######## block 1 ########
<file path="src/rtl/ahb_arb_pkg.sv">
// Shared types and helpers for the parametrised AHB arbiter.
package ahb_arb_pkg;

    localparam int unsigned MAX_MASTERS = 16;
    localparam int unsigned MAX_IW      = 4;

    typedef enum logic [1:0] {
        OKAY  = 2'b00,
        ERROR = 2'b01,
        RETRY = 2'b10,
        SPLIT = 2'b11
    } hresp_t;

    // Index of the set bit in a one-hot vector (zero when empty).
    function automatic logic [MAX_IW-1:0] onehot_to_idx(input logic [MAX_MASTERS-1:0] oh);
        logic [MAX_IW-1:0] idx;
        idx = '0;
        for (int i = 0; i < int'(MAX_MASTERS); i++) begin
            if (oh[i]) idx = idx | MAX_IW'(i);
        end
        return idx;
    endfunction

endpackage

</file>
<file path="src/rtl/ahb_arb_pick.sv">
// Combinational rotating-priority picker: first set request at or after
// start (wrapping), or lowest set request when rotation is disabled.
module ahb_arb_pick
    import ahb_arb_pkg::*;
#(
    parameter  int unsigned N  = 16,
    localparam int unsigned MW = $clog2(N)
) (
    input  logic [N-1:0]  req,
    input  logic [MW-1:0] start,
    input  logic          rr_en,
    output logic [N-1:0]  win_c,
    output logic          valid_c
);

    localparam int unsigned IW = MW + 1;

    logic [IW-1:0] idx;

    // Scan N candidates starting at the effective start index.
    always_comb begin
        win_c   = '0;
        valid_c = 1'b0;
        idx     = '0;
        for (int k = 0; k < int'(N); k++) begin
            idx = (rr_en ? {1'b0, start} : IW'(0)) + IW'(k);
            if (idx >= IW'(N)) idx = idx - IW'(N);
            if (!valid_c && req[idx[MW-1:0]]) begin
                win_c[idx[MW-1:0]] = 1'b1;
                valid_c            = 1'b1;
            end
        end
    end

endmodule

</file>
<file path="src/rtl/ahb_arbiter_param.sv">
// Parametrised AHB arbiter: fixed-priority or round-robin grant, locked
// transfer holding, SPLIT masking with HSPLIT release, address handover.
// Optional assertions are compiled when AHB_ARB_SVA_EN is defined.
module ahb_arbiter_param
    import ahb_arb_pkg::*;
#(
    parameter  int unsigned N_MASTERS      = 16,
    parameter  int unsigned DEFAULT_MASTER = 0,
    parameter  int unsigned ROUND_ROBIN    = 1,
    localparam int unsigned MW             = $clog2(N_MASTERS)
) (
    input  logic                 HCLK,
    input  logic                 HRESETn,
    input  logic [N_MASTERS-1:0] HBUSREQx,
    input  logic [N_MASTERS-1:0] HLOCKx,
    input  logic [N_MASTERS-1:0] HSPLIT,
    input  logic                 HREADY,
    input  logic [1:0]           HRESP,
    output logic [N_MASTERS-1:0] HGRANTx,
    output logic [MW-1:0]        HMASTER,
    output logic                 HMASTLOCK
);

    localparam logic [N_MASTERS-1:0] DEF_OH  = N_MASTERS'(1) << DEFAULT_MASTER;
    localparam logic [MW-1:0]        DEF_IDX = MW'(DEFAULT_MASTER);

    logic [MW-1:0]        rr_ptr;
    logic [MW-1:0]        start_c;
    logic [MW-1:0]        g_idx_c;
    logic [MW-1:0]        win_idx_c;
    logic [N_MASTERS-1:0] split_mask;
    logic [N_MASTERS-1:0] elig_c;
    logic [N_MASTERS-1:0] win_c;
    logic [N_MASTERS-1:0] split_set_c;
    logic                 win_valid_c;
    logic                 arb_point_c;

    assign g_idx_c     = MW'(onehot_to_idx(MAX_MASTERS'(HGRANTx)));
    assign win_idx_c   = MW'(onehot_to_idx(MAX_MASTERS'(win_c)));
    assign elig_c      = HBUSREQx & ~split_mask;
    assign start_c     = (rr_ptr == MW'(N_MASTERS - 1)) ? '0 : rr_ptr + MW'(1);
    assign arb_point_c = HREADY && !(HLOCKx[g_idx_c] && HBUSREQx[g_idx_c]);
    assign split_set_c = (hresp_t'(HRESP) == SPLIT && !HREADY) ? (N_MASTERS'(1) << HMASTER) : '0;

    ahb_arb_pick #(.N(N_MASTERS)) u_pick (
        .req     (elig_c),
        .start   (start_c),
        .rr_en   (ROUND_ROBIN != 0),
        .win_c   (win_c),
        .valid_c (win_valid_c)
    );

    // Grant and rotation pointer update at arbitration points only.
    always_ff @(posedge HCLK or negedge HRESETn) begin
        if (!HRESETn) begin
            HGRANTx <= DEF_OH;
            rr_ptr  <= DEF_IDX;
        end else if (arb_point_c) begin
            if (win_valid_c) begin
                HGRANTx <= win_c;
                if (ROUND_ROBIN != 0) rr_ptr <= win_idx_c;
            end else begin
                HGRANTx <= DEF_OH;
            end
        end
    end

    // Address-phase ownership follows the grant whenever the bus is ready.
    always_ff @(posedge HCLK or negedge HRESETn) begin
        if (!HRESETn) begin
            HMASTER   <= DEF_IDX;
            HMASTLOCK <= 1'b0;
        end else if (HREADY) begin
            HMASTER   <= g_idx_c;
            HMASTLOCK <= HLOCKx[g_idx_c];
        end
    end

    // Split mask: a new SPLIT on the owner beats a same-edge release.
    always_ff @(posedge HCLK or negedge HRESETn) begin
        if (!HRESETn) begin
            split_mask <= '0;
        end else begin
            split_mask <= (split_mask & ~HSPLIT) | split_set_c;
        end
    end

`ifdef AHB_ARB_SVA_EN
    logic [4:0] starve_cnt [N_MASTERS];

    // Arbitration points seen by each eligible, ungranted requester.
    always_ff @(posedge HCLK or negedge HRESETn) begin
        if (!HRESETn) begin
            for (int i = 0; i < int'(N_MASTERS); i++) starve_cnt[i] <= '0;
        end else begin
            for (int i = 0; i < int'(N_MASTERS); i++) begin
                if (!HBUSREQx[i] || split_mask[i] || HGRANTx[i]) starve_cnt[i] <= '0;
                else if (arb_point_c && starve_cnt[i] != '1) starve_cnt[i] <= starve_cnt[i] + 5'd1;
            end
        end
    end

    a_req_known: assert property (@(posedge HCLK) disable iff (!HRESETn)
        !$isunknown(HBUSREQx))
        else $error("%0t %m: HBUSREQx has X/Z", $time);

    a_onehot: assert property (@(posedge HCLK) disable iff (!HRESETn)
        $onehot(HGRANTx))
        else $error("%0t %m: HGRANTx not one-hot", $time);

    a_lock_hold: assert property (@(posedge HCLK) disable iff (!HRESETn)
        (HLOCKx[g_idx_c] && HBUSREQx[g_idx_c]) |=> $stable(HGRANTx))
        else $error("%0t %m: grant moved while locked owner requests", $time);

    a_stall_hold: assert property (@(posedge HCLK) disable iff (!HRESETn)
        !HREADY |=> ($stable(HMASTER) && $stable(HMASTLOCK)))
        else $error("%0t %m: HMASTER changed during wait state", $time);

    a_masked_grant: assert property (@(posedge HCLK) disable iff (!HRESETn)
        1'b1 |=> ((HGRANTx & ~$past(HGRANTx) & $past(split_mask) & ~DEF_OH) == '0))
        else $error("%0t %m: masked master newly granted", $time);

    if (ROUND_ROBIN != 0) begin : g_starve
        for (genvar i = 0; i < int'(N_MASTERS); i++) begin : g_m
            a_starve: assert property (@(posedge HCLK) disable iff (!HRESETn)
                starve_cnt[i] <= 5'(N_MASTERS))
                else $error("%0t %m: master %0d starved", $time, i);
        end
    end
`endif

endmodule

</file>
<file path="config.mk">
export PLATFORM = sky130hd
export DESIGN_NAME = ahb_arbiter_param
export DESIGN_NICKNAME = d
export VERILOG_FILES = /design/src/rtl/ahb_arb_pkg.sv /design/src/rtl/ahb_arb_pick.sv /design/src/rtl/ahb_arbiter_param.sv
export SDC_FILE = /design/constraint.sdc
export NUM_CORES = 1
export LEC_CHECK = 0
export ABC_AREA = 1
export CAP_MARGIN = 20
export CORE_UTILIZATION = 54
export CTS_BUF_LIST = sky130_fd_sc_hd__clkbuf_8
export DETAILED_ROUTE_END_ITERATION = 8
export GPL_ROUTABILITY_DRIVEN = 0
export PLACE_DENSITY_LB_ADDON = 0.12
export RECOVER_POWER = 50
export SYNTH_ARGS = -nofsm -noshare
export SYNTH_HDL_FRONTEND = slang
export SYNTH_SLANG_ARGS = --single-unit
export TNS_END_PERCENT = 1
</file>
<file path="constraint.sdc">
create_clock -name HCLK -period 4.85 [get_ports HCLK]
set_input_delay 0.485 -clock HCLK [delete_from_list [all_inputs] [get_ports HCLK]]
set_output_delay 0.485 -clock HCLK [all_outputs]
set_load 0.01 [all_outputs]
</file>
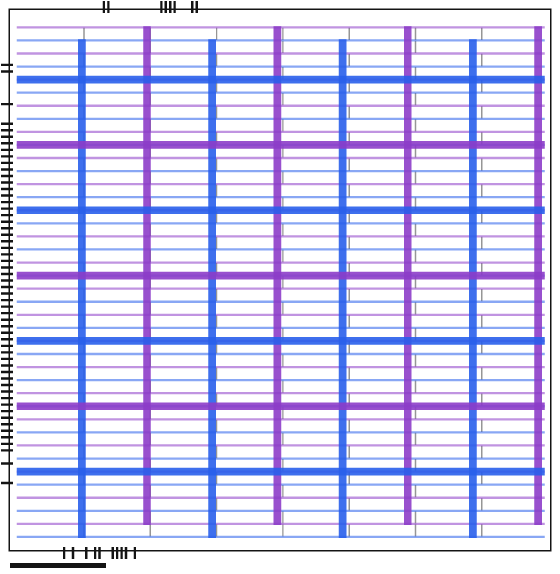
Fig. 1. Power grid (block 1).
The bar under the picture is 20 um long. Pins as bars on the die edge. Tap cells in grey.
[blue] VSS
[purple] VDD
rows: 39
met5 straps: 7
tap cells: 143
met1 rails: 40
met4 straps: 8

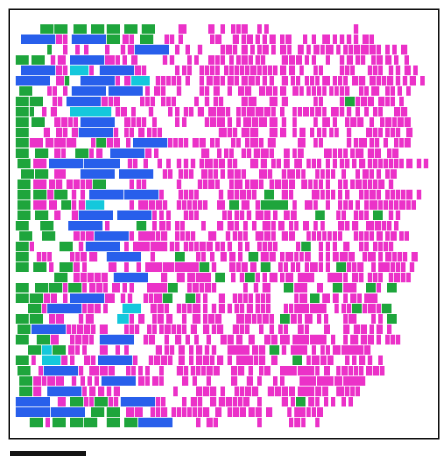
Fig. 2. Cell classes on the final placement (block 1).
The bar under the picture is 20 um long.
[green] other buffers and delay cells | cells: 107 | share of their area: 13%
[cyan] clock drivers and dummy loads | cells: 8 | share of their area: 1.5%
[blue] flops | cells: 41 | share of their area: 14%
[magenta] all other logic | cells: 1,170 | share of their area: 71%

==> results.toml <==
# physical design summary
[global_route]
grt_pass1_vias = 7840
use_met3 = 0.07613
grt_usage = 0.3870

[setup_path]
r2r_cells = 29
rrSetupSlack_ps = 420
r2r_start = "rr_ptr[1]"
critPathSlowestCell = "dfrtp_1"
cp-end-kind = "register"

[sta]
fin_ws_ps = 415.5
min_period_ps = 4435
fin_hold_ws_ps = 493.9
finalMaxSlewViolations = 42
fin_crit_sh = 0.9143
clock_skew_ps = 10.93

[routing]
drcViolationCount = 0
post_drt_via_cell_ratio = 6.021

[floorplanning]
fp-row-count = 39

[status]
violations = "max-capacitance violations, max-slew violations"
status = "finished, violations left"

[synthesis]
syn-instance-count = 1267
mux_area_frac = 0.006082
yosysChipArea_um2 = 6583
ys_sh_xor = 0.007413

[layout]
drive_above_1_share = 0.05882

[run]
cap_violations = 1

[hold_path]
min_to = "HMASTLOCK"

[clocking]
cts_hold_buf = 0
cts_buffers = 5
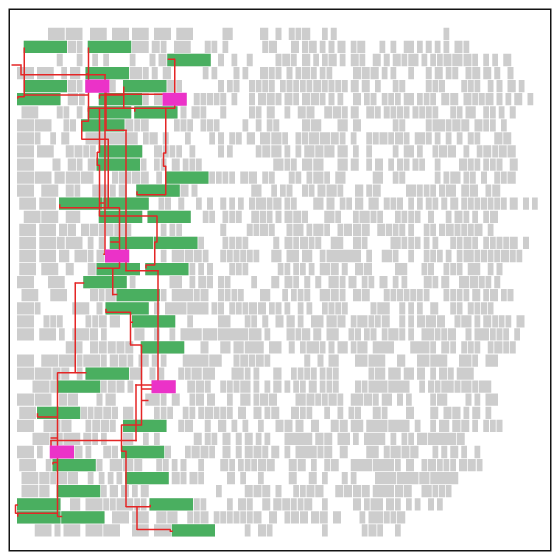
Fig. 3. Clock distribution (block 1).
[red] clock wires | length: 571 um
[magenta] cells driving clock nets | count: 5
[green] flip-flops | count: 41
flops lie: a vertical strip on the left
routed clock nets: 6

## Yosys cell counts (4+ instances only)
cell / instances
nor2_1: 295
nand2_1: 273
nand3_1: 233
inv_1: 165
nand4_1: 50
dfrtp_1: 40
clkbuf_1: 38
o21ai_0: 38
o22ai_1: 19
ha_1: 14
a21oi_1: 12
nor3_1: 10
buf_2: 9
inv_2: 9
nand2_2: 7
a31oi_1: 5
o21ai_1: 5
mux2i_1: 4
nor2_2: 4
## state kept, by name, summed over array words and instances, names as in the netlist
name,cells
HMASTER,4
HMASTLOCK,1
HGRANTx,16
rr_ptr,4
split_mask,16

######## block 2 ########
`config.mk`:
```
export PLATFORM = sky130hd
export DESIGN_NAME = sd_card_cmd_responder
export DESIGN_NICKNAME = d
export VERILOG_FILES = /design/src/rtl/sd_card_cmd_responder.sv
export SDC_FILE = /design/constraint.sdc
export NUM_CORES = 1
export LEC_CHECK = 0
export CAP_MARGIN = 20
export CORE_ASPECT_RATIO = 1.25
export CORE_UTILIZATION = 56
export CTS_BUF_LIST = sky130_fd_sc_hd__clkbuf_4 sky130_fd_sc_hd__clkbuf_8
export CTS_CLUSTER_SIZE = 10
export DETAILED_ROUTE_END_ITERATION = 8
export GPL_ROUTABILITY_DRIVEN = 1
export HOLD_SLACK_MARGIN = 0.15
export PLACE_DENSITY = 0.8
export SETUP_SLACK_MARGIN = 0.2
export SLEW_MARGIN = 20
export SYNTH_ARGS = -nofsm -noshare
export SYNTH_HDL_FRONTEND = slang
export SYNTH_SLANG_ARGS = --single-unit
export TNS_END_PERCENT = 100
```
`constraint.sdc`:
```
create_clock -name clk -period 4.6 [get_ports clk]
set_input_delay 0.92 -clock clk [delete_from_list [all_inputs] [get_ports clk]]
set_output_delay 0.92 -clock clk [all_outputs]
set_load 0.02 [all_outputs]
```
`src/rtl/sd_card_cmd_responder.sv`:
```
// Card-side SD CMD line endpoint: oversamples sd_clk, deframes 48-bit host commands
// with CRC7 checking, and serialises the card's 48-bit short response back onto CMD.
`timescale 1ns/1ps
module sd_card_cmd_responder #(
    parameter int NCR         = 2,
    parameter int SYNC_STAGES = 2
) (
    input  logic        clk,
    input  logic        rst,
    input  logic        sd_clk,
    input  logic        sd_cmd_in,
    output logic        sd_cmd_out,
    output logic        sd_cmd_oe,
    output logic        cmd_valid,
    output logic [5:0]  cmd_index,
    output logic [31:0] cmd_arg,
    output logic        cmd_err,
    output logic        rsp_ready,
    input  logic        rsp_valid,
    input  logic        rsp_skip,
    input  logic [5:0]  rsp_index,
    input  logic [31:0] rsp_payload,
    output logic        busy
);

    localparam int NW = $clog2(NCR + 1);

    typedef enum logic [2:0] {
        S_IDLE,
        S_RECV,
        S_CHECK,
        S_WAIT_RSP,
        S_SEND_WAIT,
        S_SEND
    } state_t;

    state_t                 state;
    logic [SYNC_STAGES-1:0] clk_sync;
    logic [SYNC_STAGES-1:0] cmd_sync;
    logic                   clk_prev;
    logic                   sd_rise;
    logic                   sd_fall;
    logic                   cmd_s;
    logic [46:0]            rx_shift;
    logic [47:0]            tx_shift;
    logic [6:0]             crc;
    logic [5:0]             bit_cnt;
    logic [5:0]             tx_cnt;
    logic [NW-1:0]          ncr_cnt;
    logic                   frame_bad;

    function automatic logic [6:0] crc7_next(input logic [6:0] c, input logic b);
        logic fb;
        fb = c[6] ^ b;
        return {c[5:0], 1'b0} ^ (fb ? 7'h09 : 7'h00);
    endfunction

    function automatic logic [6:0] crc7_of(input logic [39:0] data);
        logic [6:0] c;
        c = '0;
        for (int i = 39; i >= 0; i--) begin
            c = crc7_next(c, data[i]);
        end
        return c;
    endfunction

    // Both lines share the same synchroniser depth so data stays aligned with the clock edges.
    always_ff @(posedge clk) begin
        if (rst) begin
            clk_sync <= '0;
            cmd_sync <= '1;
            clk_prev <= 1'b0;
        end else begin
            clk_sync <= {clk_sync[SYNC_STAGES-2:0], sd_clk};
            cmd_sync <= {cmd_sync[SYNC_STAGES-2:0], sd_cmd_in};
            clk_prev <= clk_sync[SYNC_STAGES-1];
        end
    end

    assign sd_rise = clk_sync[SYNC_STAGES-1] & ~clk_prev;
    assign sd_fall = ~clk_sync[SYNC_STAGES-1] & clk_prev;
    assign cmd_s   = cmd_sync[SYNC_STAGES-1];
    assign busy    = (state != S_IDLE);

    // rx_shift holds everything after the start bit: [46] transmission, [7:1] CRC, [0] end.
    assign frame_bad = (rx_shift[7:1] != crc) | ~rx_shift[46] | ~rx_shift[0];

    always_ff @(posedge clk) begin
        if (rst) begin
            state      <= S_IDLE;
            sd_cmd_oe  <= 1'b0;
            sd_cmd_out <= 1'b1;
            cmd_valid  <= 1'b0;
            cmd_index  <= '0;
            cmd_arg    <= '0;
            cmd_err    <= 1'b0;
            rsp_ready  <= 1'b0;
            rx_shift   <= '0;
            tx_shift   <= '1;
            crc        <= '0;
            bit_cnt    <= '0;
            tx_cnt     <= '0;
            ncr_cnt    <= '0;
        end else begin
            cmd_valid <= 1'b0;
            unique case (state)
                S_IDLE: begin
                    sd_cmd_oe  <= 1'b0;
                    sd_cmd_out <= 1'b1;
                    if (sd_rise && !cmd_s) begin
                        rx_shift <= '0;
                        crc      <= '0;
                        bit_cnt  <= 6'd1;
                        state    <= S_RECV;
                    end
                end
                S_RECV: begin
                    if (sd_rise) begin
                        rx_shift <= {rx_shift[45:0], cmd_s};
                        if (bit_cnt < 6'd40) begin
                            crc <= crc7_next(crc, cmd_s);
                        end
                        bit_cnt <= bit_cnt + 6'd1;
                        if (bit_cnt == 6'd47) begin
                            state <= S_CHECK;
                        end
                    end
                end
                S_CHECK: begin
                    cmd_index <= rx_shift[45:40];
                    cmd_arg   <= rx_shift[39:8];
                    cmd_err   <= frame_bad;
                    cmd_valid <= 1'b1;
                    ncr_cnt   <= '0;
                    if (frame_bad) begin
                        state <= S_IDLE;
                    end else begin
                        rsp_ready <= 1'b1;
                        state     <= S_WAIT_RSP;
                    end
                end
                S_WAIT_RSP: begin
                    if (sd_rise && ncr_cnt != NW'(NCR)) begin
                        ncr_cnt <= ncr_cnt + 1'b1;
                    end
                    if (rsp_valid) begin
                        rsp_ready <= 1'b0;
                        if (rsp_skip) begin
                            state <= S_IDLE;
                        end else begin
                            tx_shift <= {2'b00, rsp_index, rsp_payload,
                                         crc7_of({2'b00, rsp_index, rsp_payload}), 1'b1};
                            state    <= S_SEND_WAIT;
                        end
                    end
                end
                S_SEND_WAIT: begin
                    if (sd_rise && ncr_cnt != NW'(NCR)) begin
                        ncr_cnt <= ncr_cnt + 1'b1;
                    end
                    // Rise and fall never coincide, so the Ncr count seen here is settled.
                    if (sd_fall && ncr_cnt >= NW'(NCR)) begin
                        sd_cmd_oe  <= 1'b1;
                        sd_cmd_out <= tx_shift[47];
                        tx_shift   <= {tx_shift[46:0], 1'b1};
                        tx_cnt     <= 6'd1;
                        state      <= S_SEND;
                    end
                end
                S_SEND: begin
                    if (sd_fall) begin
                        if (tx_cnt == 6'd48) begin
                            sd_cmd_oe  <= 1'b0;
                            sd_cmd_out <= 1'b1;
                            state      <= S_IDLE;
                        end else begin
                            sd_cmd_out <= tx_shift[47];
                            tx_shift   <= {tx_shift[46:0], 1'b1};
                            tx_cnt     <= tx_cnt + 6'd1;
                        end
                    end
                end
                default: state <= S_IDLE;
            endcase
        end
    end

endmodule

```
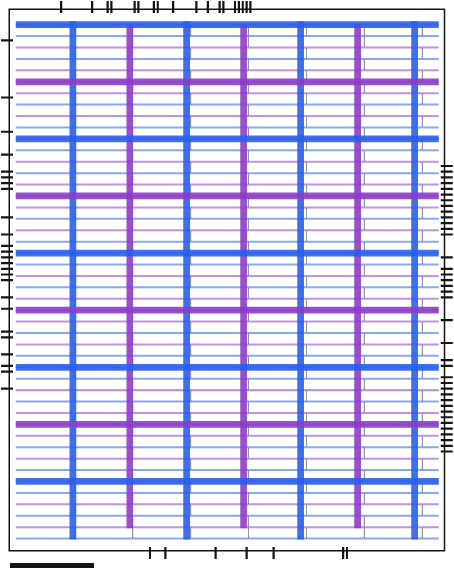
Fig. 4. Power grid (block 2).
The bar under the picture is 20 um long. Pins as bars on the die edge. Tap cells in grey.
[blue] VSS
[purple] VDD
met4 straps: 7
met5 straps: 9
tap cells: 164
signal pins: 88
rows: 45

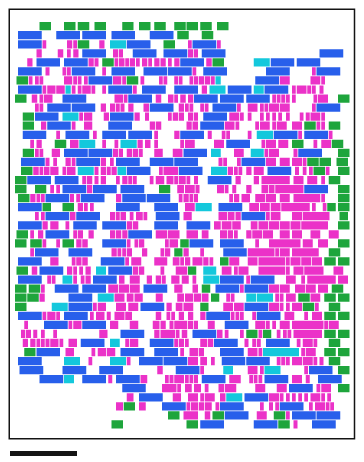
Fig. 5. Cell classes on the final placement (block 2).
The bar under the picture is 20 um long.
[blue] flops | cells: 166 | share of their area: 40%
[magenta] all other logic | cells: 625 | share of their area: 44%
[cyan] clock drivers and dummy loads | cells: 32 | share of their area: 4.7%
[green] other buffers and delay cells | cells: 97 | share of their area: 11%

==> results.toml <==
# physical design summary
[sta]
rsz0062_at_grt = "no"
fin_crit_sh = 0.7377

[power]
total_power_mw = 3.093
power-top-group = "sequential cells"

[synthesis]
yosysChipArea_um2 = 7182
top_cell = "dfxtp_1"
ys.flops = 166

[global_route]
grt_pass1_wl_um = 27110
grt_max_degree = 63

[setup_path]
critPathSlowestCell = "clkdlybuf4s50_1"
cp-end-kind = "register"
r2r_cells = 8
crit_family = "XOR/XNOR gates"

[floorplanning]
nWellTaps = 164
fp-row-count = 45
die_w_um = 103.3
core_area_um2 = 12330

[status]
status = "finished clean"

[layout]
largestRegisters = "rx_shift (47), tx_shift (47), cmd_arg (32)"
final_cell_mix = "dfxtp_1 (166), nand2_1 (155), nor2_1 (130)"
logic_area_um2 = 3623
final_nets = 955

[clocking]
path_clk_slew_ps = 90
cts_sinks = 166
cts_setup_buffers = 0
ctsResizeCount = 0
## metrics by stage
| step | instances | cell area, um^2 | hold slack [ps] |
|---|---|---|---|
| floorplan | 852 | 7182 | 389.5 |
| global placement | 1052 | 8117 | 399.0 |
| detailed placement | 1052 | 8122 | 412.8 |
| CTS | 1084 | 8509 | 434.1 |
| global route | 1084 | 8509 | 449.5 |
| finish | 1084 | 8509 | 427.0 |
## metal layers
layer,share of wire,track usage
met3,0.060,0.07007
met5,0,0
met2,0.49,0.4541
met1,0.42,0.3000
met4,0.029,0.1234

######## block 3 ########
Fig. 6: block 3, power grid
The bar under the picture is 10 um long. Pins as bars on the die edge. Tap cells in grey.
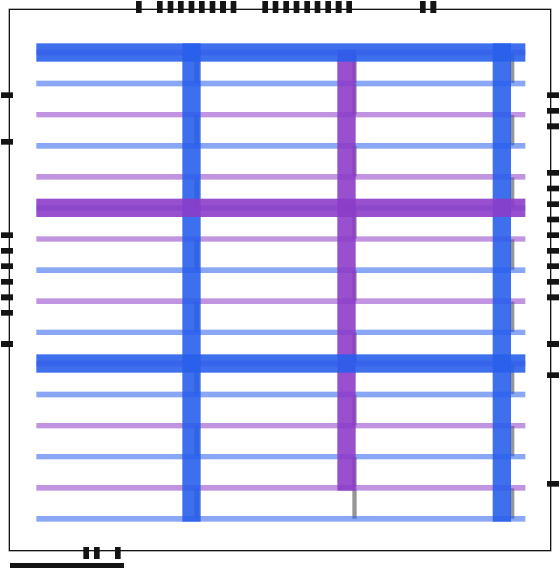
**src/rtl/pipe_hazard_ctrl.sv**
```systemverilog
// Stall/flush controller for the 5-stage pipeline: load-use stalls, data-memory freeze/timeout, branch flush.
// Optional HAZ_PERF_CNT_EN builds a saturating 16-bit stall-cycle counter on stall_cnt.
module pipe_hazard_ctrl #(
  parameter int MEM_TIMEOUT = 15
) (
  input  logic        clk,
  input  logic        rst_n,
  input  logic [4:0]  ID_rs,
  input  logic [4:0]  ID_rt,
  input  logic        ID_UsesRt,
  input  logic        EX_MemRead,
  input  logic [4:0]  EX_WeSel,
  input  logic        EX_Branch_Taken,
  input  logic        MEM_MemRead,
  input  logic        MEM_MemWrite,
  input  logic        dmem_ready,
  output logic        PC_Write,
  output logic        IFID_Write,
  output logic        IFID_Flush,
  output logic        IDEX_Bubble,
  output logic        MEMWB_Bubble,
  output logic        EXMEM_Hold,
  output logic        dmem_req,
  output logic        mem_err,
  output logic [15:0] stall_cnt
);

  // state    | meaning
  // RUN      | normal flow; hazards and memory accesses decoded each cycle
  // MEM_WAIT | pipeline frozen until dmem_ready or the wait counter times out
  typedef enum logic {RUN, MEM_WAIT} state_t;

  localparam int CW = $clog2(MEM_TIMEOUT + 1);

  state_t        r_state, w_state_nxt;
  logic [CW-1:0] r_wait_cnt, w_wait_cnt_nxt;
  logic          r_mem_err, w_set_err;
  logic          w_lu, w_ma, w_eval_run;

  assign w_lu = EX_MemRead && (EX_WeSel != 5'd0) &&
                ((EX_WeSel == ID_rs) || (ID_UsesRt && (EX_WeSel == ID_rt)));
  assign w_ma = MEM_MemRead || MEM_MemWrite;

  always_comb begin
    PC_Write       = 1'b1;
    IFID_Write     = 1'b1;
    IFID_Flush     = 1'b0;
    IDEX_Bubble    = 1'b0;
    MEMWB_Bubble   = 1'b0;
    EXMEM_Hold     = 1'b0;
    dmem_req       = 1'b0;
    w_state_nxt    = r_state;
    w_wait_cnt_nxt = r_wait_cnt;
    w_set_err      = 1'b0;
    w_eval_run     = 1'b0;

    if (!rst_n) begin
      PC_Write       = 1'b0;
      IFID_Write     = 1'b0;
      IFID_Flush     = 1'b1;
      IDEX_Bubble    = 1'b1;
      MEMWB_Bubble   = 1'b1;
      w_state_nxt    = RUN;
      w_wait_cnt_nxt = '0;
    end else begin
      case (r_state)
        RUN: begin
          if (w_ma && !dmem_ready) begin
            PC_Write       = 1'b0;
            IFID_Write     = 1'b0;
            EXMEM_Hold     = 1'b1;
            MEMWB_Bubble   = 1'b1;
            dmem_req       = 1'b1;
            w_state_nxt    = MEM_WAIT;
            w_wait_cnt_nxt = '0;
          end else begin
            dmem_req   = w_ma;
            w_eval_run = 1'b1;
          end
        end
        MEM_WAIT: begin
          if (dmem_ready) begin
            dmem_req    = 1'b1;
            w_eval_run  = 1'b1;
            w_state_nxt = RUN;
          end else if (r_wait_cnt == CW'(MEM_TIMEOUT)) begin
            // Abandon the access: release the pipeline but keep the load result out of MEM/WB.
            w_set_err      = 1'b1;
            MEMWB_Bubble   = 1'b1;
            w_state_nxt    = RUN;
            w_wait_cnt_nxt = '0;
          end else begin
            PC_Write       = 1'b0;
            IFID_Write     = 1'b0;
            EXMEM_Hold     = 1'b1;
            MEMWB_Bubble   = 1'b1;
            dmem_req       = 1'b1;
            w_wait_cnt_nxt = r_wait_cnt + CW'(1);
          end
        end
        default: w_state_nxt = RUN;
      endcase

      if (w_eval_run) begin
        if (EX_Branch_Taken) begin
          IFID_Flush  = 1'b1;
          IDEX_Bubble = 1'b1;
          PC_Write    = 1'b1;
        end else if (w_lu) begin
          PC_Write    = 1'b0;
          IFID_Write  = 1'b0;
          IDEX_Bubble = 1'b1;
        end
      end
    end
  end

  always_ff @(posedge clk or negedge rst_n) begin
    if (!rst_n) begin
      r_state    <= RUN;
      r_wait_cnt <= '0;
      r_mem_err  <= 1'b0;
    end else begin
      r_state    <= w_state_nxt;
      r_wait_cnt <= w_wait_cnt_nxt;
      r_mem_err  <= r_mem_err | w_set_err;
    end
  end

  assign mem_err = r_mem_err;

`ifdef HAZ_PERF_CNT_EN
  logic [15:0] r_stall_cnt;

  always_ff @(posedge clk or negedge rst_n) begin
    if (!rst_n) begin
      r_stall_cnt <= '0;
    end else if (!PC_Write && (r_stall_cnt != 16'hFFFF)) begin
      r_stall_cnt <= r_stall_cnt + 16'd1;
    end
  end

  assign stall_cnt = r_stall_cnt;
`else
  assign stall_cnt = 16'h0000;
`endif

endmodule

```
**config.mk**
```make
export PLATFORM = sky130hd
export DESIGN_NAME = pipe_hazard_ctrl
export DESIGN_NICKNAME = d
export VERILOG_FILES = /design/src/rtl/pipe_hazard_ctrl.sv
export SDC_FILE = /design/constraint.sdc
export NUM_CORES = 1
export LEC_CHECK = 0
export CAP_MARGIN = 0
export CORE_MARGIN = 2
export CORE_UTILIZATION = 33
export CTS_BUF_LIST = sky130_fd_sc_hd__clkbuf_4 sky130_fd_sc_hd__clkbuf_8 sky130_fd_sc_hd__clkbuf_16
export DETAILED_ROUTE_END_ITERATION = 16
export GPL_ROUTABILITY_DRIVEN = 0
export HOLD_SLACK_MARGIN = 0.15
export PLACE_DENSITY_LB_ADDON = 0.12
export SKIP_LAST_GASP = 1
export SLEW_MARGIN = 15
export SYNTH_ARGS = -nofsm -noshare
export SYNTH_HDL_FRONTEND = slang
export SYNTH_SLANG_ARGS = --single-unit
```
**constraint.sdc**
```tcl
create_clock -name clk -period 2.1 [get_ports clk]
set_input_delay 0.42 -clock clk [delete_from_list [all_inputs] [get_ports clk]]
set_output_delay 0.42 -clock clk [all_outputs]
set_load 0.02 [all_outputs]
```
==> results.toml <==
# physical design summary
[status]
status = "finished, violations left"
violations = "negative setup slack"

[hold_path]
min_path_cells = 1
hold_class = "register to register"

[clocking]
path_clk_slew_ps = 50
cts_sinks = 6

[power]
seq_power_share = 0.300
pg_clk_mw = 0.109
seq-power_mw = 0.121

[sta]
min_period_ps = 2114
fin_ws_ps = -14.48
setup_viol = 1

[setup_path]
r2r_cells = 7
start_kind = "primary input"
path_common_cell = "buf_6"

[global_route]
grtUsageMet1 = 0.2230

[synthesis]
edf_count = 0
ys_cells = 75
ys.flops = 6

[routing]
wl_met1_um = 722

[layout]
n_clock_buffer = 3
buffer_area_frac = 0.3807

[floorplanning]
core_area_um2 = 1745
## Picture notes: Fig. 6
[blue] VSS
[purple] VDD
rows: 15
met4 straps: 3
met5 straps: 3
met1 rails: 16

[through the flow]
step                      area [um^2]  setup TNS (ps)  hold WS (ps)
after floorplan                 673.1               0         124.4
after global placement          996.0           -3841         445.1
after detailed placement        996.0           -4015         478.7
after CTS                        1006               0         493.7
after global routing             1039          -182.6         506.1
final                            1039          -14.48         478.3
[how the worst min path moves through the flow]
stage | endpoint | slack, ps
6_report | mem_err | 480
5_1_grt | mem_err | 510
4_1_cts | mem_err | 490
3_5_place_dp | mem_err | 480
3_3_place_gp | mem_err | 450
2_1_floorplan | mem_err | 120

######## block 4 ########
$ cat config.mk
export PLATFORM = sky130hd
export DESIGN_NAME = tick_generator
export DESIGN_NICKNAME = d
export VERILOG_FILES = /design/src/rtl/tick_gen_pkg.sv /design/src/rtl/tick_channel.sv /design/src/rtl/tick_generator.sv
export SDC_FILE = /design/constraint.sdc
export NUM_CORES = 1
export LEC_CHECK = 0
export CAP_MARGIN = 40
export CORE_MARGIN = 4
export CORE_UTILIZATION = 55
export CTS_BUF_LIST = sky130_fd_sc_hd__clkbuf_4 sky130_fd_sc_hd__clkbuf_8 sky130_fd_sc_hd__clkbuf_16
export CTS_CLUSTER_DIAMETER = 200
export DETAILED_ROUTE_END_ITERATION = 7
export PLACE_DENSITY_LB_ADDON = 0.25
export SLEW_MARGIN = 10
export SYNTH_ARGS = -nofsm -noshare
export SYNTH_HDL_FRONTEND = slang
export SYNTH_SLANG_ARGS = --single-unit
export TNS_END_PERCENT = 30
$ cat constraint.sdc
create_clock -name clock -period 14.1 [get_ports clock]
set_input_delay 1.41 -clock clock [delete_from_list [all_inputs] [get_ports clock]]
set_output_delay 1.41 -clock clock [all_outputs]
set_load 0.05 [all_outputs]
$ cat src/rtl/tick_gen_pkg.sv
// Shared definitions for the tick generator.
//   mode_t        : per-channel operating mode (RUN, HALT, STEP, reserved)
//   DEFAULT_DIV_C : divisor loaded into every channel at reset
//   sel_width()   : width of a channel-select field, never less than one bit
package tick_gen_pkg;

  typedef enum logic [1:0] {
    MODE_RUN  = 2'd0,
    MODE_HALT = 2'd1,
    MODE_STEP = 2'd2,
    MODE_RSVD = 2'd3
  } mode_t;

  localparam int unsigned DEFAULT_DIV_C = 32'd25_000_000;

  function automatic int unsigned sel_width(input int unsigned n);
    if (n > 32'd1) begin
      return $clog2(n);
    end else begin
      return 32'd1;
    end
  endfunction

endpackage

$ cat src/rtl/tick_channel.sv
// One programmable tick channel: divisor, mode, counter, tick pulse and phase.
// Ports:
//   clock, reset : system clock, synchronous active-high reset
//   wr_en        : local configuration write (already decoded by the top)
//   wr_div       : divisor to load on wr_en
//   wr_mode      : mode to load on wr_en
//   step_req     : single-cycle step request, honoured only in STEP mode
//   tick         : registered single-cycle enable pulse
//   phase        : registered square wave, toggles on every tick
//   mode         : current mode readback
module tick_channel
  import tick_gen_pkg::*;
#(
  parameter int unsigned WIDTH       = 32,
  parameter int unsigned DEFAULT_DIV = DEFAULT_DIV_C
) (
  input  logic             clock,
  input  logic             reset,
  input  logic             wr_en,
  input  logic [WIDTH-1:0] wr_div,
  input  logic [1:0]       wr_mode,
  input  logic             step_req,
  output logic             tick,
  output logic             phase,
  output mode_t            mode
);

  localparam logic [WIDTH-1:0] DIV_RST = WIDTH'(DEFAULT_DIV);
  localparam logic [WIDTH-1:0] ONE     = WIDTH'(1'b1);

  logic [WIDTH-1:0] div_r;
  logic [WIDTH-1:0] cnt_r;
  mode_t            mode_r;
  logic             tick_r;
  logic             phase_r;

  logic [WIDTH-1:0] dm1_s;
  logic [WIDTH-1:0] div_next_s;
  logic [WIDTH-1:0] cnt_next_s;
  mode_t            mode_next_s;
  logic             tick_next_s;
  logic             phase_next_s;

  // Terminal count: D = 0 behaves like D = 1 so the channel ticks every cycle.
  always_comb begin
    if (div_r == '0) begin
      dm1_s = '0;
    end else begin
      dm1_s = div_r - ONE;
    end
  end

  // Next-state logic; a local write overrides RUN/STEP behaviour this cycle.
  always_comb begin
    div_next_s  = div_r;
    mode_next_s = mode_r;
    cnt_next_s  = cnt_r;
    tick_next_s = 1'b0;
    if (wr_en) begin
      div_next_s  = wr_div;
      mode_next_s = mode_t'(wr_mode);
      cnt_next_s  = '0;
      tick_next_s = 1'b0;
    end else begin
      case (mode_r)
        MODE_RUN: begin
          // >= rather than == so a counter beyond the terminal value recovers.
          if (cnt_r >= dm1_s) begin
            cnt_next_s  = '0;
            tick_next_s = 1'b1;
          end else begin
            cnt_next_s  = cnt_r + ONE;
            tick_next_s = 1'b0;
          end
        end
        MODE_STEP: begin
          cnt_next_s  = '0;
          tick_next_s = step_req;
        end
        MODE_HALT, MODE_RSVD: begin
          cnt_next_s  = cnt_r;
          tick_next_s = 1'b0;
        end
        default: begin
          cnt_next_s  = cnt_r;
          tick_next_s = 1'b0;
        end
      endcase
    end
    phase_next_s = phase_r ^ tick_next_s;
  end

  // Channel state registers with synchronous reset.
  always_ff @(posedge clock) begin
    if (reset) begin
      div_r   <= DIV_RST;
      mode_r  <= MODE_RUN;
      cnt_r   <= '0;
      tick_r  <= 1'b0;
      phase_r <= 1'b0;
    end else begin
      div_r   <= div_next_s;
      mode_r  <= mode_next_s;
      cnt_r   <= cnt_next_s;
      tick_r  <= tick_next_s;
      phase_r <= phase_next_s;
    end
  end

  assign tick  = tick_r;
  assign phase = phase_r;
  assign mode  = mode_r;

endmodule

$ cat src/rtl/tick_generator.sv
// Free-running counter plus CHANNELS independent programmable tick channels.
// Ports:
//   clock, reset : system clock, synchronous active-high reset
//   cfg_we       : configuration write strobe
//   cfg_ch       : target channel; values >= CHANNELS select nothing
//   cfg_div      : new divisor for the target channel
//   cfg_mode     : new mode for the target channel
//   step_req     : step pulse broadcast to all channels
//   free_count   : free-running wrap-around count
//   tick         : per-channel registered enable pulse
//   phase        : per-channel registered square wave
//   mode         : per-channel mode readback, two bits per channel
module tick_generator
  import tick_gen_pkg::*;
#(
  parameter  int unsigned WIDTH       = 32,
  parameter  int unsigned CHANNELS    = 4,
  parameter  int unsigned DEFAULT_DIV = DEFAULT_DIV_C,
  localparam int unsigned CH_W        = sel_width(CHANNELS)
) (
  input  logic                  clock,
  input  logic                  reset,
  input  logic                  cfg_we,
  input  logic [CH_W-1:0]       cfg_ch,
  input  logic [WIDTH-1:0]      cfg_div,
  input  logic [1:0]            cfg_mode,
  input  logic                  step_req,
  output logic [WIDTH-1:0]      free_count,
  output logic [CHANNELS-1:0]   tick,
  output logic [CHANNELS-1:0]   phase,
  output logic [2*CHANNELS-1:0] mode
);

  logic [WIDTH-1:0]    free_count_r;
  logic [CHANNELS-1:0] wr_en_s;
  mode_t               ch_mode_s [CHANNELS];

  // Free-running counter, independent of channel configuration.
  always_ff @(posedge clock) begin
    if (reset) begin
      free_count_r <= '0;
    end else begin
      free_count_r <= free_count_r + WIDTH'(1'b1);
    end
  end

  assign free_count = free_count_r;

  for (genvar i = 0; i < CHANNELS; i++) begin : g_ch
    // Out-of-range cfg_ch values never match any channel index.
    assign wr_en_s[i] = cfg_we & (cfg_ch == CH_W'(i));

    tick_channel #(
      .WIDTH       (WIDTH),
      .DEFAULT_DIV (DEFAULT_DIV)
    ) u_channel (
      .clock    (clock),
      .reset    (reset),
      .wr_en    (wr_en_s[i]),
      .wr_div   (cfg_div),
      .wr_mode  (cfg_mode),
      .step_req (step_req),
      .tick     (tick[i]),
      .phase    (phase[i]),
      .mode     (ch_mode_s[i])
    );

    assign mode[2*i +: 2] = ch_mode_s[i];
  end

endmodule

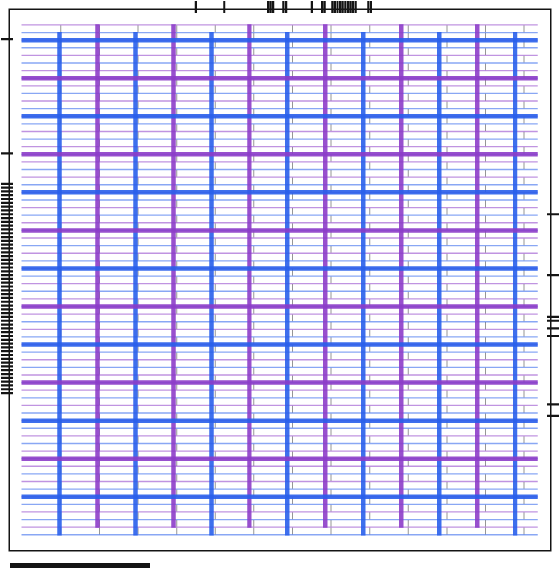
Fig. 7. Power grid (block 4).
The bar under the picture is 50 um long. Pins as bars on the die edge. Tap cells in grey.
[purple] VDD
[blue] VSS
rows: 67
met5 straps: 13
met1 rails: 68
met4 straps: 13
tap cells: 448

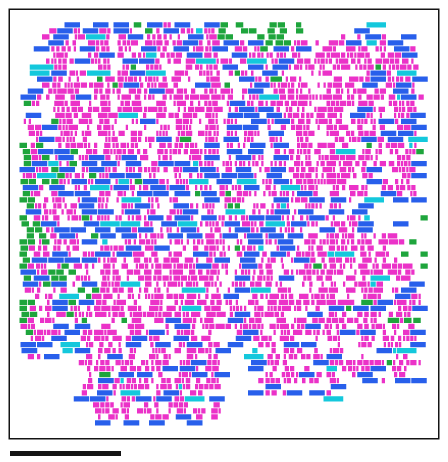
Fig. 8. Cell classes on the final placement (block 4).
The bar under the picture is 50 um long.
[cyan] clock drivers and dummy loads | cells: 58 | share of their area: 5.6%
[green] other buffers and delay cells | cells: 110 | share of their area: 5.3%
[blue] flops | cells: 304 | share of their area: 30%
[magenta] all other logic | cells: 2,030 | share of their area: 60%

==> results.toml <==
# physical design summary
[status]
status = "finished clean"

[layout]
finish.utilization = 0.6288
layout.cells.most_common = "nand2_1"
logic_gates = 1985
dominant_cells = "multi-input combinational cells"
area_growth_pct = 12.26
comb_share = 0.5723

[hold_path]
hold_class = "register to register"

[sta]
min_period_ps = 6007

[routing]
ant_nets = 0
drcViolationCount = 0

[setup_path]
critPathSlowestCell = "or3_1"
critPathBufInv = 1

[clocking]
ctsHtreeMaxLevel = 2
cts_sinks = 304
cts_buffers = 34

[synthesis]
fa_ha_area_frac = 0.09370
top_cell = "nand2_1"
ys_types = 73
ys_sh_simple = 0.3297

[placed_design]
dpl_worst_slack_ps = 8194

[global_route]
grt_pass1_wl_um = 84660
-- worst min-delay path by stage --
stage                                     start                          end  slack, ps
finish              g_ch[1].u_channel.div_r[27]  g_ch[1].u_channel.div_r[27]        470
global route        g_ch[0].u_channel.div_r[23]  g_ch[0].u_channel.div_r[23]        500
CTS                 g_ch[1].u_channel.div_r[27]  g_ch[1].u_channel.div_r[27]        470
detailed placement  g_ch[1].u_channel.div_r[27]  g_ch[1].u_channel.div_r[27]        460
global placement    g_ch[3].u_channel.div_r[23]  g_ch[3].u_channel.div_r[23]        450
floorplan           g_ch[3].u_channel.div_r[23]  g_ch[3].u_channel.div_r[23]        440

######## block 5 ########
Fig. 9: block 5, clock distribution
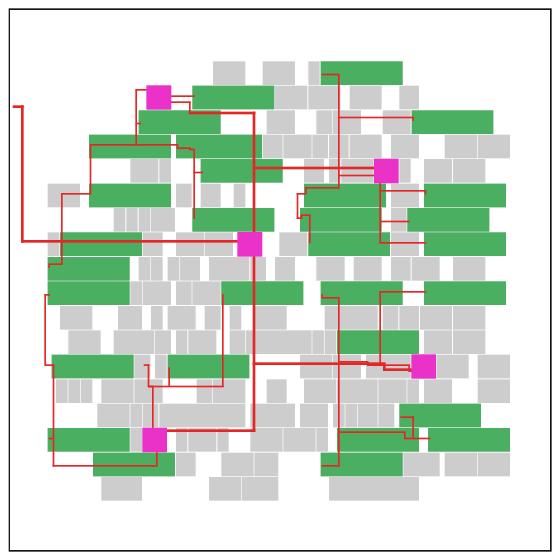
Fig. 10: block 5, congestion heat map
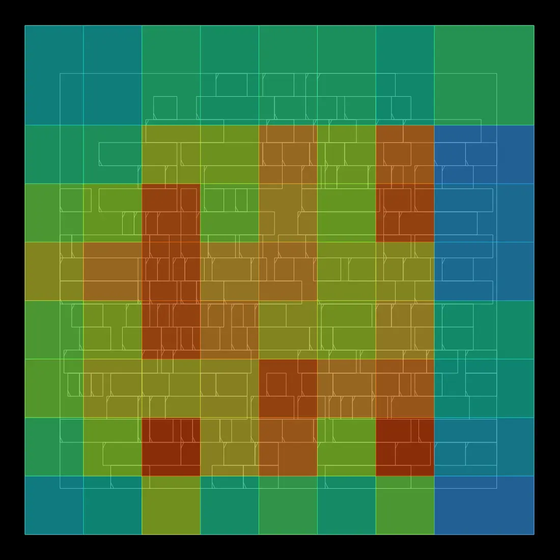
Fig. 11: block 5, cell classes on the final placement
The bar under the picture is 20 um long.
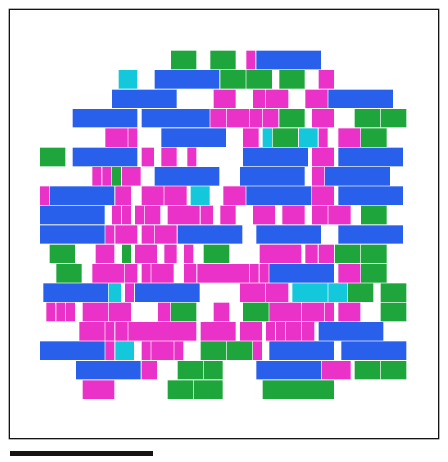
`config.mk`:
```
export PLATFORM = sky130hd
export DESIGN_NAME = fir_ctrl
export DESIGN_NICKNAME = d
export VERILOG_FILES = /design/src/rtl/fir_ctrl.sv
export SDC_FILE = /design/constraint.sdc
export NUM_CORES = 1
export LEC_CHECK = 0
export CAP_MARGIN = 30
export CORE_MARGIN = 4
export CORE_UTILIZATION = 53
export DETAILED_ROUTE_END_ITERATION = 10
export GPL_TIMING_DRIVEN = 0
export PLACE_DENSITY = 0.84
export SYNTH_ARGS = -nofsm -noshare
export SYNTH_HDL_FRONTEND = slang
export SYNTH_SLANG_ARGS = --single-unit
```
`constraint.sdc`:
```
create_clock -name clk -period 3.75 [get_ports clk]
set_input_delay 0.375 -clock clk [delete_from_list [all_inputs] [get_ports clk]]
set_output_delay 0.375 -clock clk [all_outputs]
set_load 0.005 [all_outputs]
```
`src/rtl/fir_ctrl.sv`:
```
// rtl/fir_ctrl.sv - control FSM sequencing the folded 8-tap FIR datapath
// with valid/ready handshakes on input samples and finished outputs.
module fir_ctrl #(
  parameter int CNT_W = 16
) (
  input  logic             clk,
  input  logic             rst_n,
  input  logic             in_valid,
  output logic             in_ready,
  input  logic             out_ready,
  output logic             out_valid,
  input  logic             flush,
  output logic             x_clr,
  output logic             shift,
  output logic [1:0]       ctrl_1,
  output logic             y_clr,
  output logic             y_en,
  output logic             valid,
  output logic             y_warm,
  output logic [CNT_W-1:0] n_out
);

  typedef enum logic [2:0] {
    S_INIT,
    S_IDLE,
    S_MAC0,
    S_MAC1,
    S_MAC2,
    S_OUT
  } state_t;

  state_t     state;
  state_t     nxt;
  logic       init_q;
  logic       idle_q;
  logic       out_q;
  logic [1:0] ctrl_q;
  logic       y_clr_q;
  logic       y_en_q;
  logic [3:0] warm;
  logic       accept;
  logic       out_hs;

  // flush overrides the state-decoded handshake and clear pins in the same cycle
  assign in_ready  = ~flush & (idle_q | (out_q & out_ready));
  assign accept    = in_valid & in_ready;
  assign shift     = accept;
  assign out_valid = out_q & ~flush;
  assign valid     = out_valid;
  assign out_hs    = out_valid & out_ready;
  assign x_clr     = init_q | flush;
  assign ctrl_1    = ctrl_q;
  assign y_clr     = y_clr_q;
  assign y_en      = y_en_q;
  assign y_warm    = out_valid & (warm == 4'd8);

  always_comb begin
    nxt = state;
    case (state)
      S_INIT: nxt = S_IDLE;
      S_IDLE: if (accept) nxt = S_MAC0;
      S_MAC0: nxt = S_MAC1;
      S_MAC1: nxt = S_MAC2;
      S_MAC2: nxt = S_OUT;
      S_OUT:  if (out_hs) nxt = accept ? S_MAC0 : S_IDLE;
      default: nxt = S_INIT;
    endcase
    if (flush) nxt = S_IDLE;
  end

  // Control pins are registered from the next state so they change with the state.
  always_ff @(posedge clk or negedge rst_n) begin
    if (!rst_n) begin
      state   <= S_INIT;
      init_q  <= 1'b1;
      idle_q  <= 1'b0;
      out_q   <= 1'b0;
      ctrl_q  <= 2'd0;
      y_clr_q <= 1'b0;
      y_en_q  <= 1'b0;
      warm    <= 4'd0;
      n_out   <= '0;
    end else begin
      state   <= nxt;
      init_q  <= (nxt == S_INIT);
      idle_q  <= (nxt == S_IDLE);
      out_q   <= (nxt == S_OUT);
      y_clr_q <= (nxt == S_MAC0);
      y_en_q  <= (nxt == S_MAC1) || (nxt == S_MAC2);
      case (nxt)
        S_MAC1:  ctrl_q <= 2'd1;
        S_MAC2:  ctrl_q <= 2'd2;
        S_OUT:   ctrl_q <= 2'd3;
        default: ctrl_q <= 2'd0;
      endcase
      if (flush) warm <= 4'd0;
      else if (accept && (warm != 4'd8)) warm <= warm + 4'd1;
      if (out_hs) n_out <= n_out + {{(CNT_W-1){1'b0}}, 1'b1};
    end
  end

endmodule

```
==> results.toml <==
# physical design summary
[status]
status = "finished clean"

[sta]
fin_crit_sh = 0.5826
fin_hold_ws_ps = 236.5
finalMaxSlewViolations = 0
finalHoldViolCount = 0

[power]
pg_clk_mw = 0.199
leakage_nw = 0.8526
pwr-share-clk = 0.315
switching_power_mw = 0.1594

[synthesis]
floorplan.nets = 135
logic_family = "simple AND/OR/NAND/NOR gates"
ys_sh_simple = 0.2186
synthTopCellsByArea = "dfrtp_1 (51%), xnor2_1 (9.8%), nand2_1 (3.1%), ha_1 (2.6%), nor2_1 (2.4%)"
synth.top_cell.area_share = 0.5052
ys_warn_count = 0
syn-instance-count = 127
syn_avg_cell_area_um2 = 11.31

[layout]
final_cell_mix = "dfrtp_1 (29), clkdlybuf4s50_1 (29), xnor2_1 (16)"
logic_gates = 87

[routing]
wirelength_um = 2827

[placed_design]
io_buffers = 29
dpl_worst_slack_ps = 1568
dp.cells = 187

[clocking]
cts_setup_buffers = 0
## Picture notes: Fig. 9
[magenta] cells driving clock nets | count: 5
[green] flip-flops | count: 30
[red] clock wires | length: 380 um
routed clock nets: 6

## Picture notes: Fig. 10
met1 usage: 0.1961
per-cell routed wire length: 14.50 um
met3 GRT Util: 0.06479
gr busiest metal: met2

## Picture notes: Fig. 11
[green] other buffers and delay cells | cells: 34 | share of their area: 19%
[blue] flops | cells: 30 | share of their area: 41%
[cyan] clock drivers and dummy loads | cells: 8 | share of their area: 3.3%
[magenta] all other logic | cells: 93 | share of their area: 36%

-- sequential cells by signal (all words and copies together), names as in the netlist --
| signal | cells |
|---|---|
| y_clr | 1 |
| out_q | 1 |
| n_out | 16 |
| y_en | 1 |
| warm | 4 |
| init_q | 1 |
| idle_q | 1 |
| ctrl_1 | 2 |
| state | 3 |
-- per-layer routing --
metal | GRT usage | part of all wire | vias up
met3 | 0.06479 | 0.056 | 7
met1 | 0.1961 | 0.41 | 506
met2 | 0.3256 | 0.52 | 23
met5 | 0 | 0 | -
met4 | 0.09177 | 0.018 | 0
li1 | - | - | 506

######## block 6 ########
Fig. 12: block 6, power grid
The bar under the picture is 10 um long. Pins as bars on the die edge. Tap cells in grey.
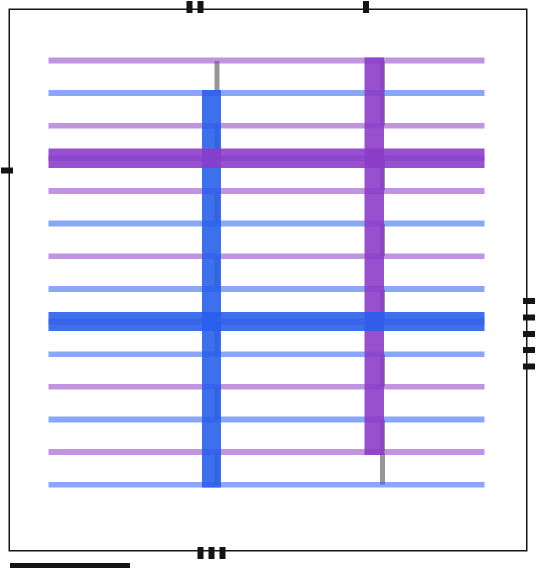
Fig. 13: block 6, cell classes on the final placement
The bar under the picture is 10 um long.
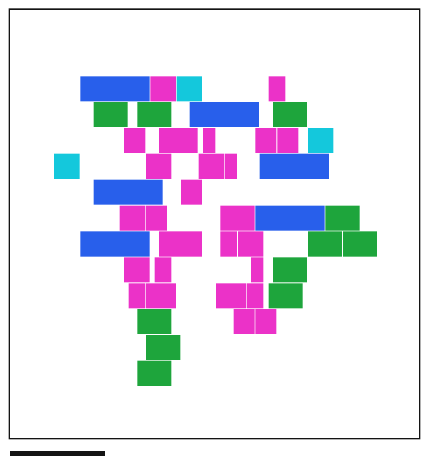
Fig. 14: block 6, clock distribution
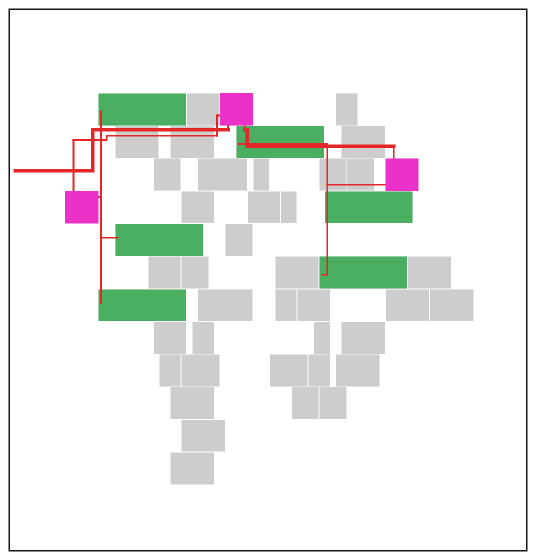
--- src/rtl/paper_proc_pkg.sv ---
// Shared definitions for the paper processor: opcode encodings and the
// pulse stretcher state type.
package paper_proc_pkg;

   localparam int OP_WIDTH = 2;

   typedef logic [OP_WIDTH-1:0] op_t;

   localparam op_t OP_INC = 2'b00;
   localparam op_t OP_JNO = 2'b01;

   typedef enum logic {
      ST_IDLE    = 1'b0,
      ST_STRETCH = 1'b1
   } stretch_state_e;

endpackage

--- src/rtl/pc_step_unit_pulse_stretcher.sv ---
// Rise detector plus IDLE/STRETCH monostable: a qualified rising edge of
// pulse fires a busy window of exactly PULSE_LEN cycles.
module pulse_stretcher
   import paper_proc_pkg::*;
#(
   parameter int PULSE_LEN = 2
) (
   input  logic clk,
   input  logic reset,
   input  logic pulse,
   input  logic trig_en,
   output logic rise,
   output logic fire,
   output logic busy
);

   localparam int CNT_W = (PULSE_LEN > 1) ? $clog2(PULSE_LEN) : 1;
   localparam logic [CNT_W-1:0] CNT_LOAD = CNT_W'(PULSE_LEN - 1);
   localparam logic [CNT_W-1:0] CNT_ONE  = CNT_W'(1);

   stretch_state_e   state_q, state_d;
   logic [CNT_W-1:0] cnt_q, cnt_d;
   logic             pulse_q;
   logic             done;

   assign rise = pulse & ~pulse_q;
   assign done = (state_q == ST_STRETCH) && (cnt_q == '0);

   always_ff @(posedge clk) begin
      if (reset) begin
         pulse_q <= 1'b0;
         state_q <= ST_IDLE;
         cnt_q   <= '0;
      end else begin
         pulse_q <= pulse;
         state_q <= state_d;
         cnt_q   <= cnt_d;
      end
   end

   always_comb begin
      state_d = state_q;
      cnt_d   = cnt_q;
      case (state_q)
         ST_IDLE: begin
            if (fire) begin
               state_d = ST_STRETCH;
               cnt_d   = CNT_LOAD;
            end
         end
         ST_STRETCH: begin
            if (fire) begin
               cnt_d = CNT_LOAD;
            end else if (cnt_q == '0) begin
               state_d = ST_IDLE;
            end else begin
               cnt_d = cnt_q - CNT_ONE;
            end
         end
         default: begin
            state_d = ST_IDLE;
            cnt_d   = '0;
         end
      endcase
   end

   // The last strobe cycle already counts as free, so a new trigger can
   // land exactly PULSE_LEN edges after the previous one.
   always_comb begin
      busy = (state_q == ST_STRETCH);
      fire = rise & trig_en & ((state_q == ST_IDLE) | done);
   end

endmodule

--- src/rtl/pc_step_unit.sv ---
// Clocked PC step/jump unit: INC adds STEP with sticky carry status and a
// monostable strobe, JNO loads a target unless overflow is pending.
// Optional PC_STEP_SATURATE_EN clamps the count at all-ones on carry-out.
module pc_step_unit
   import paper_proc_pkg::*;
#(
   parameter int              WIDTH     = 2,
   parameter int              OP_W      = 2,
   parameter logic [OP_W-1:0] INC_OP    = OP_INC,
   parameter logic [OP_W-1:0] JNO_OP    = OP_JNO,
   parameter int              STEP      = 1,
   parameter int              PULSE_LEN = 2
) (
   input  logic             clk,
   input  logic             reset,
   input  logic             pulse,
   input  logic [OP_W-1:0]  instr_op,
   input  logic [WIDTH-1:0] jump_target,
   output logic [WIDTH-1:0] adder_to_out,
   output logic             adder_to_status,
   output logic             monostable,
   output logic             busy
);

   logic [WIDTH-1:0] cnt_q, cnt_d;
   logic             status_q, status_d;
   logic [WIDTH:0]   sum;
   logic             carry;
   logic             rise, inc_fire, jno_fire, stretch_busy;

   pulse_stretcher #(
      .PULSE_LEN (PULSE_LEN)
   ) u_stretch (
      .clk     (clk),
      .reset   (reset),
      .pulse   (pulse),
      .trig_en (instr_op == INC_OP),
      .rise    (rise),
      .fire    (inc_fire),
      .busy    (stretch_busy)
   );

   assign jno_fire = rise & (instr_op == JNO_OP);
   assign sum      = {1'b0, cnt_q} + (WIDTH+1)'(STEP);
   assign carry    = sum[WIDTH];

   always_comb begin
      cnt_d    = cnt_q;
      status_d = status_q;
      if (inc_fire) begin
         if (carry) status_d = 1'b1;
`ifdef PC_STEP_SATURATE_EN
         cnt_d = carry ? {WIDTH{1'b1}} : sum[WIDTH-1:0];
`else
         cnt_d = sum[WIDTH-1:0];
`endif
      end else if (jno_fire) begin
         // A pending overflow consumes the jump: the count holds and the flag clears.
         if (!status_q) cnt_d = jump_target;
         else           status_d = 1'b0;
      end
   end

   always_ff @(posedge clk) begin
      if (reset) begin
         cnt_q    <= '0;
         status_q <= 1'b0;
      end else begin
         cnt_q    <= cnt_d;
         status_q <= status_d;
      end
   end

   assign adder_to_out    = cnt_q;
   assign adder_to_status = status_q;
   assign busy            = stretch_busy;
   assign monostable      = stretch_busy;

endmodule

--- config.mk ---
export PLATFORM = sky130hd
export DESIGN_NAME = pc_step_unit
export DESIGN_NICKNAME = d
export VERILOG_FILES = /design/src/rtl/paper_proc_pkg.sv /design/src/rtl/pc_step_unit_pulse_stretcher.sv /design/src/rtl/pc_step_unit.sv
export SDC_FILE = /design/constraint.sdc
export NUM_CORES = 1
export LEC_CHECK = 0
export CAP_MARGIN = 20
export CORE_AREA = 3 3 40 42
export DETAILED_ROUTE_END_ITERATION = 7
export DIE_AREA = 0 0 43 45
export PLACE_DENSITY = 0.48
export SLEW_MARGIN = 25
export SYNTH_ARGS = -nofsm -noshare
export SYNTH_HDL_FRONTEND = slang
export SYNTH_SLANG_ARGS = --single-unit
--- constraint.sdc ---
create_clock -name clk -period 3.85 [get_ports clk]
set_clock_uncertainty 0.05 [all_clocks]
set_input_delay 0.9625 -clock clk [delete_from_list [all_inputs] [get_ports clk]]
set_output_delay 0.9625 -clock clk [all_outputs]
set_load 0.005 [all_outputs]
==> results.toml <==
# physical design summary
[status]
status = "finished clean"

[synthesis]
synthTopCellsByArea = "dfxtp_1 (39%), a211oi_1 (7.3%), a31oi_1 (6.1%), and3b_1 (5.7%), o21ai_0 (4.9%)"
top_cell = "dfxtp_1"
floorplan.nets = 42
ys_seq_frac = 0.3902

[layout]
n_all_buffers = 11
layout.cells.most_common = "clkdlybuf4s50_1"
fillers = 138
clock_cell_area_share = 0.05028
comb_share = 0.3939

[sta]
worst_slew_pin_slew_ps = 481.0
fin_crit_sh = 0.5737
fin_setup_tns_ps = 0

[power]
switching_share = 0.2238

[global_route]
grt_pass1_vias = 320
grtUsageMet1 = 0.1039
grt_busiest_layer = "met2"
antenna_found_initial = 0

[setup_path]
arrival_ps = 1200
start_kind = "register"
endpoint = "monostable"

[routing]
first_pass_iters = 4
wirelength_um = 804
wl_met1_um = 358
drcViolationCount = 0

[hold_path]
min_to = "adder_to_out[1]"

[floorplanning]
core_area_um2 = 1285

[placed_design]
hpwl_um = 603.1
## Picture notes: Fig. 12
[blue] VSS
[purple] VDD
rows: 13
met4 straps: 2
signal pins: 12
met5 straps: 2
met1 rails: 14

## Picture notes: Fig. 13
[magenta] all other logic | cells: 26 | share of their area: 41%
[blue] flops | cells: 6 | share of their area: 28%
[green] other buffers and delay cells | cells: 11 | share of their area: 26%
[cyan] cells driving clock nets | cells: 3 | share of their area: 5.2%

## Picture notes: Fig. 14
[magenta] cells driving clock nets | count: 3
[green] flip-flops | count: 6
[red] clock wires | length: 105 um
routed clock nets: 4

[power by group through the flow]
stage / clock [mW] / combinational (mW) / sequential (mW)
detailed placement: 0 / 0.0208 / 0.0685
global placement: 0 / 0.0202 / 0.0684
floorplan: 0 / 0.00900 / 0.0682
global route: 0.0675 / 0.0229 / 0.0677
finish: 0.0573 / 0.0208 / 0.0674
CTS: 0.0615 / 0.0209 / 0.0674
[kinds of logic after synthesis]
group           after synthesis  share of synthesized area
buf+inv                       2                    0.03658
flops                         6                     0.3903
fa+ha+maj                     1                    0.04064
compound gates               12                     0.2398
simple gates                 13                     0.2927

######## block 7 ########
Fig. 15: block 7, cell classes on the final placement
The bar under the picture is 20 um long.
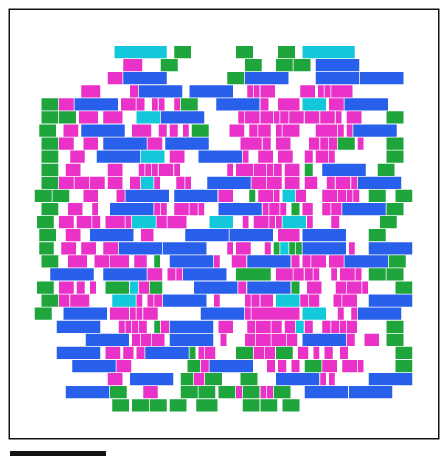
===== src/rtl/hamming_pkg.sv =====
// Shared helpers for the SECDED decoder: code geometry and data bit layout.
// Codeword bit 0 is overall parity; bits 1..N follow classic Hamming order.
package hamming_pkg;

  localparam int MAX_CW_W = 64;

  typedef enum logic [1:0] {
    CLS_CLEAN,
    CLS_SINGLE,
    CLS_DOUBLE
  } err_class_e;

  function automatic bit is_pow2(int x);
    return (x > 0) && ((x & (x - 1)) == 0);
  endfunction

  function automatic int parity_bits(int dw);
    int p;
    p = 0;
    for (int i = 7; i >= 1; i--)
      if ((1 << i) >= dw + i + 1) p = i;
    return p;
  endfunction

  function automatic int code_n(int dw);
    return dw + parity_bits(dw);
  endfunction

  function automatic int code_w(int dw);
    return code_n(dw) + 1;
  endfunction

  // k-th position (ascending) that is not a power of two
  function automatic int data_pos(int k);
    int cnt;
    int pos;
    cnt = 0;
    pos = 0;
    for (int i = 3; i < MAX_CW_W; i++) begin
      if (!is_pow2(i)) begin
        if (cnt == k && pos == 0) pos = i;
        cnt++;
      end
    end
    return pos;
  endfunction

  localparam int DEF_DATA_W = 8;
  localparam int DEF_N      = code_n(DEF_DATA_W);
  localparam int DEF_CW_W   = code_w(DEF_DATA_W);

endpackage


===== src/rtl/hamming_secded_syndrome.sv =====
// Combinational syndrome and overall parity of an extended Hamming codeword.
// Kept separate so an encoder-side checker can reuse it.
module hamming_secded_syndrome
  import hamming_pkg::*;
#(
  parameter  int DATA_W = 8,
  localparam int P      = parity_bits(DATA_W),
  localparam int CW_W   = code_w(DATA_W)
) (
  input  logic [CW_W-1:0] codeword,
  output logic [P-1:0]    syndrome,
  output logic            pf
);

  always_comb begin
    syndrome = '0;
    for (int i = 1; i < CW_W; i++)
      if (codeword[i]) syndrome = syndrome ^ P'(i);
  end

  assign pf = ^codeword;

endmodule


===== src/rtl/hamming_secded_decoder_pipe.sv =====
// Two-stage SECDED decoder with valid/ready flow control
// and saturating corrected/uncorrectable word counters.
module hamming_secded_decoder_pipe
  import hamming_pkg::*;
#(
  parameter  int DATA_W = 8,
  parameter  int CNT_W  = 16,
  localparam int P      = parity_bits(DATA_W),
  localparam int N      = code_n(DATA_W),
  localparam int CW_W   = code_w(DATA_W),
  localparam int POS_W  = $clog2(CW_W)
) (
  input  logic              clk,
  input  logic              rst,
  input  logic              in_valid,
  output logic              in_ready,
  input  logic [CW_W-1:0]   codeword_in,
  output logic              out_valid,
  input  logic              out_ready,
  output logic [DATA_W-1:0] data_out,
  output logic              err_single,
  output logic              err_double,
  output logic [POS_W-1:0]  err_pos,
  input  logic              clear_counts,
  output logic [CNT_W-1:0]  corr_count,
  output logic [CNT_W-1:0]  uncorr_count
);

  localparam logic [P-1:0] N_P = P'(N);

  logic              s1_valid;
  logic              s2_valid;
  logic              s1_load;
  logic              s2_load;
  logic [CW_W-1:0]   s1_cw;
  logic [P-1:0]      s1_syn;
  logic              s1_pf;
  logic [P-1:0]      syn;
  logic              pf;
  err_class_e        cls;
  logic              flip;
  logic [POS_W-1:0]  fix_pos;
  logic [DATA_W-1:0] fixed_data;
  logic              syn_zero;
  logic              syn_in_range;
  logic              out_hs;
  logic              unused_parity;

  hamming_secded_syndrome #(
    .DATA_W(DATA_W)
  ) u_syn (
    .codeword(codeword_in),
    .syndrome(syn),
    .pf      (pf)
  );

  assign s2_load  = !s2_valid || out_ready;
  assign s1_load  = !s1_valid || s2_load;
  assign in_ready = s1_load;
  assign out_hs   = s2_valid && out_ready;

  always_ff @(posedge clk or posedge rst) begin
    if (rst) begin
      s1_valid <= 1'b0;
      s1_cw    <= '0;
      s1_syn   <= '0;
      s1_pf    <= 1'b0;
    end else if (s1_load) begin
      s1_valid <= in_valid;
      s1_cw    <= codeword_in;
      s1_syn   <= syn;
      s1_pf    <= pf;
    end
  end

  assign syn_zero     = (s1_syn == '0);
  assign syn_in_range = (s1_syn <= N_P);

  always_comb begin
    cls     = CLS_DOUBLE;
    flip    = 1'b0;
    fix_pos = '0;
    unique case (1'b1)
      syn_zero && !s1_pf: cls = CLS_CLEAN;
      syn_zero && s1_pf:  cls = CLS_SINGLE;
      !syn_zero && s1_pf && syn_in_range: begin
        cls     = CLS_SINGLE;
        flip    = 1'b1;
        fix_pos = POS_W'(s1_syn);
      end
      default: cls = CLS_DOUBLE;
    endcase
  end

  for (genvar k = 0; k < DATA_W; k++) begin : g_data
    localparam int POS = data_pos(k);
    assign fixed_data[k] =
      s1_cw[POS] ^ (flip && (s1_syn == P'(POS)));
  end

  // parity positions only feed the syndrome, never the data
  assign unused_parity = ^s1_cw;

  always_ff @(posedge clk or posedge rst) begin
    if (rst) begin
      s2_valid   <= 1'b0;
      data_out   <= '0;
      err_single <= 1'b0;
      err_double <= 1'b0;
      err_pos    <= '0;
    end else if (s2_load) begin
      s2_valid   <= s1_valid;
      data_out   <= fixed_data;
      err_single <= s1_valid && (cls == CLS_SINGLE);
      err_double <= s1_valid && (cls == CLS_DOUBLE);
      err_pos    <= s1_valid ? fix_pos : '0;
    end
  end

  assign out_valid = s2_valid;

  always_ff @(posedge clk or posedge rst) begin
    if (rst) begin
      corr_count   <= '0;
      uncorr_count <= '0;
    end else if (clear_counts) begin
      corr_count   <= '0;
      uncorr_count <= '0;
    end else if (out_hs) begin
      if (err_single && corr_count != {CNT_W{1'b1}})
        corr_count <= corr_count + CNT_W'(1);
      if (err_double && uncorr_count != {CNT_W{1'b1}})
        uncorr_count <= uncorr_count + CNT_W'(1);
    end
  end

endmodule


===== config.mk =====
export PLATFORM = sky130hd
export DESIGN_NAME = hamming_secded_decoder_pipe
export DESIGN_NICKNAME = d
export VERILOG_FILES = /design/src/rtl/hamming_pkg.sv /design/src/rtl/hamming_secded_syndrome.sv /design/src/rtl/hamming_secded_decoder_pipe.sv
export SDC_FILE = /design/constraint.sdc
export NUM_CORES = 1
export LEC_CHECK = 0
export CORE_MARGIN = 5
export CORE_UTILIZATION = 50
export DETAILED_ROUTE_END_ITERATION = 12
export GPL_TIMING_DRIVEN = 0
export PLACE_DENSITY = 0.79
export SLEW_MARGIN = 10
export SYNTH_ARGS = -nofsm -noshare
export SYNTH_HDL_FRONTEND = slang
export SYNTH_SLANG_ARGS = --single-unit

===== constraint.sdc =====
create_clock -name clk -period 2.3 [get_ports clk]
set_clock_uncertainty 0.15 [all_clocks]
set_input_delay 0.46 -clock clk [delete_from_list [all_inputs] [get_ports clk]]
set_output_delay 0.46 -clock clk [all_outputs]
set_load 0.01 [all_outputs]

==> results.toml <==
# physical design summary
[floorplanning]
die_h_um = 88.99

[setup_path]
cp-end-kind = "register"
reg2reg_to = "uncorr_count[5]"
cp_max_fo = 10

[sta]
worst_slew_pin_slew_ps = 606.6

[layout]
dominant_cells = "multi-input combinational cells"
num-nonclk-inverters = 6
logic_area_um2 = 1539
flops = 61
area_growth_pct = 32.89

[power]
power_density_nw_per_um2 = 716.4
intPower_mw = 2.132
switching_share = 0.2819

[routing]
drcViolationCount = 0
post_drt_via_cell_ratio = 5.420

[run]
cap_violations = 0

[global_route]
gr-total-overflow = 0

[synthesis]
mux_area_frac = 0.04252

[status]
status = "finished clean"

[placed_design]
io_buffers = 65

[clocking]
clkLatencyLatePin_ps = 330
About Fig. 15:
[magenta] all other logic | cells: 239 | share of their area: 39%
[cyan] clock drivers and dummy loads | cells: 16 | share of their area: 5.3%
[blue] flops | cells: 61 | share of their area: 38%
[green] other buffers and delay cells | cells: 80 | share of their area: 18%

flip-flops by register name, summed over array words and instances (netlist names), 4 cells and up:
signal,flops
corr_count,16
data_out,8
err_pos,4
s1_cw,8
s1_syn,4
uncorr_count,16
routing by layer:
| metal | vias up | global-route usage | part of all wire | wire length, um |
|---|---|---|---|---|
| met5 | - | 0 | 0 | 0 |
| li1 | 1238 | - | - | - |
| met2 | 67 | 0.3354 | 0.50 | 3520 |
| met4 | 0 | 0.07172 | 0.018 | 128 |
| met1 | 1234 | 0.2393 | 0.43 | 3027 |
| met3 | 14 | 0.03226 | 0.045 | 313 |

######## block 8 ########
**config.mk**
```make
export PLATFORM = sky130hd
export DESIGN_NAME = tick_countdown_flat
export DESIGN_NICKNAME = d
export VERILOG_FILES = /design/src/rtl/tick_countdown_if.sv /design/src/rtl/tick_countdown.sv /design/src/flat_wrapper.sv
export SDC_FILE = /design/constraint.sdc
export NUM_CORES = 1
export LEC_CHECK = 0
export ABC_AREA = 1
export CORE_ASPECT_RATIO = 0.6
export CORE_UTILIZATION = 55
export CTS_BUF_LIST = sky130_fd_sc_hd__clkbuf_4 sky130_fd_sc_hd__clkbuf_8
export CTS_CLUSTER_DIAMETER = 30
export CTS_CLUSTER_SIZE = 24
export DETAILED_ROUTE_END_ITERATION = 8
export GPL_TIMING_DRIVEN = 1
export PLACE_DENSITY_LB_ADDON = 0.25
export SLEW_MARGIN = 20
export SYNTH_ARGS = -nofsm -noshare
export SYNTH_HDL_FRONTEND = slang
export SYNTH_SLANG_ARGS = --single-unit
```
**constraint.sdc**
```tcl
create_clock -name clock -period 3.3 [get_ports clock]
set_clock_uncertainty 0.05 [all_clocks]
set_input_delay 0.33 -clock clock [delete_from_list [all_inputs] [get_ports clock]]
set_output_delay 0.33 -clock clock [all_outputs]
set_load 0.005 [all_outputs]
```
**src/rtl/tick_countdown_if.sv**
```systemverilog
// Control/status bundle for tick_countdown: the controller drives the strobes and settings,
// the counter returns its registered status.
interface tick_countdown_if #(
    parameter int PRESCALE_W = 16
);
    // load is a single-cycle strobe; there is no ready.
    // The counter accepts a load on every rising edge outside reset.
    logic                  enable;
    logic                  load;
    logic [2:0]            load_value;
    logic                  auto_reload;
    logic [PRESCALE_W-1:0] prescale;
    logic [2:0]            count;
    logic                  tick;
    logic                  done;
    logic                  busy;
    logic                  dbg_state;

    modport master (
        output enable, load, load_value, auto_reload, prescale,
        input  count, tick, done, busy, dbg_state
    );

    modport slave (
        input  enable, load, load_value, auto_reload, prescale,
        output count, tick, done, busy, dbg_state
    );
endinterface

```
**src/rtl/tick_countdown.sv**
```systemverilog
// Prescaled countdown timer: a prescaler divides enabled cycles into ticks,
// each tick steps a 0..4 countdown, and expiry either reloads the count or stops.
module tick_countdown #(
    parameter int PRESCALE_W = 16
) (
    input  logic             clock,
    input  logic             reset,
    tick_countdown_if.slave  bus
);

    typedef enum logic {
        IDLE = 1'b0,
        RUN  = 1'b1
    } state_t;

    state_t                state_q, state_d;
    logic [2:0]            count_q, count_d;
    logic [2:0]            reload_q, reload_d;
    logic [PRESCALE_W-1:0] pcnt_q, pcnt_d;
    logic                  tick_q, tick_d;
    logic                  done_q, done_d;

    logic [2:0]            load_clamped;
    logic                  wrap;

    // Values 5..7 saturate so the count can never leave 0..4.
    always_comb begin
        load_clamped = bus.load_value;
        if (bus.load_value > 3'd4) begin
            load_clamped = 3'd4;
        end
    end

    // Equality compare: lowering prescale below pcnt lets pcnt run on through its wrap.
    assign wrap = (pcnt_q == bus.prescale);

    always_comb begin
        state_d  = state_q;
        count_d  = count_q;
        reload_d = reload_q;
        pcnt_d   = pcnt_q;
        tick_d   = 1'b0;
        done_d   = 1'b0;

        if (bus.load) begin
            reload_d = load_clamped;
            count_d  = load_clamped;
            pcnt_d   = '0;
            state_d  = RUN;
        end else if ((state_q == RUN) && bus.enable) begin
            if (!wrap) begin
                pcnt_d = pcnt_q + 1'b1;
            end else begin
                pcnt_d = '0;
                tick_d = 1'b1;
                if (count_q != 3'd0) begin
                    count_d = count_q - 3'd1;
                end else begin
                    done_d = 1'b1;
                    if (bus.auto_reload) begin
                        count_d = reload_q;
                    end else begin
                        state_d = IDLE;
                    end
                end
            end
        end
    end

    always_ff @(posedge clock or posedge reset) begin
        if (reset) begin
            state_q  <= IDLE;
            count_q  <= 3'd0;
            reload_q <= 3'd0;
            pcnt_q   <= '0;
            tick_q   <= 1'b0;
            done_q   <= 1'b0;
        end else begin
            state_q  <= state_d;
            count_q  <= count_d;
            reload_q <= reload_d;
            pcnt_q   <= pcnt_d;
            tick_q   <= tick_d;
            done_q   <= done_d;
        end
    end

    assign bus.count     = count_q;
    assign bus.tick      = tick_q;
    assign bus.done      = done_q;
    assign bus.busy      = (state_q == RUN);
    assign bus.dbg_state = state_q;

endmodule

```
**src/flat_wrapper.sv**
```systemverilog
// flat-port wrapper written by rule: the top's interface ports become plain ports
module tick_countdown_flat 
#(
    parameter int PRESCALE_W = 16
)
  (clock, reset, bus_enable, bus_load, bus_load_value, bus_auto_reload, bus_prescale, bus_count, bus_tick, bus_done, bus_busy, bus_dbg_state);
  tick_countdown_if #(.PRESCALE_W(PRESCALE_W)) bus_i ();
  input  logic clock;
  input  logic reset;
  input wire logic [$bits(bus_i.enable)-1:0] bus_enable;
  input wire logic [$bits(bus_i.load)-1:0] bus_load;
  input wire logic [$bits(bus_i.load_value)-1:0] bus_load_value;
  input wire logic [$bits(bus_i.auto_reload)-1:0] bus_auto_reload;
  input wire logic [$bits(bus_i.prescale)-1:0] bus_prescale;
  output wire logic [$bits(bus_i.count)-1:0] bus_count;
  output wire logic [$bits(bus_i.tick)-1:0] bus_tick;
  output wire logic [$bits(bus_i.done)-1:0] bus_done;
  output wire logic [$bits(bus_i.busy)-1:0] bus_busy;
  output wire logic [$bits(bus_i.dbg_state)-1:0] bus_dbg_state;
  assign bus_i.enable = bus_enable;
  assign bus_i.load = bus_load;
  assign bus_i.load_value = bus_load_value;
  assign bus_i.auto_reload = bus_auto_reload;
  assign bus_i.prescale = bus_prescale;
  assign bus_count = bus_i.count;
  assign bus_tick = bus_i.tick;
  assign bus_done = bus_i.done;
  assign bus_busy = bus_i.busy;
  assign bus_dbg_state = bus_i.dbg_state;
  tick_countdown #(.PRESCALE_W(PRESCALE_W)) u_core (.clock(clock), .reset(reset), .bus(bus_i));
endmodule
```
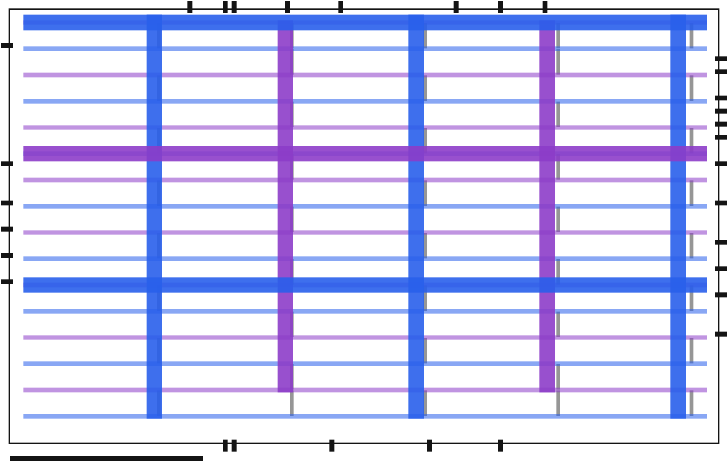
Fig. 16. Power grid (block 8).
The bar under the picture is 20 um long. Pins as bars on the die edge. Tap cells in grey.
[purple] VDD
[blue] VSS
met5 straps: 3
met4 straps: 5
rows: 15
met1 rails: 16

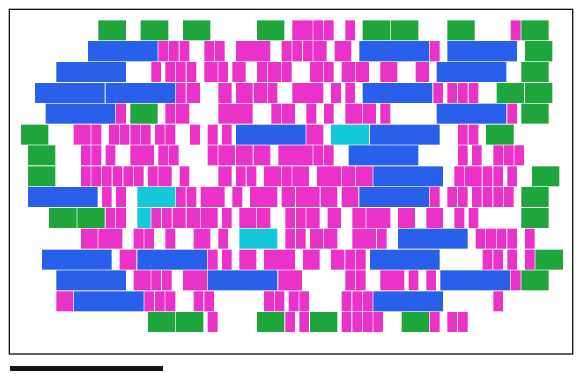
Fig. 17. Cell classes on the final placement (block 8).
The bar under the picture is 20 um long.
[cyan] clock drivers and dummy loads | cells: 4 | share of their area: 2.3%
[magenta] all other logic | cells: 217 | share of their area: 51%
[green] other buffers and delay cells | cells: 30 | share of their area: 15%
[blue] flops | cells: 25 | share of their area: 31%

==> results.toml <==
# physical design summary
[power]
seq_power_share = 0.491
switching_share = 0.2941
vdd_drop_max_mv = 0.2462
power_density_nw_per_um2 = 334.0
switching_power_mw = 0.2003
seq-power_mw = 0.334

[sta]
fin_crit_sh = 0.6793
finalMaxSlewViolations = 0

[routing]
drcViolationCount = 0
wl_met3_um = 309
post_drt_via_cell_ratio = 4.918

[global_route]
use_met3 = 0.06920
grt_pass1_vias = 1380

[layout]
buffer_area_frac = 0.1472

[floorplanning]
die_w_um = 73.36
fp-row-count = 15

[setup_path]
endpoint = "u_core.pcnt_q[12]"
start_kind = "primary input"
r2r_start = "u_core.pcnt_q[5]"
critPathSlowestCell = "clkdlybuf4s50_1"
critPathBufInv = 3

[synthesis]
synth_area_leader_cell = "dfrtp_1"
floorplan.nets = 273
syn-instance-count = 246
ys_cells = 246
yosysChipArea_um2 = 1680

[status]
status = "finished clean"

[clocking]
cts_hold_buf = 0
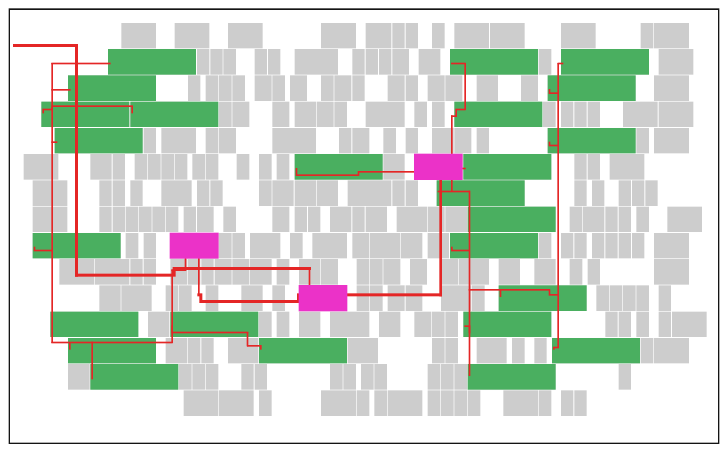
Fig. 18. Clock distribution (block 8).
[red] clock wires | length: 307 um
[green] flip-flops | count: 25
[magenta] cells driving clock nets | count: 3
flops lie: widely spread
routed clock nets: 4

## through the flow
stage | worst slack, ps | std cells
floorplan | 1832 | 246
global placement | 955.9 | 314
detailed placement | 866.3 | 314
CTS | 1131 | 318
global route | 922.2 | 318
finish | 1058 | 318
## synth_stat cells (all sizes together)
cell,n
buf,4
o22ai,2
nor2,39
o21ai,10
o211ai,1
xor2,10
nor4,1
nor3,5
dfrtp,25
inv,43
clkinv,1
nand3,10
ha,3
a21oi,2
nand4,5
nand2,84
and2,1

######## block 9 ########
[src/rtl/pipeline_hazard_controller.sv]
// -----------------------------------------------------------------------------
// pipeline_hazard_controller
//
// Central stall/flush sequencer for the 5-stage pipeline. Freezes the whole
// pipeline across L1 D-cache misses (RUN / MEM_WAIT FSM), resolves load-use
// hazards and taken-branch flushes with fixed priority
// (memstall > load_use > branch > normal), keeps saturating event counters
// and a sticky miss-timeout flag.
//
// Ports:
//   clk_i, rst_i              clock (rising edge), async active-high reset
//   IFID_rs1_i/IFID_rs2_i     source registers of the instruction in ID
//   IFID_rs2_valid_i          ID instruction actually reads rs2
//   IDEX_MemRead_i/IDEX_rd_i  EX instruction is a load / its destination
//   branch_taken_i            ID-stage branch resolved taken
//   dcache_miss_i             MEM access missed the D-cache (level)
//   dcache_ack_i              refill complete (one-cycle pulse)
//   pc_write_o, stall_o, mem_stall_o, flush_o, bubble_o   pipeline controls
//   state_o                   0 = RUN, 1 = MEM_WAIT
//   load_use_cnt_o, mem_stall_cnt_o, flush_cnt_o          event counters
//   err_timeout_o             sticky miss-timeout flag
// -----------------------------------------------------------------------------
module pipeline_hazard_controller #(
   parameter int unsigned CNT_W   = 16,
   parameter int unsigned TIMEOUT = 255
) (
   input  logic             clk_i,
   input  logic             rst_i,
   input  logic [4:0]       IFID_rs1_i,
   input  logic [4:0]       IFID_rs2_i,
   input  logic             IFID_rs2_valid_i,
   input  logic             IDEX_MemRead_i,
   input  logic [4:0]       IDEX_rd_i,
   input  logic             branch_taken_i,
   input  logic             dcache_miss_i,
   input  logic             dcache_ack_i,
   output logic             pc_write_o,
   output logic             stall_o,
   output logic             mem_stall_o,
   output logic             flush_o,
   output logic             bubble_o,
   output logic             state_o,
   output logic [CNT_W-1:0] load_use_cnt_o,
   output logic [CNT_W-1:0] mem_stall_cnt_o,
   output logic [CNT_W-1:0] flush_cnt_o,
   output logic             err_timeout_o
);

   localparam logic StRun     = 1'b0;
   localparam logic StMemWait = 1'b1;

   localparam logic [7:0]       TimeoutVal = 8'(TIMEOUT);
   localparam logic [CNT_W-1:0] CntMax     = '1;

   logic             state_q, state_d;
   logic [7:0]       wait_q, wait_d;
   logic             err_q, err_d;
   logic [CNT_W-1:0] lu_cnt_q, lu_cnt_d;
   logic [CNT_W-1:0] ms_cnt_q, ms_cnt_d;
   logic [CNT_W-1:0] fl_cnt_q, fl_cnt_d;

   logic load_use;
   logic mem_stall;
   logic [7:0] wait_inc;

   assign load_use = IDEX_MemRead_i && (IDEX_rd_i != 5'd0) &&
                     ((IDEX_rd_i == IFID_rs1_i) ||
                      (IFID_rs2_valid_i && (IDEX_rd_i == IFID_rs2_i)));

   assign mem_stall = (state_q == StMemWait) || dcache_miss_i;

   // Control decode, fixed priority.
   always_comb begin
      pc_write_o  = 1'b1;
      stall_o     = 1'b0;
      mem_stall_o = 1'b0;
      flush_o     = 1'b0;
      bubble_o    = 1'b0;
      if (mem_stall) begin
         mem_stall_o = 1'b1;
         pc_write_o  = 1'b0;
      end else if (load_use) begin
         stall_o    = 1'b1;
         bubble_o   = 1'b1;
         pc_write_o = 1'b0;
      end else if (branch_taken_i) begin
         flush_o = 1'b1;
      end
   end

   // Count of MEM_WAIT cycles including the current one, saturating.
   assign wait_inc = (wait_q == 8'hFF) ? wait_q : wait_q + 8'd1;

   always_comb begin
      state_d = state_q;
      wait_d  = wait_q;
      err_d   = err_q;
      unique case (state_q)
         StRun: begin
            // A miss acked in the same cycle is a single-cycle stall.
            if (dcache_miss_i && !dcache_ack_i) begin
               state_d = StMemWait;
               wait_d  = 8'd0;
            end
         end
         StMemWait: begin
            wait_d = wait_inc;
            if (wait_inc >= TimeoutVal) begin
               err_d = 1'b1;
            end
            if (dcache_ack_i) begin
               state_d = StRun;
            end
         end
         default: state_d = StRun;
      endcase
   end

   always_comb begin
      lu_cnt_d = lu_cnt_q;
      ms_cnt_d = ms_cnt_q;
      fl_cnt_d = fl_cnt_q;
      if (stall_o && lu_cnt_q != CntMax) begin
         lu_cnt_d = lu_cnt_q + CNT_W'(1);
      end
      if (mem_stall_o && ms_cnt_q != CntMax) begin
         ms_cnt_d = ms_cnt_q + CNT_W'(1);
      end
      if (flush_o && fl_cnt_q != CntMax) begin
         fl_cnt_d = fl_cnt_q + CNT_W'(1);
      end
   end

   always_ff @(posedge clk_i or posedge rst_i) begin
      if (rst_i) begin
         state_q  <= StRun;
         wait_q   <= 8'd0;
         err_q    <= 1'b0;
         lu_cnt_q <= '0;
         ms_cnt_q <= '0;
         fl_cnt_q <= '0;
      end else begin
         state_q  <= state_d;
         wait_q   <= wait_d;
         err_q    <= err_d;
         lu_cnt_q <= lu_cnt_d;
         ms_cnt_q <= ms_cnt_d;
         fl_cnt_q <= fl_cnt_d;
      end
   end

   assign state_o         = state_q;
   assign err_timeout_o   = err_q;
   assign load_use_cnt_o  = lu_cnt_q;
   assign mem_stall_cnt_o = ms_cnt_q;
   assign flush_cnt_o     = fl_cnt_q;

endmodule

[config.mk]
export PLATFORM = sky130hd
export DESIGN_NAME = pipeline_hazard_controller
export DESIGN_NICKNAME = d
export VERILOG_FILES = /design/src/rtl/pipeline_hazard_controller.sv
export SDC_FILE = /design/constraint.sdc
export NUM_CORES = 1
export LEC_CHECK = 0
export CORE_MARGIN = 4
export CORE_UTILIZATION = 54
export DETAILED_ROUTE_END_ITERATION = 16
export PLACE_DENSITY = 0.9
export SLEW_MARGIN = 20
export SYNTH_ARGS = -nofsm -noshare
export SYNTH_HDL_FRONTEND = slang
export SYNTH_SLANG_ARGS = --single-unit
export TNS_END_PERCENT = 100
[constraint.sdc]
create_clock -name clk_i -period 5.6 [get_ports clk_i]
set_input_delay 0.84 -clock clk_i [delete_from_list [all_inputs] [get_ports clk_i]]
set_output_delay 0.84 -clock clk_i [all_outputs]
set_load 0.02 [all_outputs]
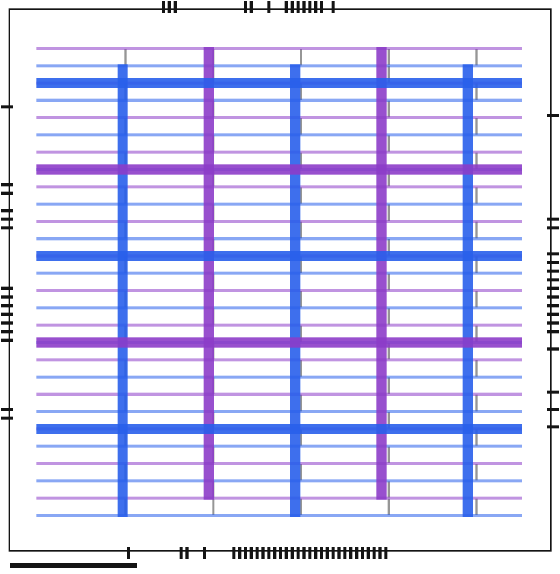
Fig. 19. Power grid (block 9).
The bar under the picture is 20 um long. Pins as bars on the die edge. Tap cells in grey.
[purple] VDD
[blue] VSS
met1 rails: 28
met4 straps: 5
rows: 27

==> results.toml <==
# physical design summary
[status]
status = "finished clean"

[setup_path]
critPathSlowestCell = "clkdlybuf4s50_1"
start_kind = "primary input"
arrival_ps = 3350

[layout]
final_cells = 477
n_all_buffers = 78
final_nets = 426

[sta]
max_freq_mhz = 238.8

[clocking]
clkLatencyLatePin_ps = 350

[synthesis]
floorplan.nets = 349
ys_sh_xor = 0.1425
syn_avg_cell_area_um2 = 9.893

[placed_design]
io_buffers = 76

[run]
warnings = 26

[routing]
wirelength_um = 8441

[hold_path]
hold_class = "register to register"

[floorplanning]
die_h_um = 84.93
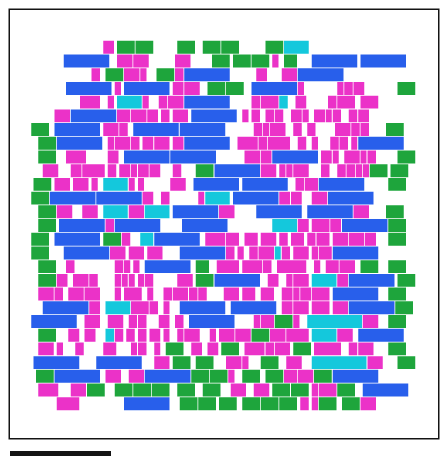
Fig. 20. Cell classes on the final placement (block 9).
The bar under the picture is 20 um long.
[blue] flops | cells: 58 | share of their area: 35%
[magenta] all other logic | cells: 253 | share of their area: 41%
[cyan] clock drivers and dummy loads | cells: 16 | share of their area: 5.3%
[green] other buffers and delay cells | cells: 78 | share of their area: 19%

## power breakdown
group | leakage (nW) | switching, mW | total [mW] | internal, mW
Sequential | 0.776 | 0.0864 | 0.560 | 0.473
Combinational | 0.824 | 0.168 | 0.334 | 0.166
Clock | 0.109 | 0.176 | 0.437 | 0.261
Total | 1.71 | 0.430 | 1.33 | 0.901
## worst min path at each step
stage                          endpoint  slack, ps  cells after the start
after global placement    err_timeout_o        460                      1
after floorplan               wait_q[1]        510                      1
after global routing      err_timeout_o        510                      1
after CTS                 err_timeout_o        490                      1
after detailed placement  err_timeout_o        470                      1
final                     err_timeout_o        480                      1

######## block 10 ########
==> config.mk <==
export PLATFORM = sky130hd
export DESIGN_NAME = beep_mixer
export DESIGN_NICKNAME = d
export VERILOG_FILES = /design/src/rtl/beep_mixer.sv
export SDC_FILE = /design/constraint.sdc
export NUM_CORES = 1
export LEC_CHECK = 0
export CAP_MARGIN = 20
export CORE_MARGIN = 5
export CORE_UTILIZATION = 60
export CTS_CLUSTER_DIAMETER = 200
export CTS_CLUSTER_SIZE = 12
export DETAILED_ROUTE_END_ITERATION = 7
export GPL_TIMING_DRIVEN = 0
export PLACE_DENSITY_LB_ADDON = 0.3
export SETUP_SLACK_MARGIN = 0.5
export SYNTH_ARGS = -nofsm -noshare
export SYNTH_HDL_FRONTEND = slang
export SYNTH_SLANG_ARGS = --single-unit
==> constraint.sdc <==
create_clock -name clk -period 3.2 [get_ports clk]
set_clock_uncertainty 0.1 [all_clocks]
set_input_delay 0.32 -clock clk [delete_from_list [all_inputs] [get_ports clk]]
set_output_delay 0.32 -clock clk [all_outputs]
set_load 0.02 [all_outputs]
==> src/rtl/beep_mixer.sv <==
// beep_mixer: mixes background music with two prioritised sound effects
// (shot, hit) onto a single buzzer output, with a debounced mute toggle.
// The effect tones and durations are set by parameters in clk cycles.

module beep_mixer #(
    parameter int SHOT_HALF = 25000,
    parameter int HIT_HALF  = 100000,
    parameter int SHOT_LEN  = 5000000,
    parameter int HIT_LEN   = 10000000,
    parameter int DEB_CYC   = 1000000
) (
    input  logic clk,
    input  logic rst_n,
    input  logic music_in,
    input  logic shot_evt,
    input  logic hit_evt,
    input  logic mute_btn,
    output logic beep_out,
    output logic sfx_busy,
    output logic muted
);

    // Counter widths follow the largest value each counter must hold.
    localparam int DUR_MAX  = (SHOT_LEN  > HIT_LEN)  ? SHOT_LEN  : HIT_LEN;
    localparam int TONE_MAX = (SHOT_HALF > HIT_HALF) ? SHOT_HALF : HIT_HALF;
    localparam int DUR_W    = $clog2(DUR_MAX + 1);
    localparam int TONE_W   = $clog2(TONE_MAX + 1);
    localparam int DEB_W    = $clog2(DEB_CYC + 1);

    localparam logic [DUR_W-1:0]  SHOT_LAST  = DUR_W'(SHOT_LEN - 1);
    localparam logic [DUR_W-1:0]  HIT_LAST   = DUR_W'(HIT_LEN - 1);
    localparam logic [TONE_W-1:0] SHOT_TLAST = TONE_W'(SHOT_HALF - 1);
    localparam logic [TONE_W-1:0] HIT_TLAST  = TONE_W'(HIT_HALF - 1);
    localparam logic [DEB_W-1:0]  DEB_LAST   = DEB_W'(DEB_CYC - 1);

    typedef enum logic [1:0] {
        IDLE,
        SHOT,
        HIT
    } state_t;

    state_t            state;
    logic [DUR_W-1:0]  dur_cnt;
    logic [TONE_W-1:0] tone_cnt;
    logic              wave;

    logic              sync_meta;
    logic              sync_q;
    logic              deb_level;
    logic [DEB_W-1:0]  deb_cnt;

    logic              start_hit;
    logic              start_shot;
    logic              effect_last;
    logic [TONE_W-1:0] tone_last;

    // A hit always (re)starts; a shot starts only when no hit is requested
    // and a hit is not already playing.
    assign start_hit   = hit_evt;
    assign start_shot  = shot_evt && !hit_evt && (state != HIT);
    assign effect_last = ((state == SHOT) && (dur_cnt == SHOT_LAST)) ||
                         ((state == HIT)  && (dur_cnt == HIT_LAST));
    assign tone_last   = (state == HIT) ? HIT_TLAST : SHOT_TLAST;
    assign sfx_busy    = (state != IDLE);

    // Mute button: 2-flop synchronizer, debounce, toggle on debounced press.
    always_ff @(posedge clk or negedge rst_n) begin
        // NOTE: the synchronizer and debounced level reset to 1 so a released
        // button does not register as a press right after reset.
        if (!rst_n) begin
            sync_meta <= 1'b1;
            sync_q    <= 1'b1;
            deb_level <= 1'b1;
            deb_cnt   <= '0;
            muted     <= 1'b0;
        end else begin
            // NOTE: non-blocking assignments make sync_q take the old
            // sync_meta, giving two real flop stages.
            sync_meta <= mute_btn;
            sync_q    <= sync_meta;
            if (sync_q != deb_level) begin
                if (deb_cnt == DEB_LAST) begin
                    deb_level <= sync_q;
                    deb_cnt   <= '0;
                    if (!sync_q) begin
                        muted <= ~muted;
                    end
                end else begin
                    deb_cnt <= deb_cnt + DEB_W'(1);
                end
            end else begin
                deb_cnt <= '0;
            end
        end
    end

    // Effect FSM with duration counter and tone generator.
    always_ff @(posedge clk or negedge rst_n) begin
        if (!rst_n) begin
            state    <= IDLE;
            dur_cnt  <= '0;
            tone_cnt <= '0;
            wave     <= 1'b0;
        end else if (start_hit) begin
            state    <= HIT;
            dur_cnt  <= '0;
            tone_cnt <= '0;
            wave     <= 1'b0;
        end else if (start_shot) begin
            state    <= SHOT;
            dur_cnt  <= '0;
            tone_cnt <= '0;
            wave     <= 1'b0;
        end else if ((state == IDLE) || effect_last) begin
            state    <= IDLE;
            dur_cnt  <= '0;
            tone_cnt <= '0;
            wave     <= 1'b0;
        end else begin
            dur_cnt <= dur_cnt + DUR_W'(1);
            if (tone_cnt == tone_last) begin
                tone_cnt <= '0;
                wave     <= ~wave;
            end else begin
                tone_cnt <= tone_cnt + TONE_W'(1);
            end
        end
    end

    // Output select: mute wins, then an active effect, then music.
    always_ff @(posedge clk or negedge rst_n) begin
        if (!rst_n) begin
            beep_out <= 1'b0;
        end else if (muted) begin
            beep_out <= 1'b0;
        end else if (state != IDLE) begin
            beep_out <= wave;
        end else begin
            beep_out <= music_in;
        end
    end

endmodule

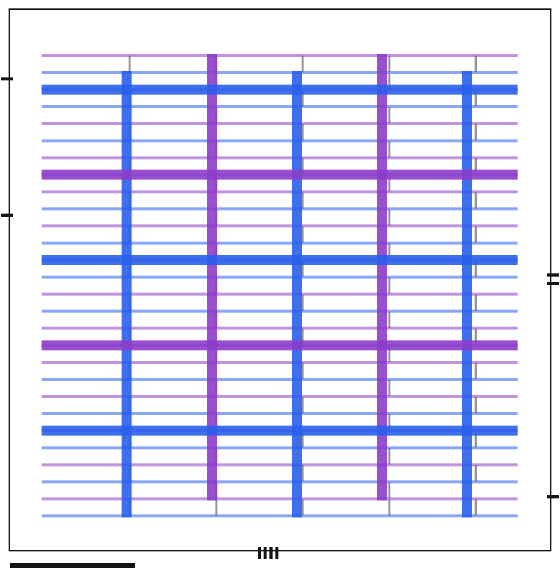
Fig. 21. Power grid (block 10).
The bar under the picture is 20 um long. Pins as bars on the die edge. Tap cells in grey.
[purple] VDD
[blue] VSS
tap cells: 72
met4 straps: 5
met5 straps: 5
met1 rails: 28

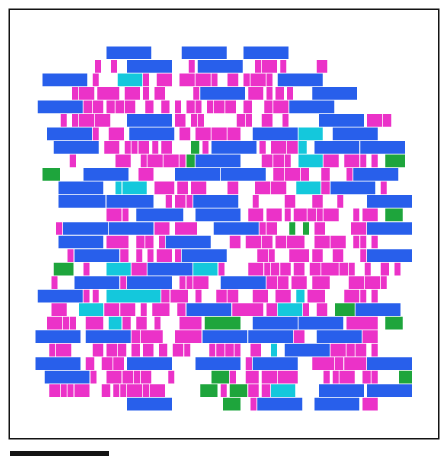
Fig. 22. Cell classes on the final placement (block 10).
The bar under the picture is 20 um long.
[green] other buffers and delay cells | cells: 16 | share of their area: 4.0%
[cyan] clock drivers and dummy loads | cells: 16 | share of their area: 5.1%
[magenta] all other logic | cells: 271 | share of their area: 45%
[blue] flops | cells: 69 | share of their area: 46%

==> results.toml <==
# physical design summary
[status]
status = "finished, violations left"
violations = "negative hold slack"

[layout]
logic_area_um2 = 1638
dominant_cells = "sequential cells"
antenna_cells = 0
regMostFlops = "dur_cnt"

[setup_path]
critical_path_cell_count = 7
worstSetupStartpoint = "deb_cnt[0]"
crit_family = "simple AND/OR/NAND/NOR gates"

[synthesis]
synth.top_cell.area_share = 0.4750

[routing]
post_drt_via_cell_ratio = 5.511

[sta]
fin_hold_ws_ps = -21.60
finalHoldViolCount = 14

[power]
power-top-group = "sequential cells"

[placed_design]
hpwl_um = 4317

[clocking]
clkLatencyLatePin_ps = 340

[floorplanning]
die_w_um = 86.13
==> metal layers <==
layer,GRT usage,up-vias
met5,0,-
met4,0.09496,0
met3,0.03266,9
met2,0.2985,35
met1,0.2543,1186
li1,-,1217
==> Yosys cell counts (all sizes together) (2+ instances only) <==
cell    number
ha           4
dfstp        3
inv         10
nand2b       3
xnor2       42
and3        13
nand3       22
or2          3
clkbuf       2
and2         2
nor4        11
nor4bb       3
and4         2
xor2        13
buf          6
dfrtp       66
nor2        77
nand2       21
or4b         3
nand4       11
a21oi        4
nor4b        3
nor3        11

######## block 11 ########
Fig. 23: block 11, power grid
The bar under the picture is 20 um long. Pins as bars on the die edge. Tap cells in grey.
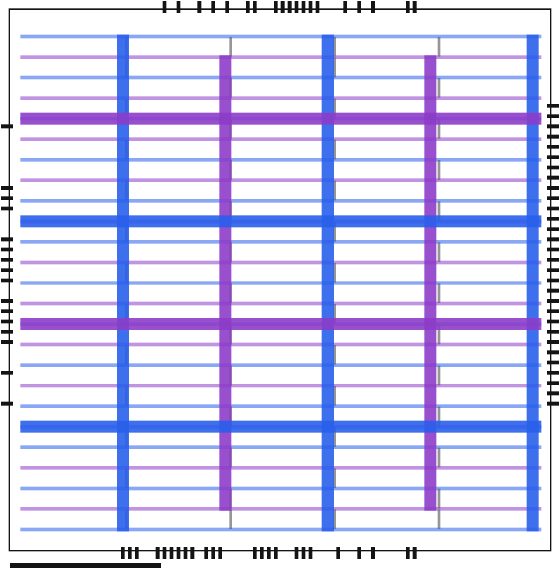
**config.mk**
```make
export PLATFORM = sky130hd
export DESIGN_NAME = instr_fetch
export DESIGN_NICKNAME = d
export VERILOG_FILES = /design/src/rtl/instr_fetch.sv
export SDC_FILE = /design/constraint.sdc
export NUM_CORES = 1
export LEC_CHECK = 0
export CAP_MARGIN = 20
export CORE_UTILIZATION = 47
export CTS_CLUSTER_SIZE = 24
export DETAILED_ROUTE_END_ITERATION = 8
export PLACE_DENSITY = 0.85
export SYNTH_ARGS = -nofsm -noshare
export SYNTH_HDL_FRONTEND = slang
export SYNTH_SLANG_ARGS = --single-unit
```
**constraint.sdc**
```tcl
create_clock -name clk -period 3.7 [get_ports clk]
set_input_delay 0.37 -clock clk [delete_from_list [all_inputs] [get_ports clk]]
set_output_delay 0.37 -clock clk [all_outputs]
set_load 0.02 [all_outputs]
```
**src/rtl/instr_fetch.sv**
```systemverilog
// Instruction fetch stage: owns the PC, reads words over a req/ack memory port
// and hands each word with its address to decode over a valid/ready handshake.
module instr_fetch #(
    parameter int                ADDR_W   = 16,
    parameter int                DATA_W   = 16,
    parameter logic [ADDR_W-1:0] RESET_PC = '0
) (
    input  logic              clk,
    input  logic              reset,
    output logic [ADDR_W-1:0] mem_addr,
    output logic              mem_rd,
    input  logic [DATA_W-1:0] mem_rdata,
    input  logic              mem_ack,
    output logic [DATA_W-1:0] instr,
    output logic [ADDR_W-1:0] instr_pc,
    output logic              instr_valid,
    input  logic              instr_ready,
    input  logic              redirect,
    input  logic [ADDR_W-1:0] redirect_pc,
    input  logic              halt,
    output logic              fetch_busy
);

    typedef enum logic [1:0] {
        S_REQ    = 2'd0,
        S_HOLD   = 2'd1,
        S_HALTED = 2'd2
    } state_t;

    localparam logic [ADDR_W-1:0] PC_STEP = ADDR_W'(1);

    state_t            state_reg, state_next;
    logic [ADDR_W-1:0] pc_reg, pc_next;
    logic [DATA_W-1:0] instr_reg, instr_next;
    logic [ADDR_W-1:0] instr_pc_reg, instr_pc_next;
    logic              valid_reg, valid_next;

    always_ff @(posedge clk or posedge reset) begin
        if (reset) begin
            state_reg    <= S_REQ;
            pc_reg       <= RESET_PC;
            instr_reg    <= '0;
            instr_pc_reg <= '0;
            valid_reg    <= 1'b0;
        end else begin
            state_reg    <= state_next;
            pc_reg       <= pc_next;
            instr_reg    <= instr_next;
            instr_pc_reg <= instr_pc_next;
            valid_reg    <= valid_next;
        end
    end

    always_comb begin
        state_next    = state_reg;
        pc_next       = pc_reg;
        instr_next    = instr_reg;
        instr_pc_next = instr_pc_reg;
        valid_next    = valid_reg;

        // Redirect overrides everything, including an ack or a decode accept
        // landing in the same cycle.
        if (redirect) begin
            pc_next    = redirect_pc;
            valid_next = 1'b0;
            state_next = halt ? S_HALTED : S_REQ;
        end else begin
            case (state_reg)
                S_REQ: begin
                    if (mem_ack) begin
                        instr_next    = mem_rdata;
                        instr_pc_next = pc_reg;
                        pc_next       = pc_reg + PC_STEP;
                        valid_next    = 1'b1;
                        state_next    = S_HOLD;
                    end
                end
                S_HOLD: begin
                    if (valid_reg && instr_ready) begin
                        valid_next = 1'b0;
                        state_next = halt ? S_HALTED : S_REQ;
                    end
                end
                S_HALTED: begin
                    valid_next = 1'b0;
                    if (!halt) begin
                        state_next = S_REQ;
                    end
                end
                default: begin
                    valid_next = 1'b0;
                    state_next = S_REQ;
                end
            endcase
        end
    end

    assign mem_rd      = (state_reg == S_REQ);
    assign fetch_busy  = (state_reg == S_REQ);
    assign mem_addr    = pc_reg;
    assign instr       = instr_reg;
    assign instr_pc    = instr_pc_reg;
    assign instr_valid = valid_reg;

endmodule

```
==> results.toml <==
# physical design summary
[setup_path]
worstPathCellList = "nor2_1 -> nand2_1 -> nor2_4 -> mux2_2"
critPathSlowestCell = "nor2_4"

[placed_design]
io_buffers = 88

[status]
status = "finished clean"

[sta]
fin_crit_sh = 0.5760
finalMaxSlewViolations = 0

[clocking]
cts_tree = "yes"

[layout]
dominant_cells = "sequential cells"
n_all_buffers = 90
logic_area_um2 = 938.4

[routing]
wl_met1_um = 2237

[synthesis]
netlist_top_cells_count = "dfrtp_1 (51), mux2_2 (31), nand2_1 (17)"
ys_seq_frac = 0.5620
ys_cells = 188

[global_route]
use_met3 = 0.04923
## Picture notes: Fig. 23
[purple] VDD
[blue] VSS
tap cells: 52
rows: 24

-- kinds of logic after synthesis --
| kind of cell | after synthesis |
|---|---|
| xor+xnor | 10 |
| compound gates | 24 |
| buf+inv | 13 |
| mux | 34 |
| flops | 51 |
| simple gates | 55 |
| fa+ha+maj | 1 |
-- power groups by stage --
stage	logic (mW)	registers (mW)	clock network, mW
3_5_place_dp	0.577	0.756	0
4_1_cts	0.579	0.746	0.356
2_1_floorplan	0.150	0.881	0
6_report	0.575	0.746	0.350
3_3_place_gp	0.564	0.752	0
5_1_grt	0.611	0.763	0.375

######## block 12 ########
==> config.mk <==
export PLATFORM = sky130hd
export DESIGN_NAME = sat_accum_flat
export DESIGN_NICKNAME = d
export VERILOG_FILES = /design/src/rtl/sat_accum_if.sv /design/src/rtl/sat_accum.sv /design/src/flat_wrapper.sv
export SDC_FILE = /design/constraint.sdc
export NUM_CORES = 1
export LEC_CHECK = 0
export CAP_MARGIN = 15
export CORE_UTILIZATION = 46
export CTS_CLUSTER_SIZE = 40
export DETAILED_ROUTE_END_ITERATION = 16
export GPL_TIMING_DRIVEN = 0
export PLACE_DENSITY = 0.74
export SLEW_MARGIN = 15
export SYNTH_ARGS = -nofsm -noshare
export SYNTH_HDL_FRONTEND = slang
export SYNTH_SLANG_ARGS = --single-unit
==> constraint.sdc <==
create_clock -name clk -period 3.1 [get_ports clk]
set_input_delay 0.465 -clock clk [delete_from_list [all_inputs] [get_ports clk]]
set_output_delay 0.465 -clock clk [all_outputs]
set_load 0.005 [all_outputs]
==> src/rtl/sat_accum_if.sv <==
// Operand/result handshake bundle for sat_accum.
// master = operand source / result consumer side, slave = sat_accum.
interface sat_accum_if #(
  parameter int unsigned W = 4
);
  logic         in_valid;
  logic         in_ready;
  logic [1:0]   mode;
  logic [W-1:0] a;
  logic [W-1:0] b;
  logic         cin;
  logic         out_valid;
  logic         out_ready;
  logic [W-1:0] result;
  logic         cout;
  logic         ovf;
  logic         ovf_sticky;

  modport master (
    output in_valid, mode, a, b, cin, out_ready,
    input  in_ready, out_valid, result, cout, ovf, ovf_sticky
  );

  modport slave (
    input  in_valid, mode, a, b, cin, out_ready,
    output in_ready, out_valid, result, cout, ovf, ovf_sticky
  );
endinterface

==> src/rtl/sat_accum.sv <==
// Two-stage signed saturating add/sub/accumulate with valid/ready flow control.
// Build option: define SAT_ACCUM_SATURATE_EN to saturate on overflow;
// without it the result (and the accumulator) wraps.
module sat_accum #(
  parameter int unsigned W = 4
) (
  input  logic        clk,
  input  logic        rst,
  sat_accum_if.slave  bus
);
  localparam int unsigned WF = W + 1;

  localparam logic [1:0] MODE_ADD = 2'b00;
  localparam logic [1:0] MODE_SUB = 2'b01;
  localparam logic [1:0] MODE_ACC = 2'b10;
  localparam logic [1:0] MODE_CLR = 2'b11;

  logic         adv;

  logic         s1_valid;
  logic [1:0]   s1_mode;
  logic [W-1:0] s1_a;
  logic [W-1:0] s1_b;
  logic         s1_cin;

  logic [W-1:0] acc;
  logic         out_valid;
  logic [W-1:0] result;
  logic         cout;
  logic         ovf;
  logic         ovf_sticky;

  logic [W-1:0] x;
  logic [W-1:0] y;
  logic         c;
  logic [W:0]   sum;
  logic         carry_msb;
  logic         cout_n;
  logic         ovf_n;
  logic [W-1:0] res_n;

  // Whole pipeline advances together whenever the output slot is free or drained
  assign adv          = ~out_valid | bus.out_ready;
  assign bus.in_ready = adv;

  assign bus.out_valid  = out_valid;
  assign bus.result     = result;
  assign bus.cout       = cout;
  assign bus.ovf        = ovf;
  assign bus.ovf_sticky = ovf_sticky;

  // Stage 1: capture the operand beat
  always_ff @(posedge clk or posedge rst) begin
    if (rst) begin
      s1_valid <= 1'b0;
      s1_mode  <= MODE_ADD;
      s1_a     <= '0;
      s1_b     <= '0;
      s1_cin   <= 1'b0;
    end else if (adv) begin
      s1_valid <= bus.in_valid;
      if (bus.in_valid) begin
        s1_mode <= bus.mode;
        s1_a    <= bus.a;
        s1_b    <= bus.b;
        s1_cin  <= bus.cin;
      end
    end
  end

  // Adder operand steering; SUB uses a + ~b + ~cin = a - b - cin
  always_comb begin
    x = s1_a;
    y = s1_b;
    c = s1_cin;
    case (s1_mode)
      MODE_SUB: begin
        y = ~s1_b;
        c = ~s1_cin;
      end
      MODE_ACC: begin
        x = acc;
        y = s1_a;
      end
      default: ;
    endcase
  end

  // Single W-bit adder with carry out; carry into the MSB recovered from the sum bit
  always_comb begin
    sum       = {1'b0, x} + {1'b0, y} + WF'(c);
    cout_n    = sum[W];
    carry_msb = sum[W-1] ^ x[W-1] ^ y[W-1];
    ovf_n     = carry_msb ^ cout_n;
`ifdef SAT_ACCUM_SATURATE_EN
    res_n     = ovf_n ? {x[W-1], {(W-1){~x[W-1]}}} : sum[W-1:0];
`else
    res_n     = sum[W-1:0];
`endif
  end

  // Stage 2: register the result, update accumulator and sticky overflow
  always_ff @(posedge clk or posedge rst) begin
    if (rst) begin
      out_valid  <= 1'b0;
      result     <= '0;
      cout       <= 1'b0;
      ovf        <= 1'b0;
      ovf_sticky <= 1'b0;
      acc        <= '0;
    end else if (adv) begin
      out_valid <= s1_valid;
      if (s1_valid) begin
        if (s1_mode == MODE_CLR) begin
          result     <= '0;
          cout       <= 1'b0;
          ovf        <= 1'b0;
          ovf_sticky <= 1'b0;
          acc        <= '0;
        end else begin
          result     <= res_n;
          cout       <= cout_n;
          ovf        <= ovf_n;
          ovf_sticky <= ovf_sticky | ovf_n;
          if (s1_mode == MODE_ACC) begin
            acc <= res_n;
          end
        end
      end
    end
  end
endmodule

==> src/flat_wrapper.sv <==
// flat-port wrapper written by rule: the top's interface ports become plain ports
module sat_accum_flat 
#(
  parameter int unsigned W = 4
)
  (clk, rst, bus_in_valid, bus_mode, bus_a, bus_b, bus_cin, bus_out_ready, bus_in_ready, bus_out_valid, bus_result, bus_cout, bus_ovf, bus_ovf_sticky);
  sat_accum_if #(.W(W)) bus_i ();
  input  logic clk;
  input  logic rst;
  input wire logic [$bits(bus_i.in_valid)-1:0] bus_in_valid;
  input wire logic [$bits(bus_i.mode)-1:0] bus_mode;
  input wire logic [$bits(bus_i.a)-1:0] bus_a;
  input wire logic [$bits(bus_i.b)-1:0] bus_b;
  input wire logic [$bits(bus_i.cin)-1:0] bus_cin;
  input wire logic [$bits(bus_i.out_ready)-1:0] bus_out_ready;
  output wire logic [$bits(bus_i.in_ready)-1:0] bus_in_ready;
  output wire logic [$bits(bus_i.out_valid)-1:0] bus_out_valid;
  output wire logic [$bits(bus_i.result)-1:0] bus_result;
  output wire logic [$bits(bus_i.cout)-1:0] bus_cout;
  output wire logic [$bits(bus_i.ovf)-1:0] bus_ovf;
  output wire logic [$bits(bus_i.ovf_sticky)-1:0] bus_ovf_sticky;
  assign bus_i.in_valid = bus_in_valid;
  assign bus_i.mode = bus_mode;
  assign bus_i.a = bus_a;
  assign bus_i.b = bus_b;
  assign bus_i.cin = bus_cin;
  assign bus_i.out_ready = bus_out_ready;
  assign bus_in_ready = bus_i.in_ready;
  assign bus_out_valid = bus_i.out_valid;
  assign bus_result = bus_i.result;
  assign bus_cout = bus_i.cout;
  assign bus_ovf = bus_i.ovf;
  assign bus_ovf_sticky = bus_i.ovf_sticky;
  sat_accum #(.W(W)) u_core (.clk(clk), .rst(rst), .bus(bus_i));
endmodule
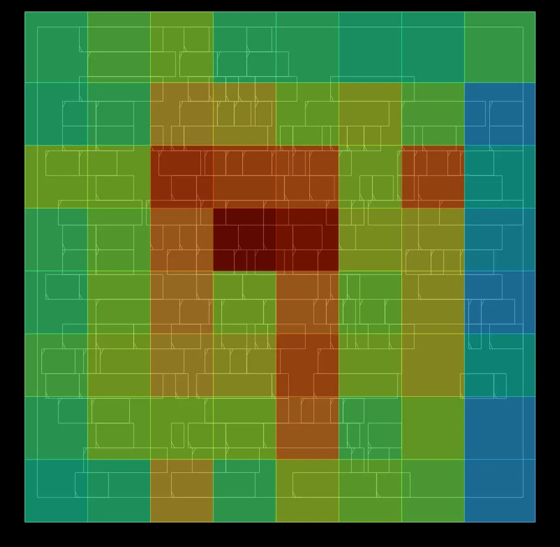
Fig. 24. Congestion heat map (block 12).
per-cell routed wire length: 13.68 um
Final Util: 0.6207
met2 Track Usage GR: 0.3214
gr busiest metal: met2

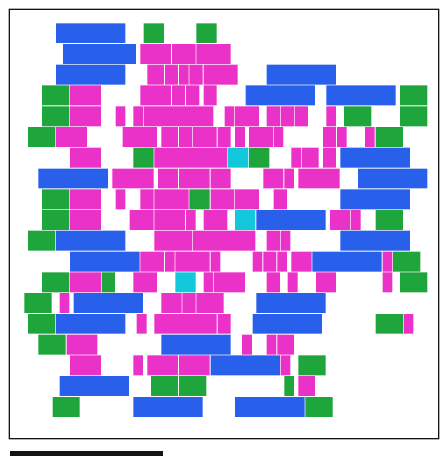
Fig. 25. Cell classes on the final placement (block 12).
The bar under the picture is 20 um long.
[green] other buffers and delay cells | cells: 30 | share of their area: 17%
[blue] flops | cells: 24 | share of their area: 36%
[cyan] cells driving clock nets | cells: 3 | share of their area: 1.3%
[magenta] all other logic | cells: 100 | share of their area: 46%

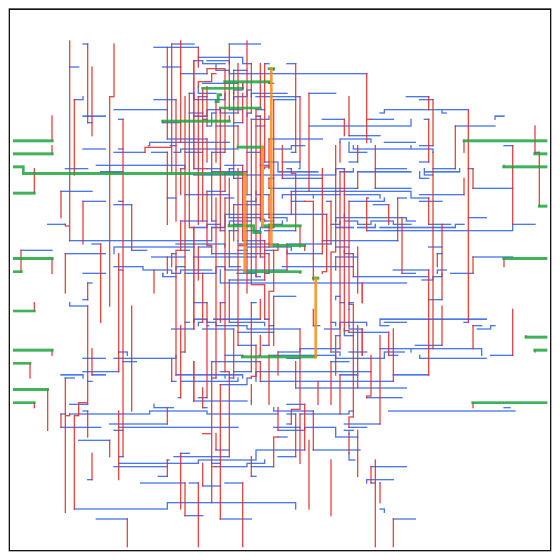
Fig. 26. Routed metal, one colour a layer (block 12).
[orange] met4 | wire length: 44.9 um
[red] met2 | wire length: 1,300 um
[blue] met1 | wire length: 1,100 um
[green] met3 | wire length: 131 um

==> results.toml <==
# physical design summary
[placed_design]
hpwl_um = 1868

[layout]
clock_cell_area_share = 0.01316
fillers = 227

[sta]
setup_viol = 0
slew_headroom = 0.4098
worst_slew_pin_slew_ps = 884.3

[setup_path]
cp-end-kind = "register"
critical_path_class = "register to register"
critPathSlowestCell = "a2111o_1"
cp_max_fo = 11

[status]
status = "finished clean"

[routing]
first_pass_iters = 4
post_drt_via_cell_ratio = 5.532

[clocking]
cts_buffers = 3
path_clk_slew_ps = 130

[synthesis]
yosysChipArea_um2 = 1345
ys_sh_xor = 0.03256
aoi_share = 0.1684

[hold_path]
hold_class = "register to register"

[power]
leakage_nw = 0.7677
switching_power_mw = 0.5456

[global_route]
grt_usage = 0.1818
-- sequential cells by signal (all words and copies together), names as in the netlist --
register               flops
u_core.bus.out_valid       1
u_core.s1_valid            1
u_core.s1_mode             2
u_core.bus.ovf             1
u_core.bus.cout            1
u_core.bus.ovf_sticky      1
u_core.s1_cin              1
u_core.s1_a                4
u_core.bus.result          4
u_core.acc                 4
u_core.s1_b                4
-- cell usage after synthesis, drive strengths merged, types with 3 or more instances --
cell type and count:
ha 6, o21ai 11, a211o 3, nand2b 3, inv 13, dfrtp 24
a221oi 4, o31ai 3, mux2 15, xnor2 3, a21oi 7, nand2 15

######## block 13 ########
File: config.mk
export PLATFORM = sky130hd
export DESIGN_NAME = jk_bank_sequencer
export DESIGN_NICKNAME = d
export VERILOG_FILES = /design/src/rtl/jk_pkg.sv /design/src/rtl/jk_cell.sv /design/src/rtl/jk_bank_sequencer.sv
export SDC_FILE = /design/constraint.sdc
export NUM_CORES = 1
export LEC_CHECK = 0
export CORE_AREA = 8 8 55 57
export CTS_CLUSTER_SIZE = 28
export DETAILED_ROUTE_END_ITERATION = 8
export DIE_AREA = 0 0 63 65
export PLACE_DENSITY = 0.84
export SLEW_MARGIN = 20
export SYNTH_ARGS = -nofsm -noshare
export SYNTH_HDL_FRONTEND = slang
export SYNTH_SLANG_ARGS = --single-unit
File: constraint.sdc
create_clock -name clk -period 3 [get_ports clk]
set_clock_uncertainty 0.1 [all_clocks]
set_input_delay 0.45 -clock clk [delete_from_list [all_inputs] [get_ports clk]]
set_output_delay 0.45 -clock clk [all_outputs]
set_load 0.02 [all_outputs]
File: src/rtl/jk_pkg.sv
// jk_pkg: op and FSM encodings shared by the JK bank sequencer and its cells
package jk_pkg;
    typedef enum logic [1:0] {OP_HOLD = 2'b00, OP_CLR = 2'b01, OP_SET = 2'b10, OP_TOG = 2'b11} op_t;
    typedef enum logic {ST_IDLE = 1'b0, ST_SWEEP = 1'b1} state_t;
    function automatic logic jk_next(input logic q, input op_t op);
        return op == OP_HOLD ? q : op == OP_CLR ? 1'b0 : op == OP_SET ? 1'b1 : !q;
    endfunction
endpackage

File: src/rtl/jk_cell.sv
// jk_cell: one JK storage bit with synchronous enable and async reset
module jk_cell
    import jk_pkg::*;
(
    input  logic clk,
    input  logic rst,
    input  logic en,
    input  op_t  op,
    output logic q
);
    always_ff @(posedge clk or posedge rst)
        if (rst) q <= 1'b0;
        else if (en) q <= jk_next(q, op);
endmodule

File: src/rtl/jk_bank_sequencer.sv
// jk_bank_sequencer: round-robin J/K command sequencer over an N-bit bank
// Defining JK_CMD_COUNT_EN adds cmd_count, a wrapping count of accepted commands.
module jk_bank_sequencer
    import jk_pkg::*;
#(
    parameter int N = 8,
    localparam int IDX_W = N > 1 ? $clog2(N) : 1
)
(
    input  logic             clk,
    input  logic             rst,
    input  logic             req0_valid,
    output logic             req0_ready,
    input  logic [1:0]       req0_op,
    input  logic [IDX_W-1:0] req0_idx,
    input  logic             req0_sweep,
    input  logic             req1_valid,
    output logic             req1_ready,
    input  logic [1:0]       req1_op,
    input  logic [IDX_W-1:0] req1_idx,
    input  logic             req1_sweep,
    output logic [N-1:0]     q,
    output logic             busy,
    output logic             err
`ifdef JK_CMD_COUNT_EN
    ,output logic [15:0]     cmd_count
`endif
);
    state_t state, state_nx;
    op_t op_l, c_op;
    logic [IDX_W-1:0] ptr, c_idx;
    logic last_grant, g0, g1, xfer, c_sweep;
    always_ff @(posedge clk or posedge rst)
        if (rst) state <= ST_IDLE;
        else state <= state_nx;
    always_comb begin
        g0 = req0_valid && (!req1_valid || last_grant);
        g1 = req1_valid && !g0;
        c_op = op_t'(g1 ? req1_op : req0_op);
        c_idx = g1 ? req1_idx : req0_idx;
        c_sweep = g1 ? req1_sweep : req0_sweep;
        state_nx = state == ST_SWEEP ? (ptr == IDX_W'(N - 1) ? ST_IDLE : ST_SWEEP)
                                     : (xfer && c_sweep ? ST_SWEEP : ST_IDLE);
    end
    // readies forced low during reset so nothing looks accepted while the bank is cleared
    always_comb begin
        busy = state == ST_SWEEP;
        req0_ready = !rst && !busy && g0;
        req1_ready = !rst && !busy && g1;
        xfer = req0_ready || req1_ready;
    end
    always_ff @(posedge clk or posedge rst)
        if (rst) begin
            ptr <= '0;
            op_l <= OP_HOLD;
            last_grant <= 1'b1;
            err <= 1'b0;
        end else begin
            err <= xfer && !c_sweep && ({1'b0, c_idx} >= (IDX_W + 1)'(N));
            if (xfer) last_grant <= g1;
            if (xfer && c_sweep) begin
                ptr <= '0;
                op_l <= c_op;
            end else if (busy) ptr <= ptr + 1'b1;
        end
`ifdef JK_CMD_COUNT_EN
    always_ff @(posedge clk or posedge rst)
        if (rst) cmd_count <= '0;
        else if (xfer) cmd_count <= cmd_count + 16'd1;
`endif
    for (genvar i = 0; i < N; i++) begin : g_cell
        jk_cell u_cell (
            .clk(clk),
            .rst(rst),
            .en (busy ? ptr == IDX_W'(i) : xfer && !c_sweep && c_idx == IDX_W'(i)),
            .op (busy ? op_l : c_op),
            .q  (q[i])
        );
    end
endmodule
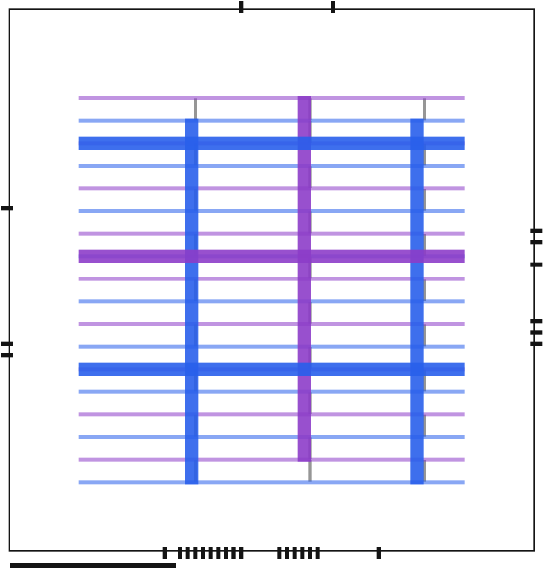
Fig. 27. Power grid (block 13).
The bar under the picture is 20 um long. Pins as bars on the die edge. Tap cells in grey.
[blue] VSS
[purple] VDD
met4 straps: 3
met5 straps: 3
met1 rails: 18

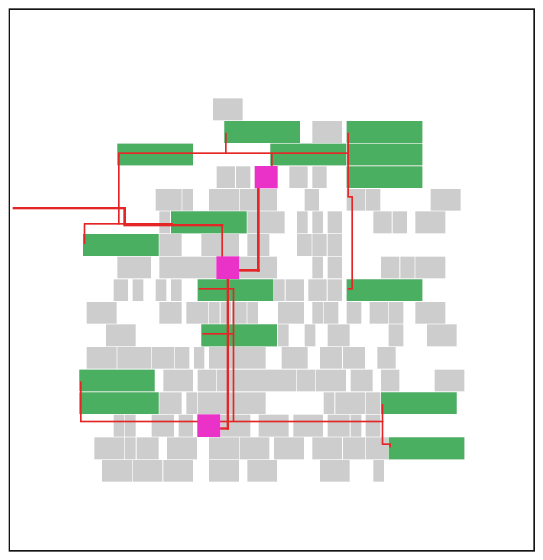
Fig. 28. Clock distribution (block 13).
[green] flip-flops | count: 15
[magenta] cells driving clock nets | count: 3
[red] clock wires | length: 216 um
routed clock nets: 4

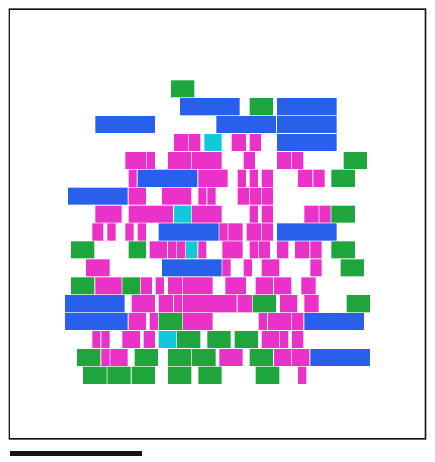
Fig. 29. Cell classes on the final placement (block 13).
The bar under the picture is 20 um long.
[cyan] clock drivers and dummy loads | cells: 4 | share of their area: 2.2%
[blue] flops | cells: 15 | share of their area: 30%
[magenta] all other logic | cells: 90 | share of their area: 46%
[green] other buffers and delay cells | cells: 28 | share of their area: 22%

-- through the flow --
step | cell area (um^2) | instances | util | total power, mW
after detailed placement | 1276 | 161 | 0.5941 | 1.097
after CTS | 1304 | 165 | 0.6069 | 1.221
after global placement | 1276 | 161 | 0.5941 | 1.058
after floorplan | 1049 | 116 | - | 0.9141
after global routing | 1304 | 165 | 0.6069 | 1.309
final | 1304 | 165 | 0.6069 | 1.206
-- registers in the layout, summed over array words and instances (netlist names) --
register and count:
busy 1, g_cell.u_cell.q 8, last_grant 1, op_l 2
ptr 3
==> results.toml <==
# physical design summary
[status]
status = "finished clean"

[layout]
logic_gates = 84
n_all_buffers = 28

[power]
pwr-share-clk = 0.098

[setup_path]
critical_path_cell_count = 4
arrival_ps = 2110
critPathBufInv = 2

[synthesis]
syn_avg_cell_area_um2 = 9.039
ys_sh_simple = 0.1516
edf_count = 0
aoi_share = 0.2243
ys_seq_frac = 0.3592

[sta]
fin_crit_sh = 0.8866

[global_route]
grt_max_degree = 16
antenna_found_initial = 0
grt_pass1_wl_um = 4202

[hold_path]
min_from = "g_cell[3].u_cell.q"

[floorplanning]
core_area_um2 = 2148
num_io_pins = 28
fp-row-count = 17

[clocking]
cts-root-buf = "clkbuf_4"


==> notes/layouts.md <==
Pictures saved along the way, in no particular order.

Power grid.
The bar under the picture is 20 um long. Pins as bars on the die edge. Tap cells in grey.
picture 1
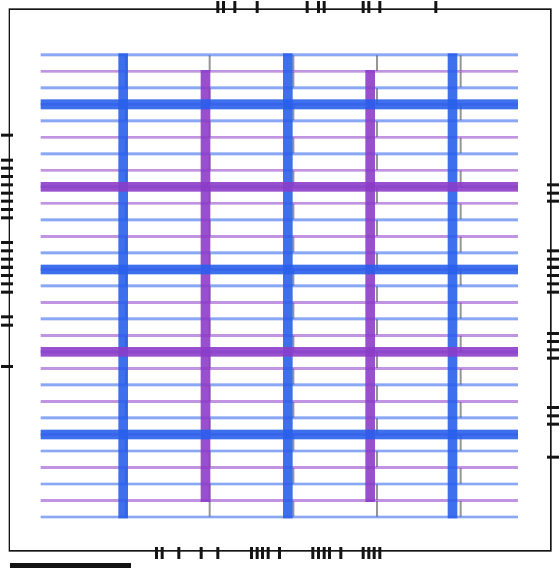
picture 2
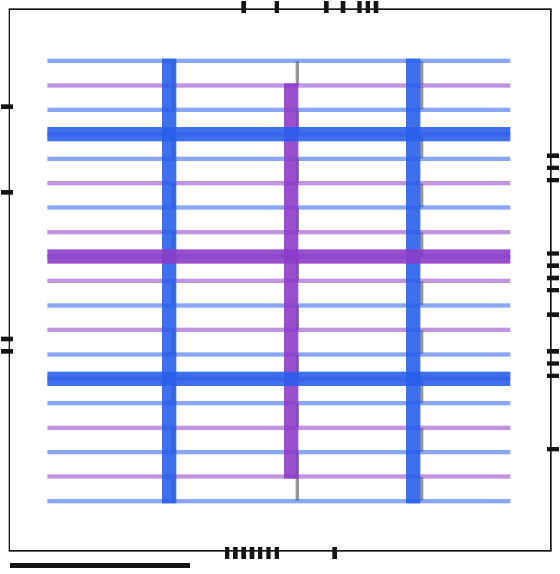
picture 3
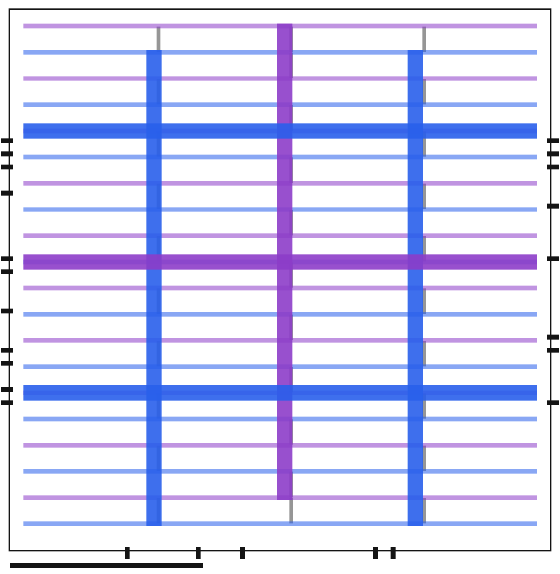
| from | picture |
|---|---|
| block 5 | picture 2 |
| block 12 | picture 3 |
| block 7 | picture 1 |


==> gallery <==
Routed metal, one colour a layer.
image #1
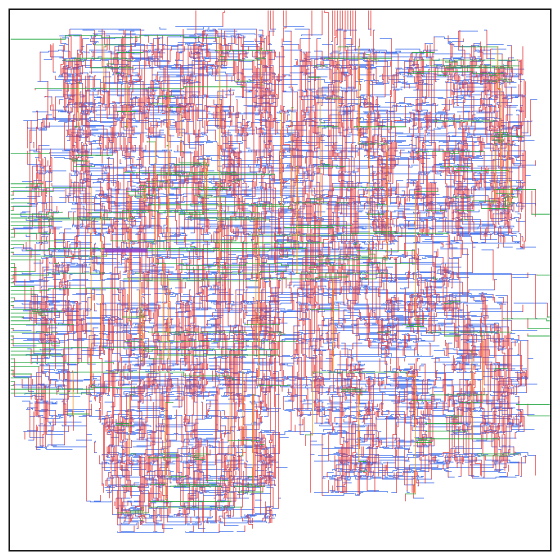
image #2
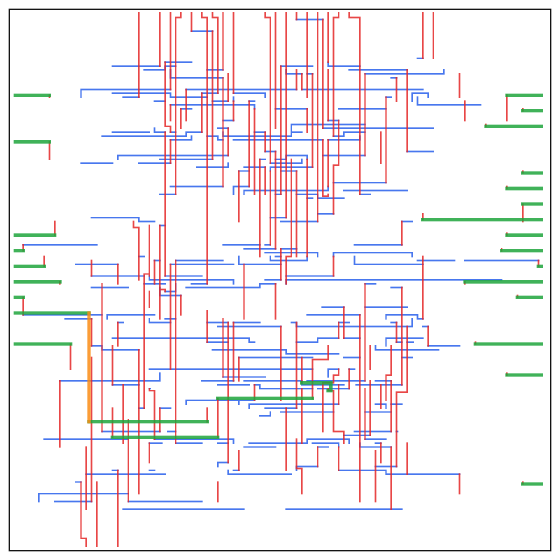
image #3
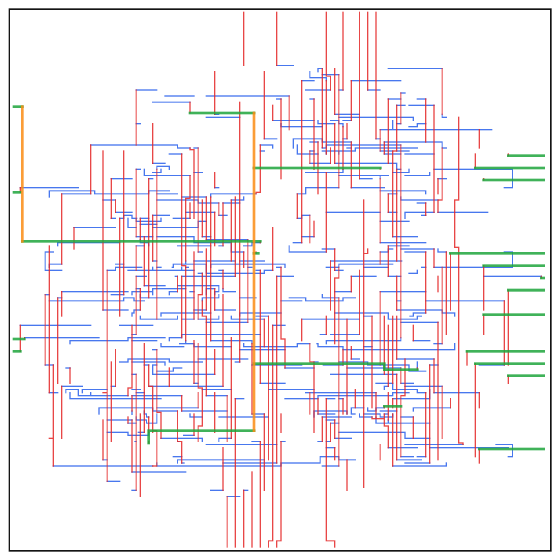
image #4
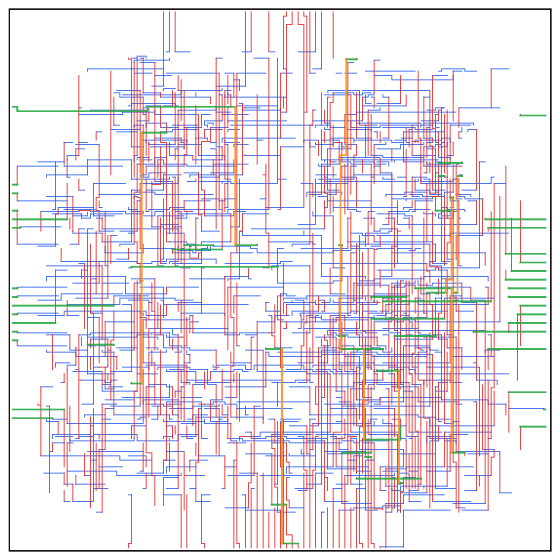
image #5
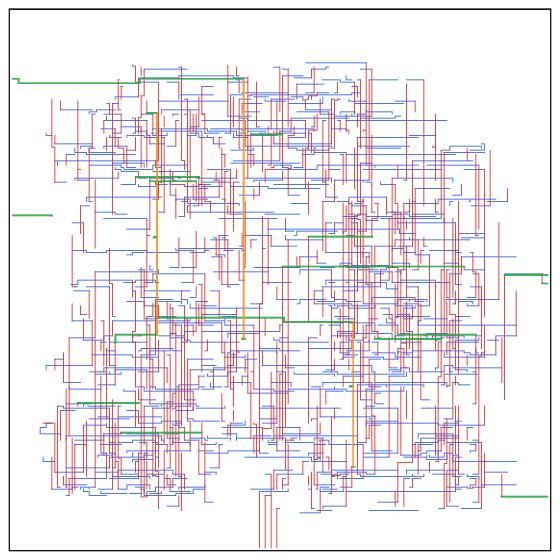
image #6
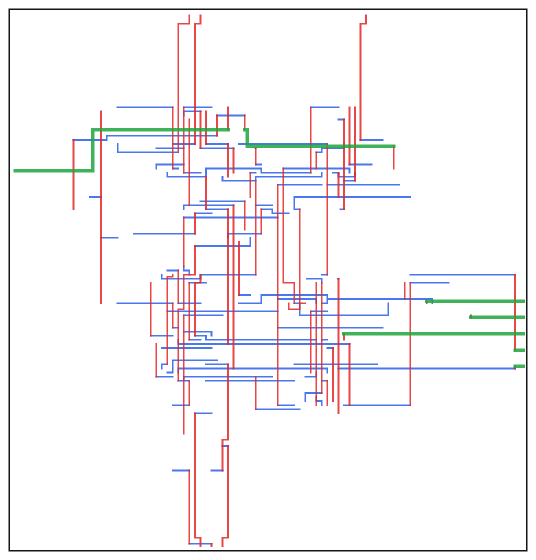
The one with the least wire is image #6.
Image #2 is block 3.
Image #6 is block 6.
Image #1 is block 4.
Image #4 is block 9.
Image #5 is block 10.
Image #3 is block 5.

Key to image #5:
[blue] met1 | wire length: 2,880 um
[red] met2 | wire length: 3,060 um
[orange] met4 | wire length: 100 um
[green] met3 | wire length: 209 um

Power is estimated from default activity; no workload was simulated.
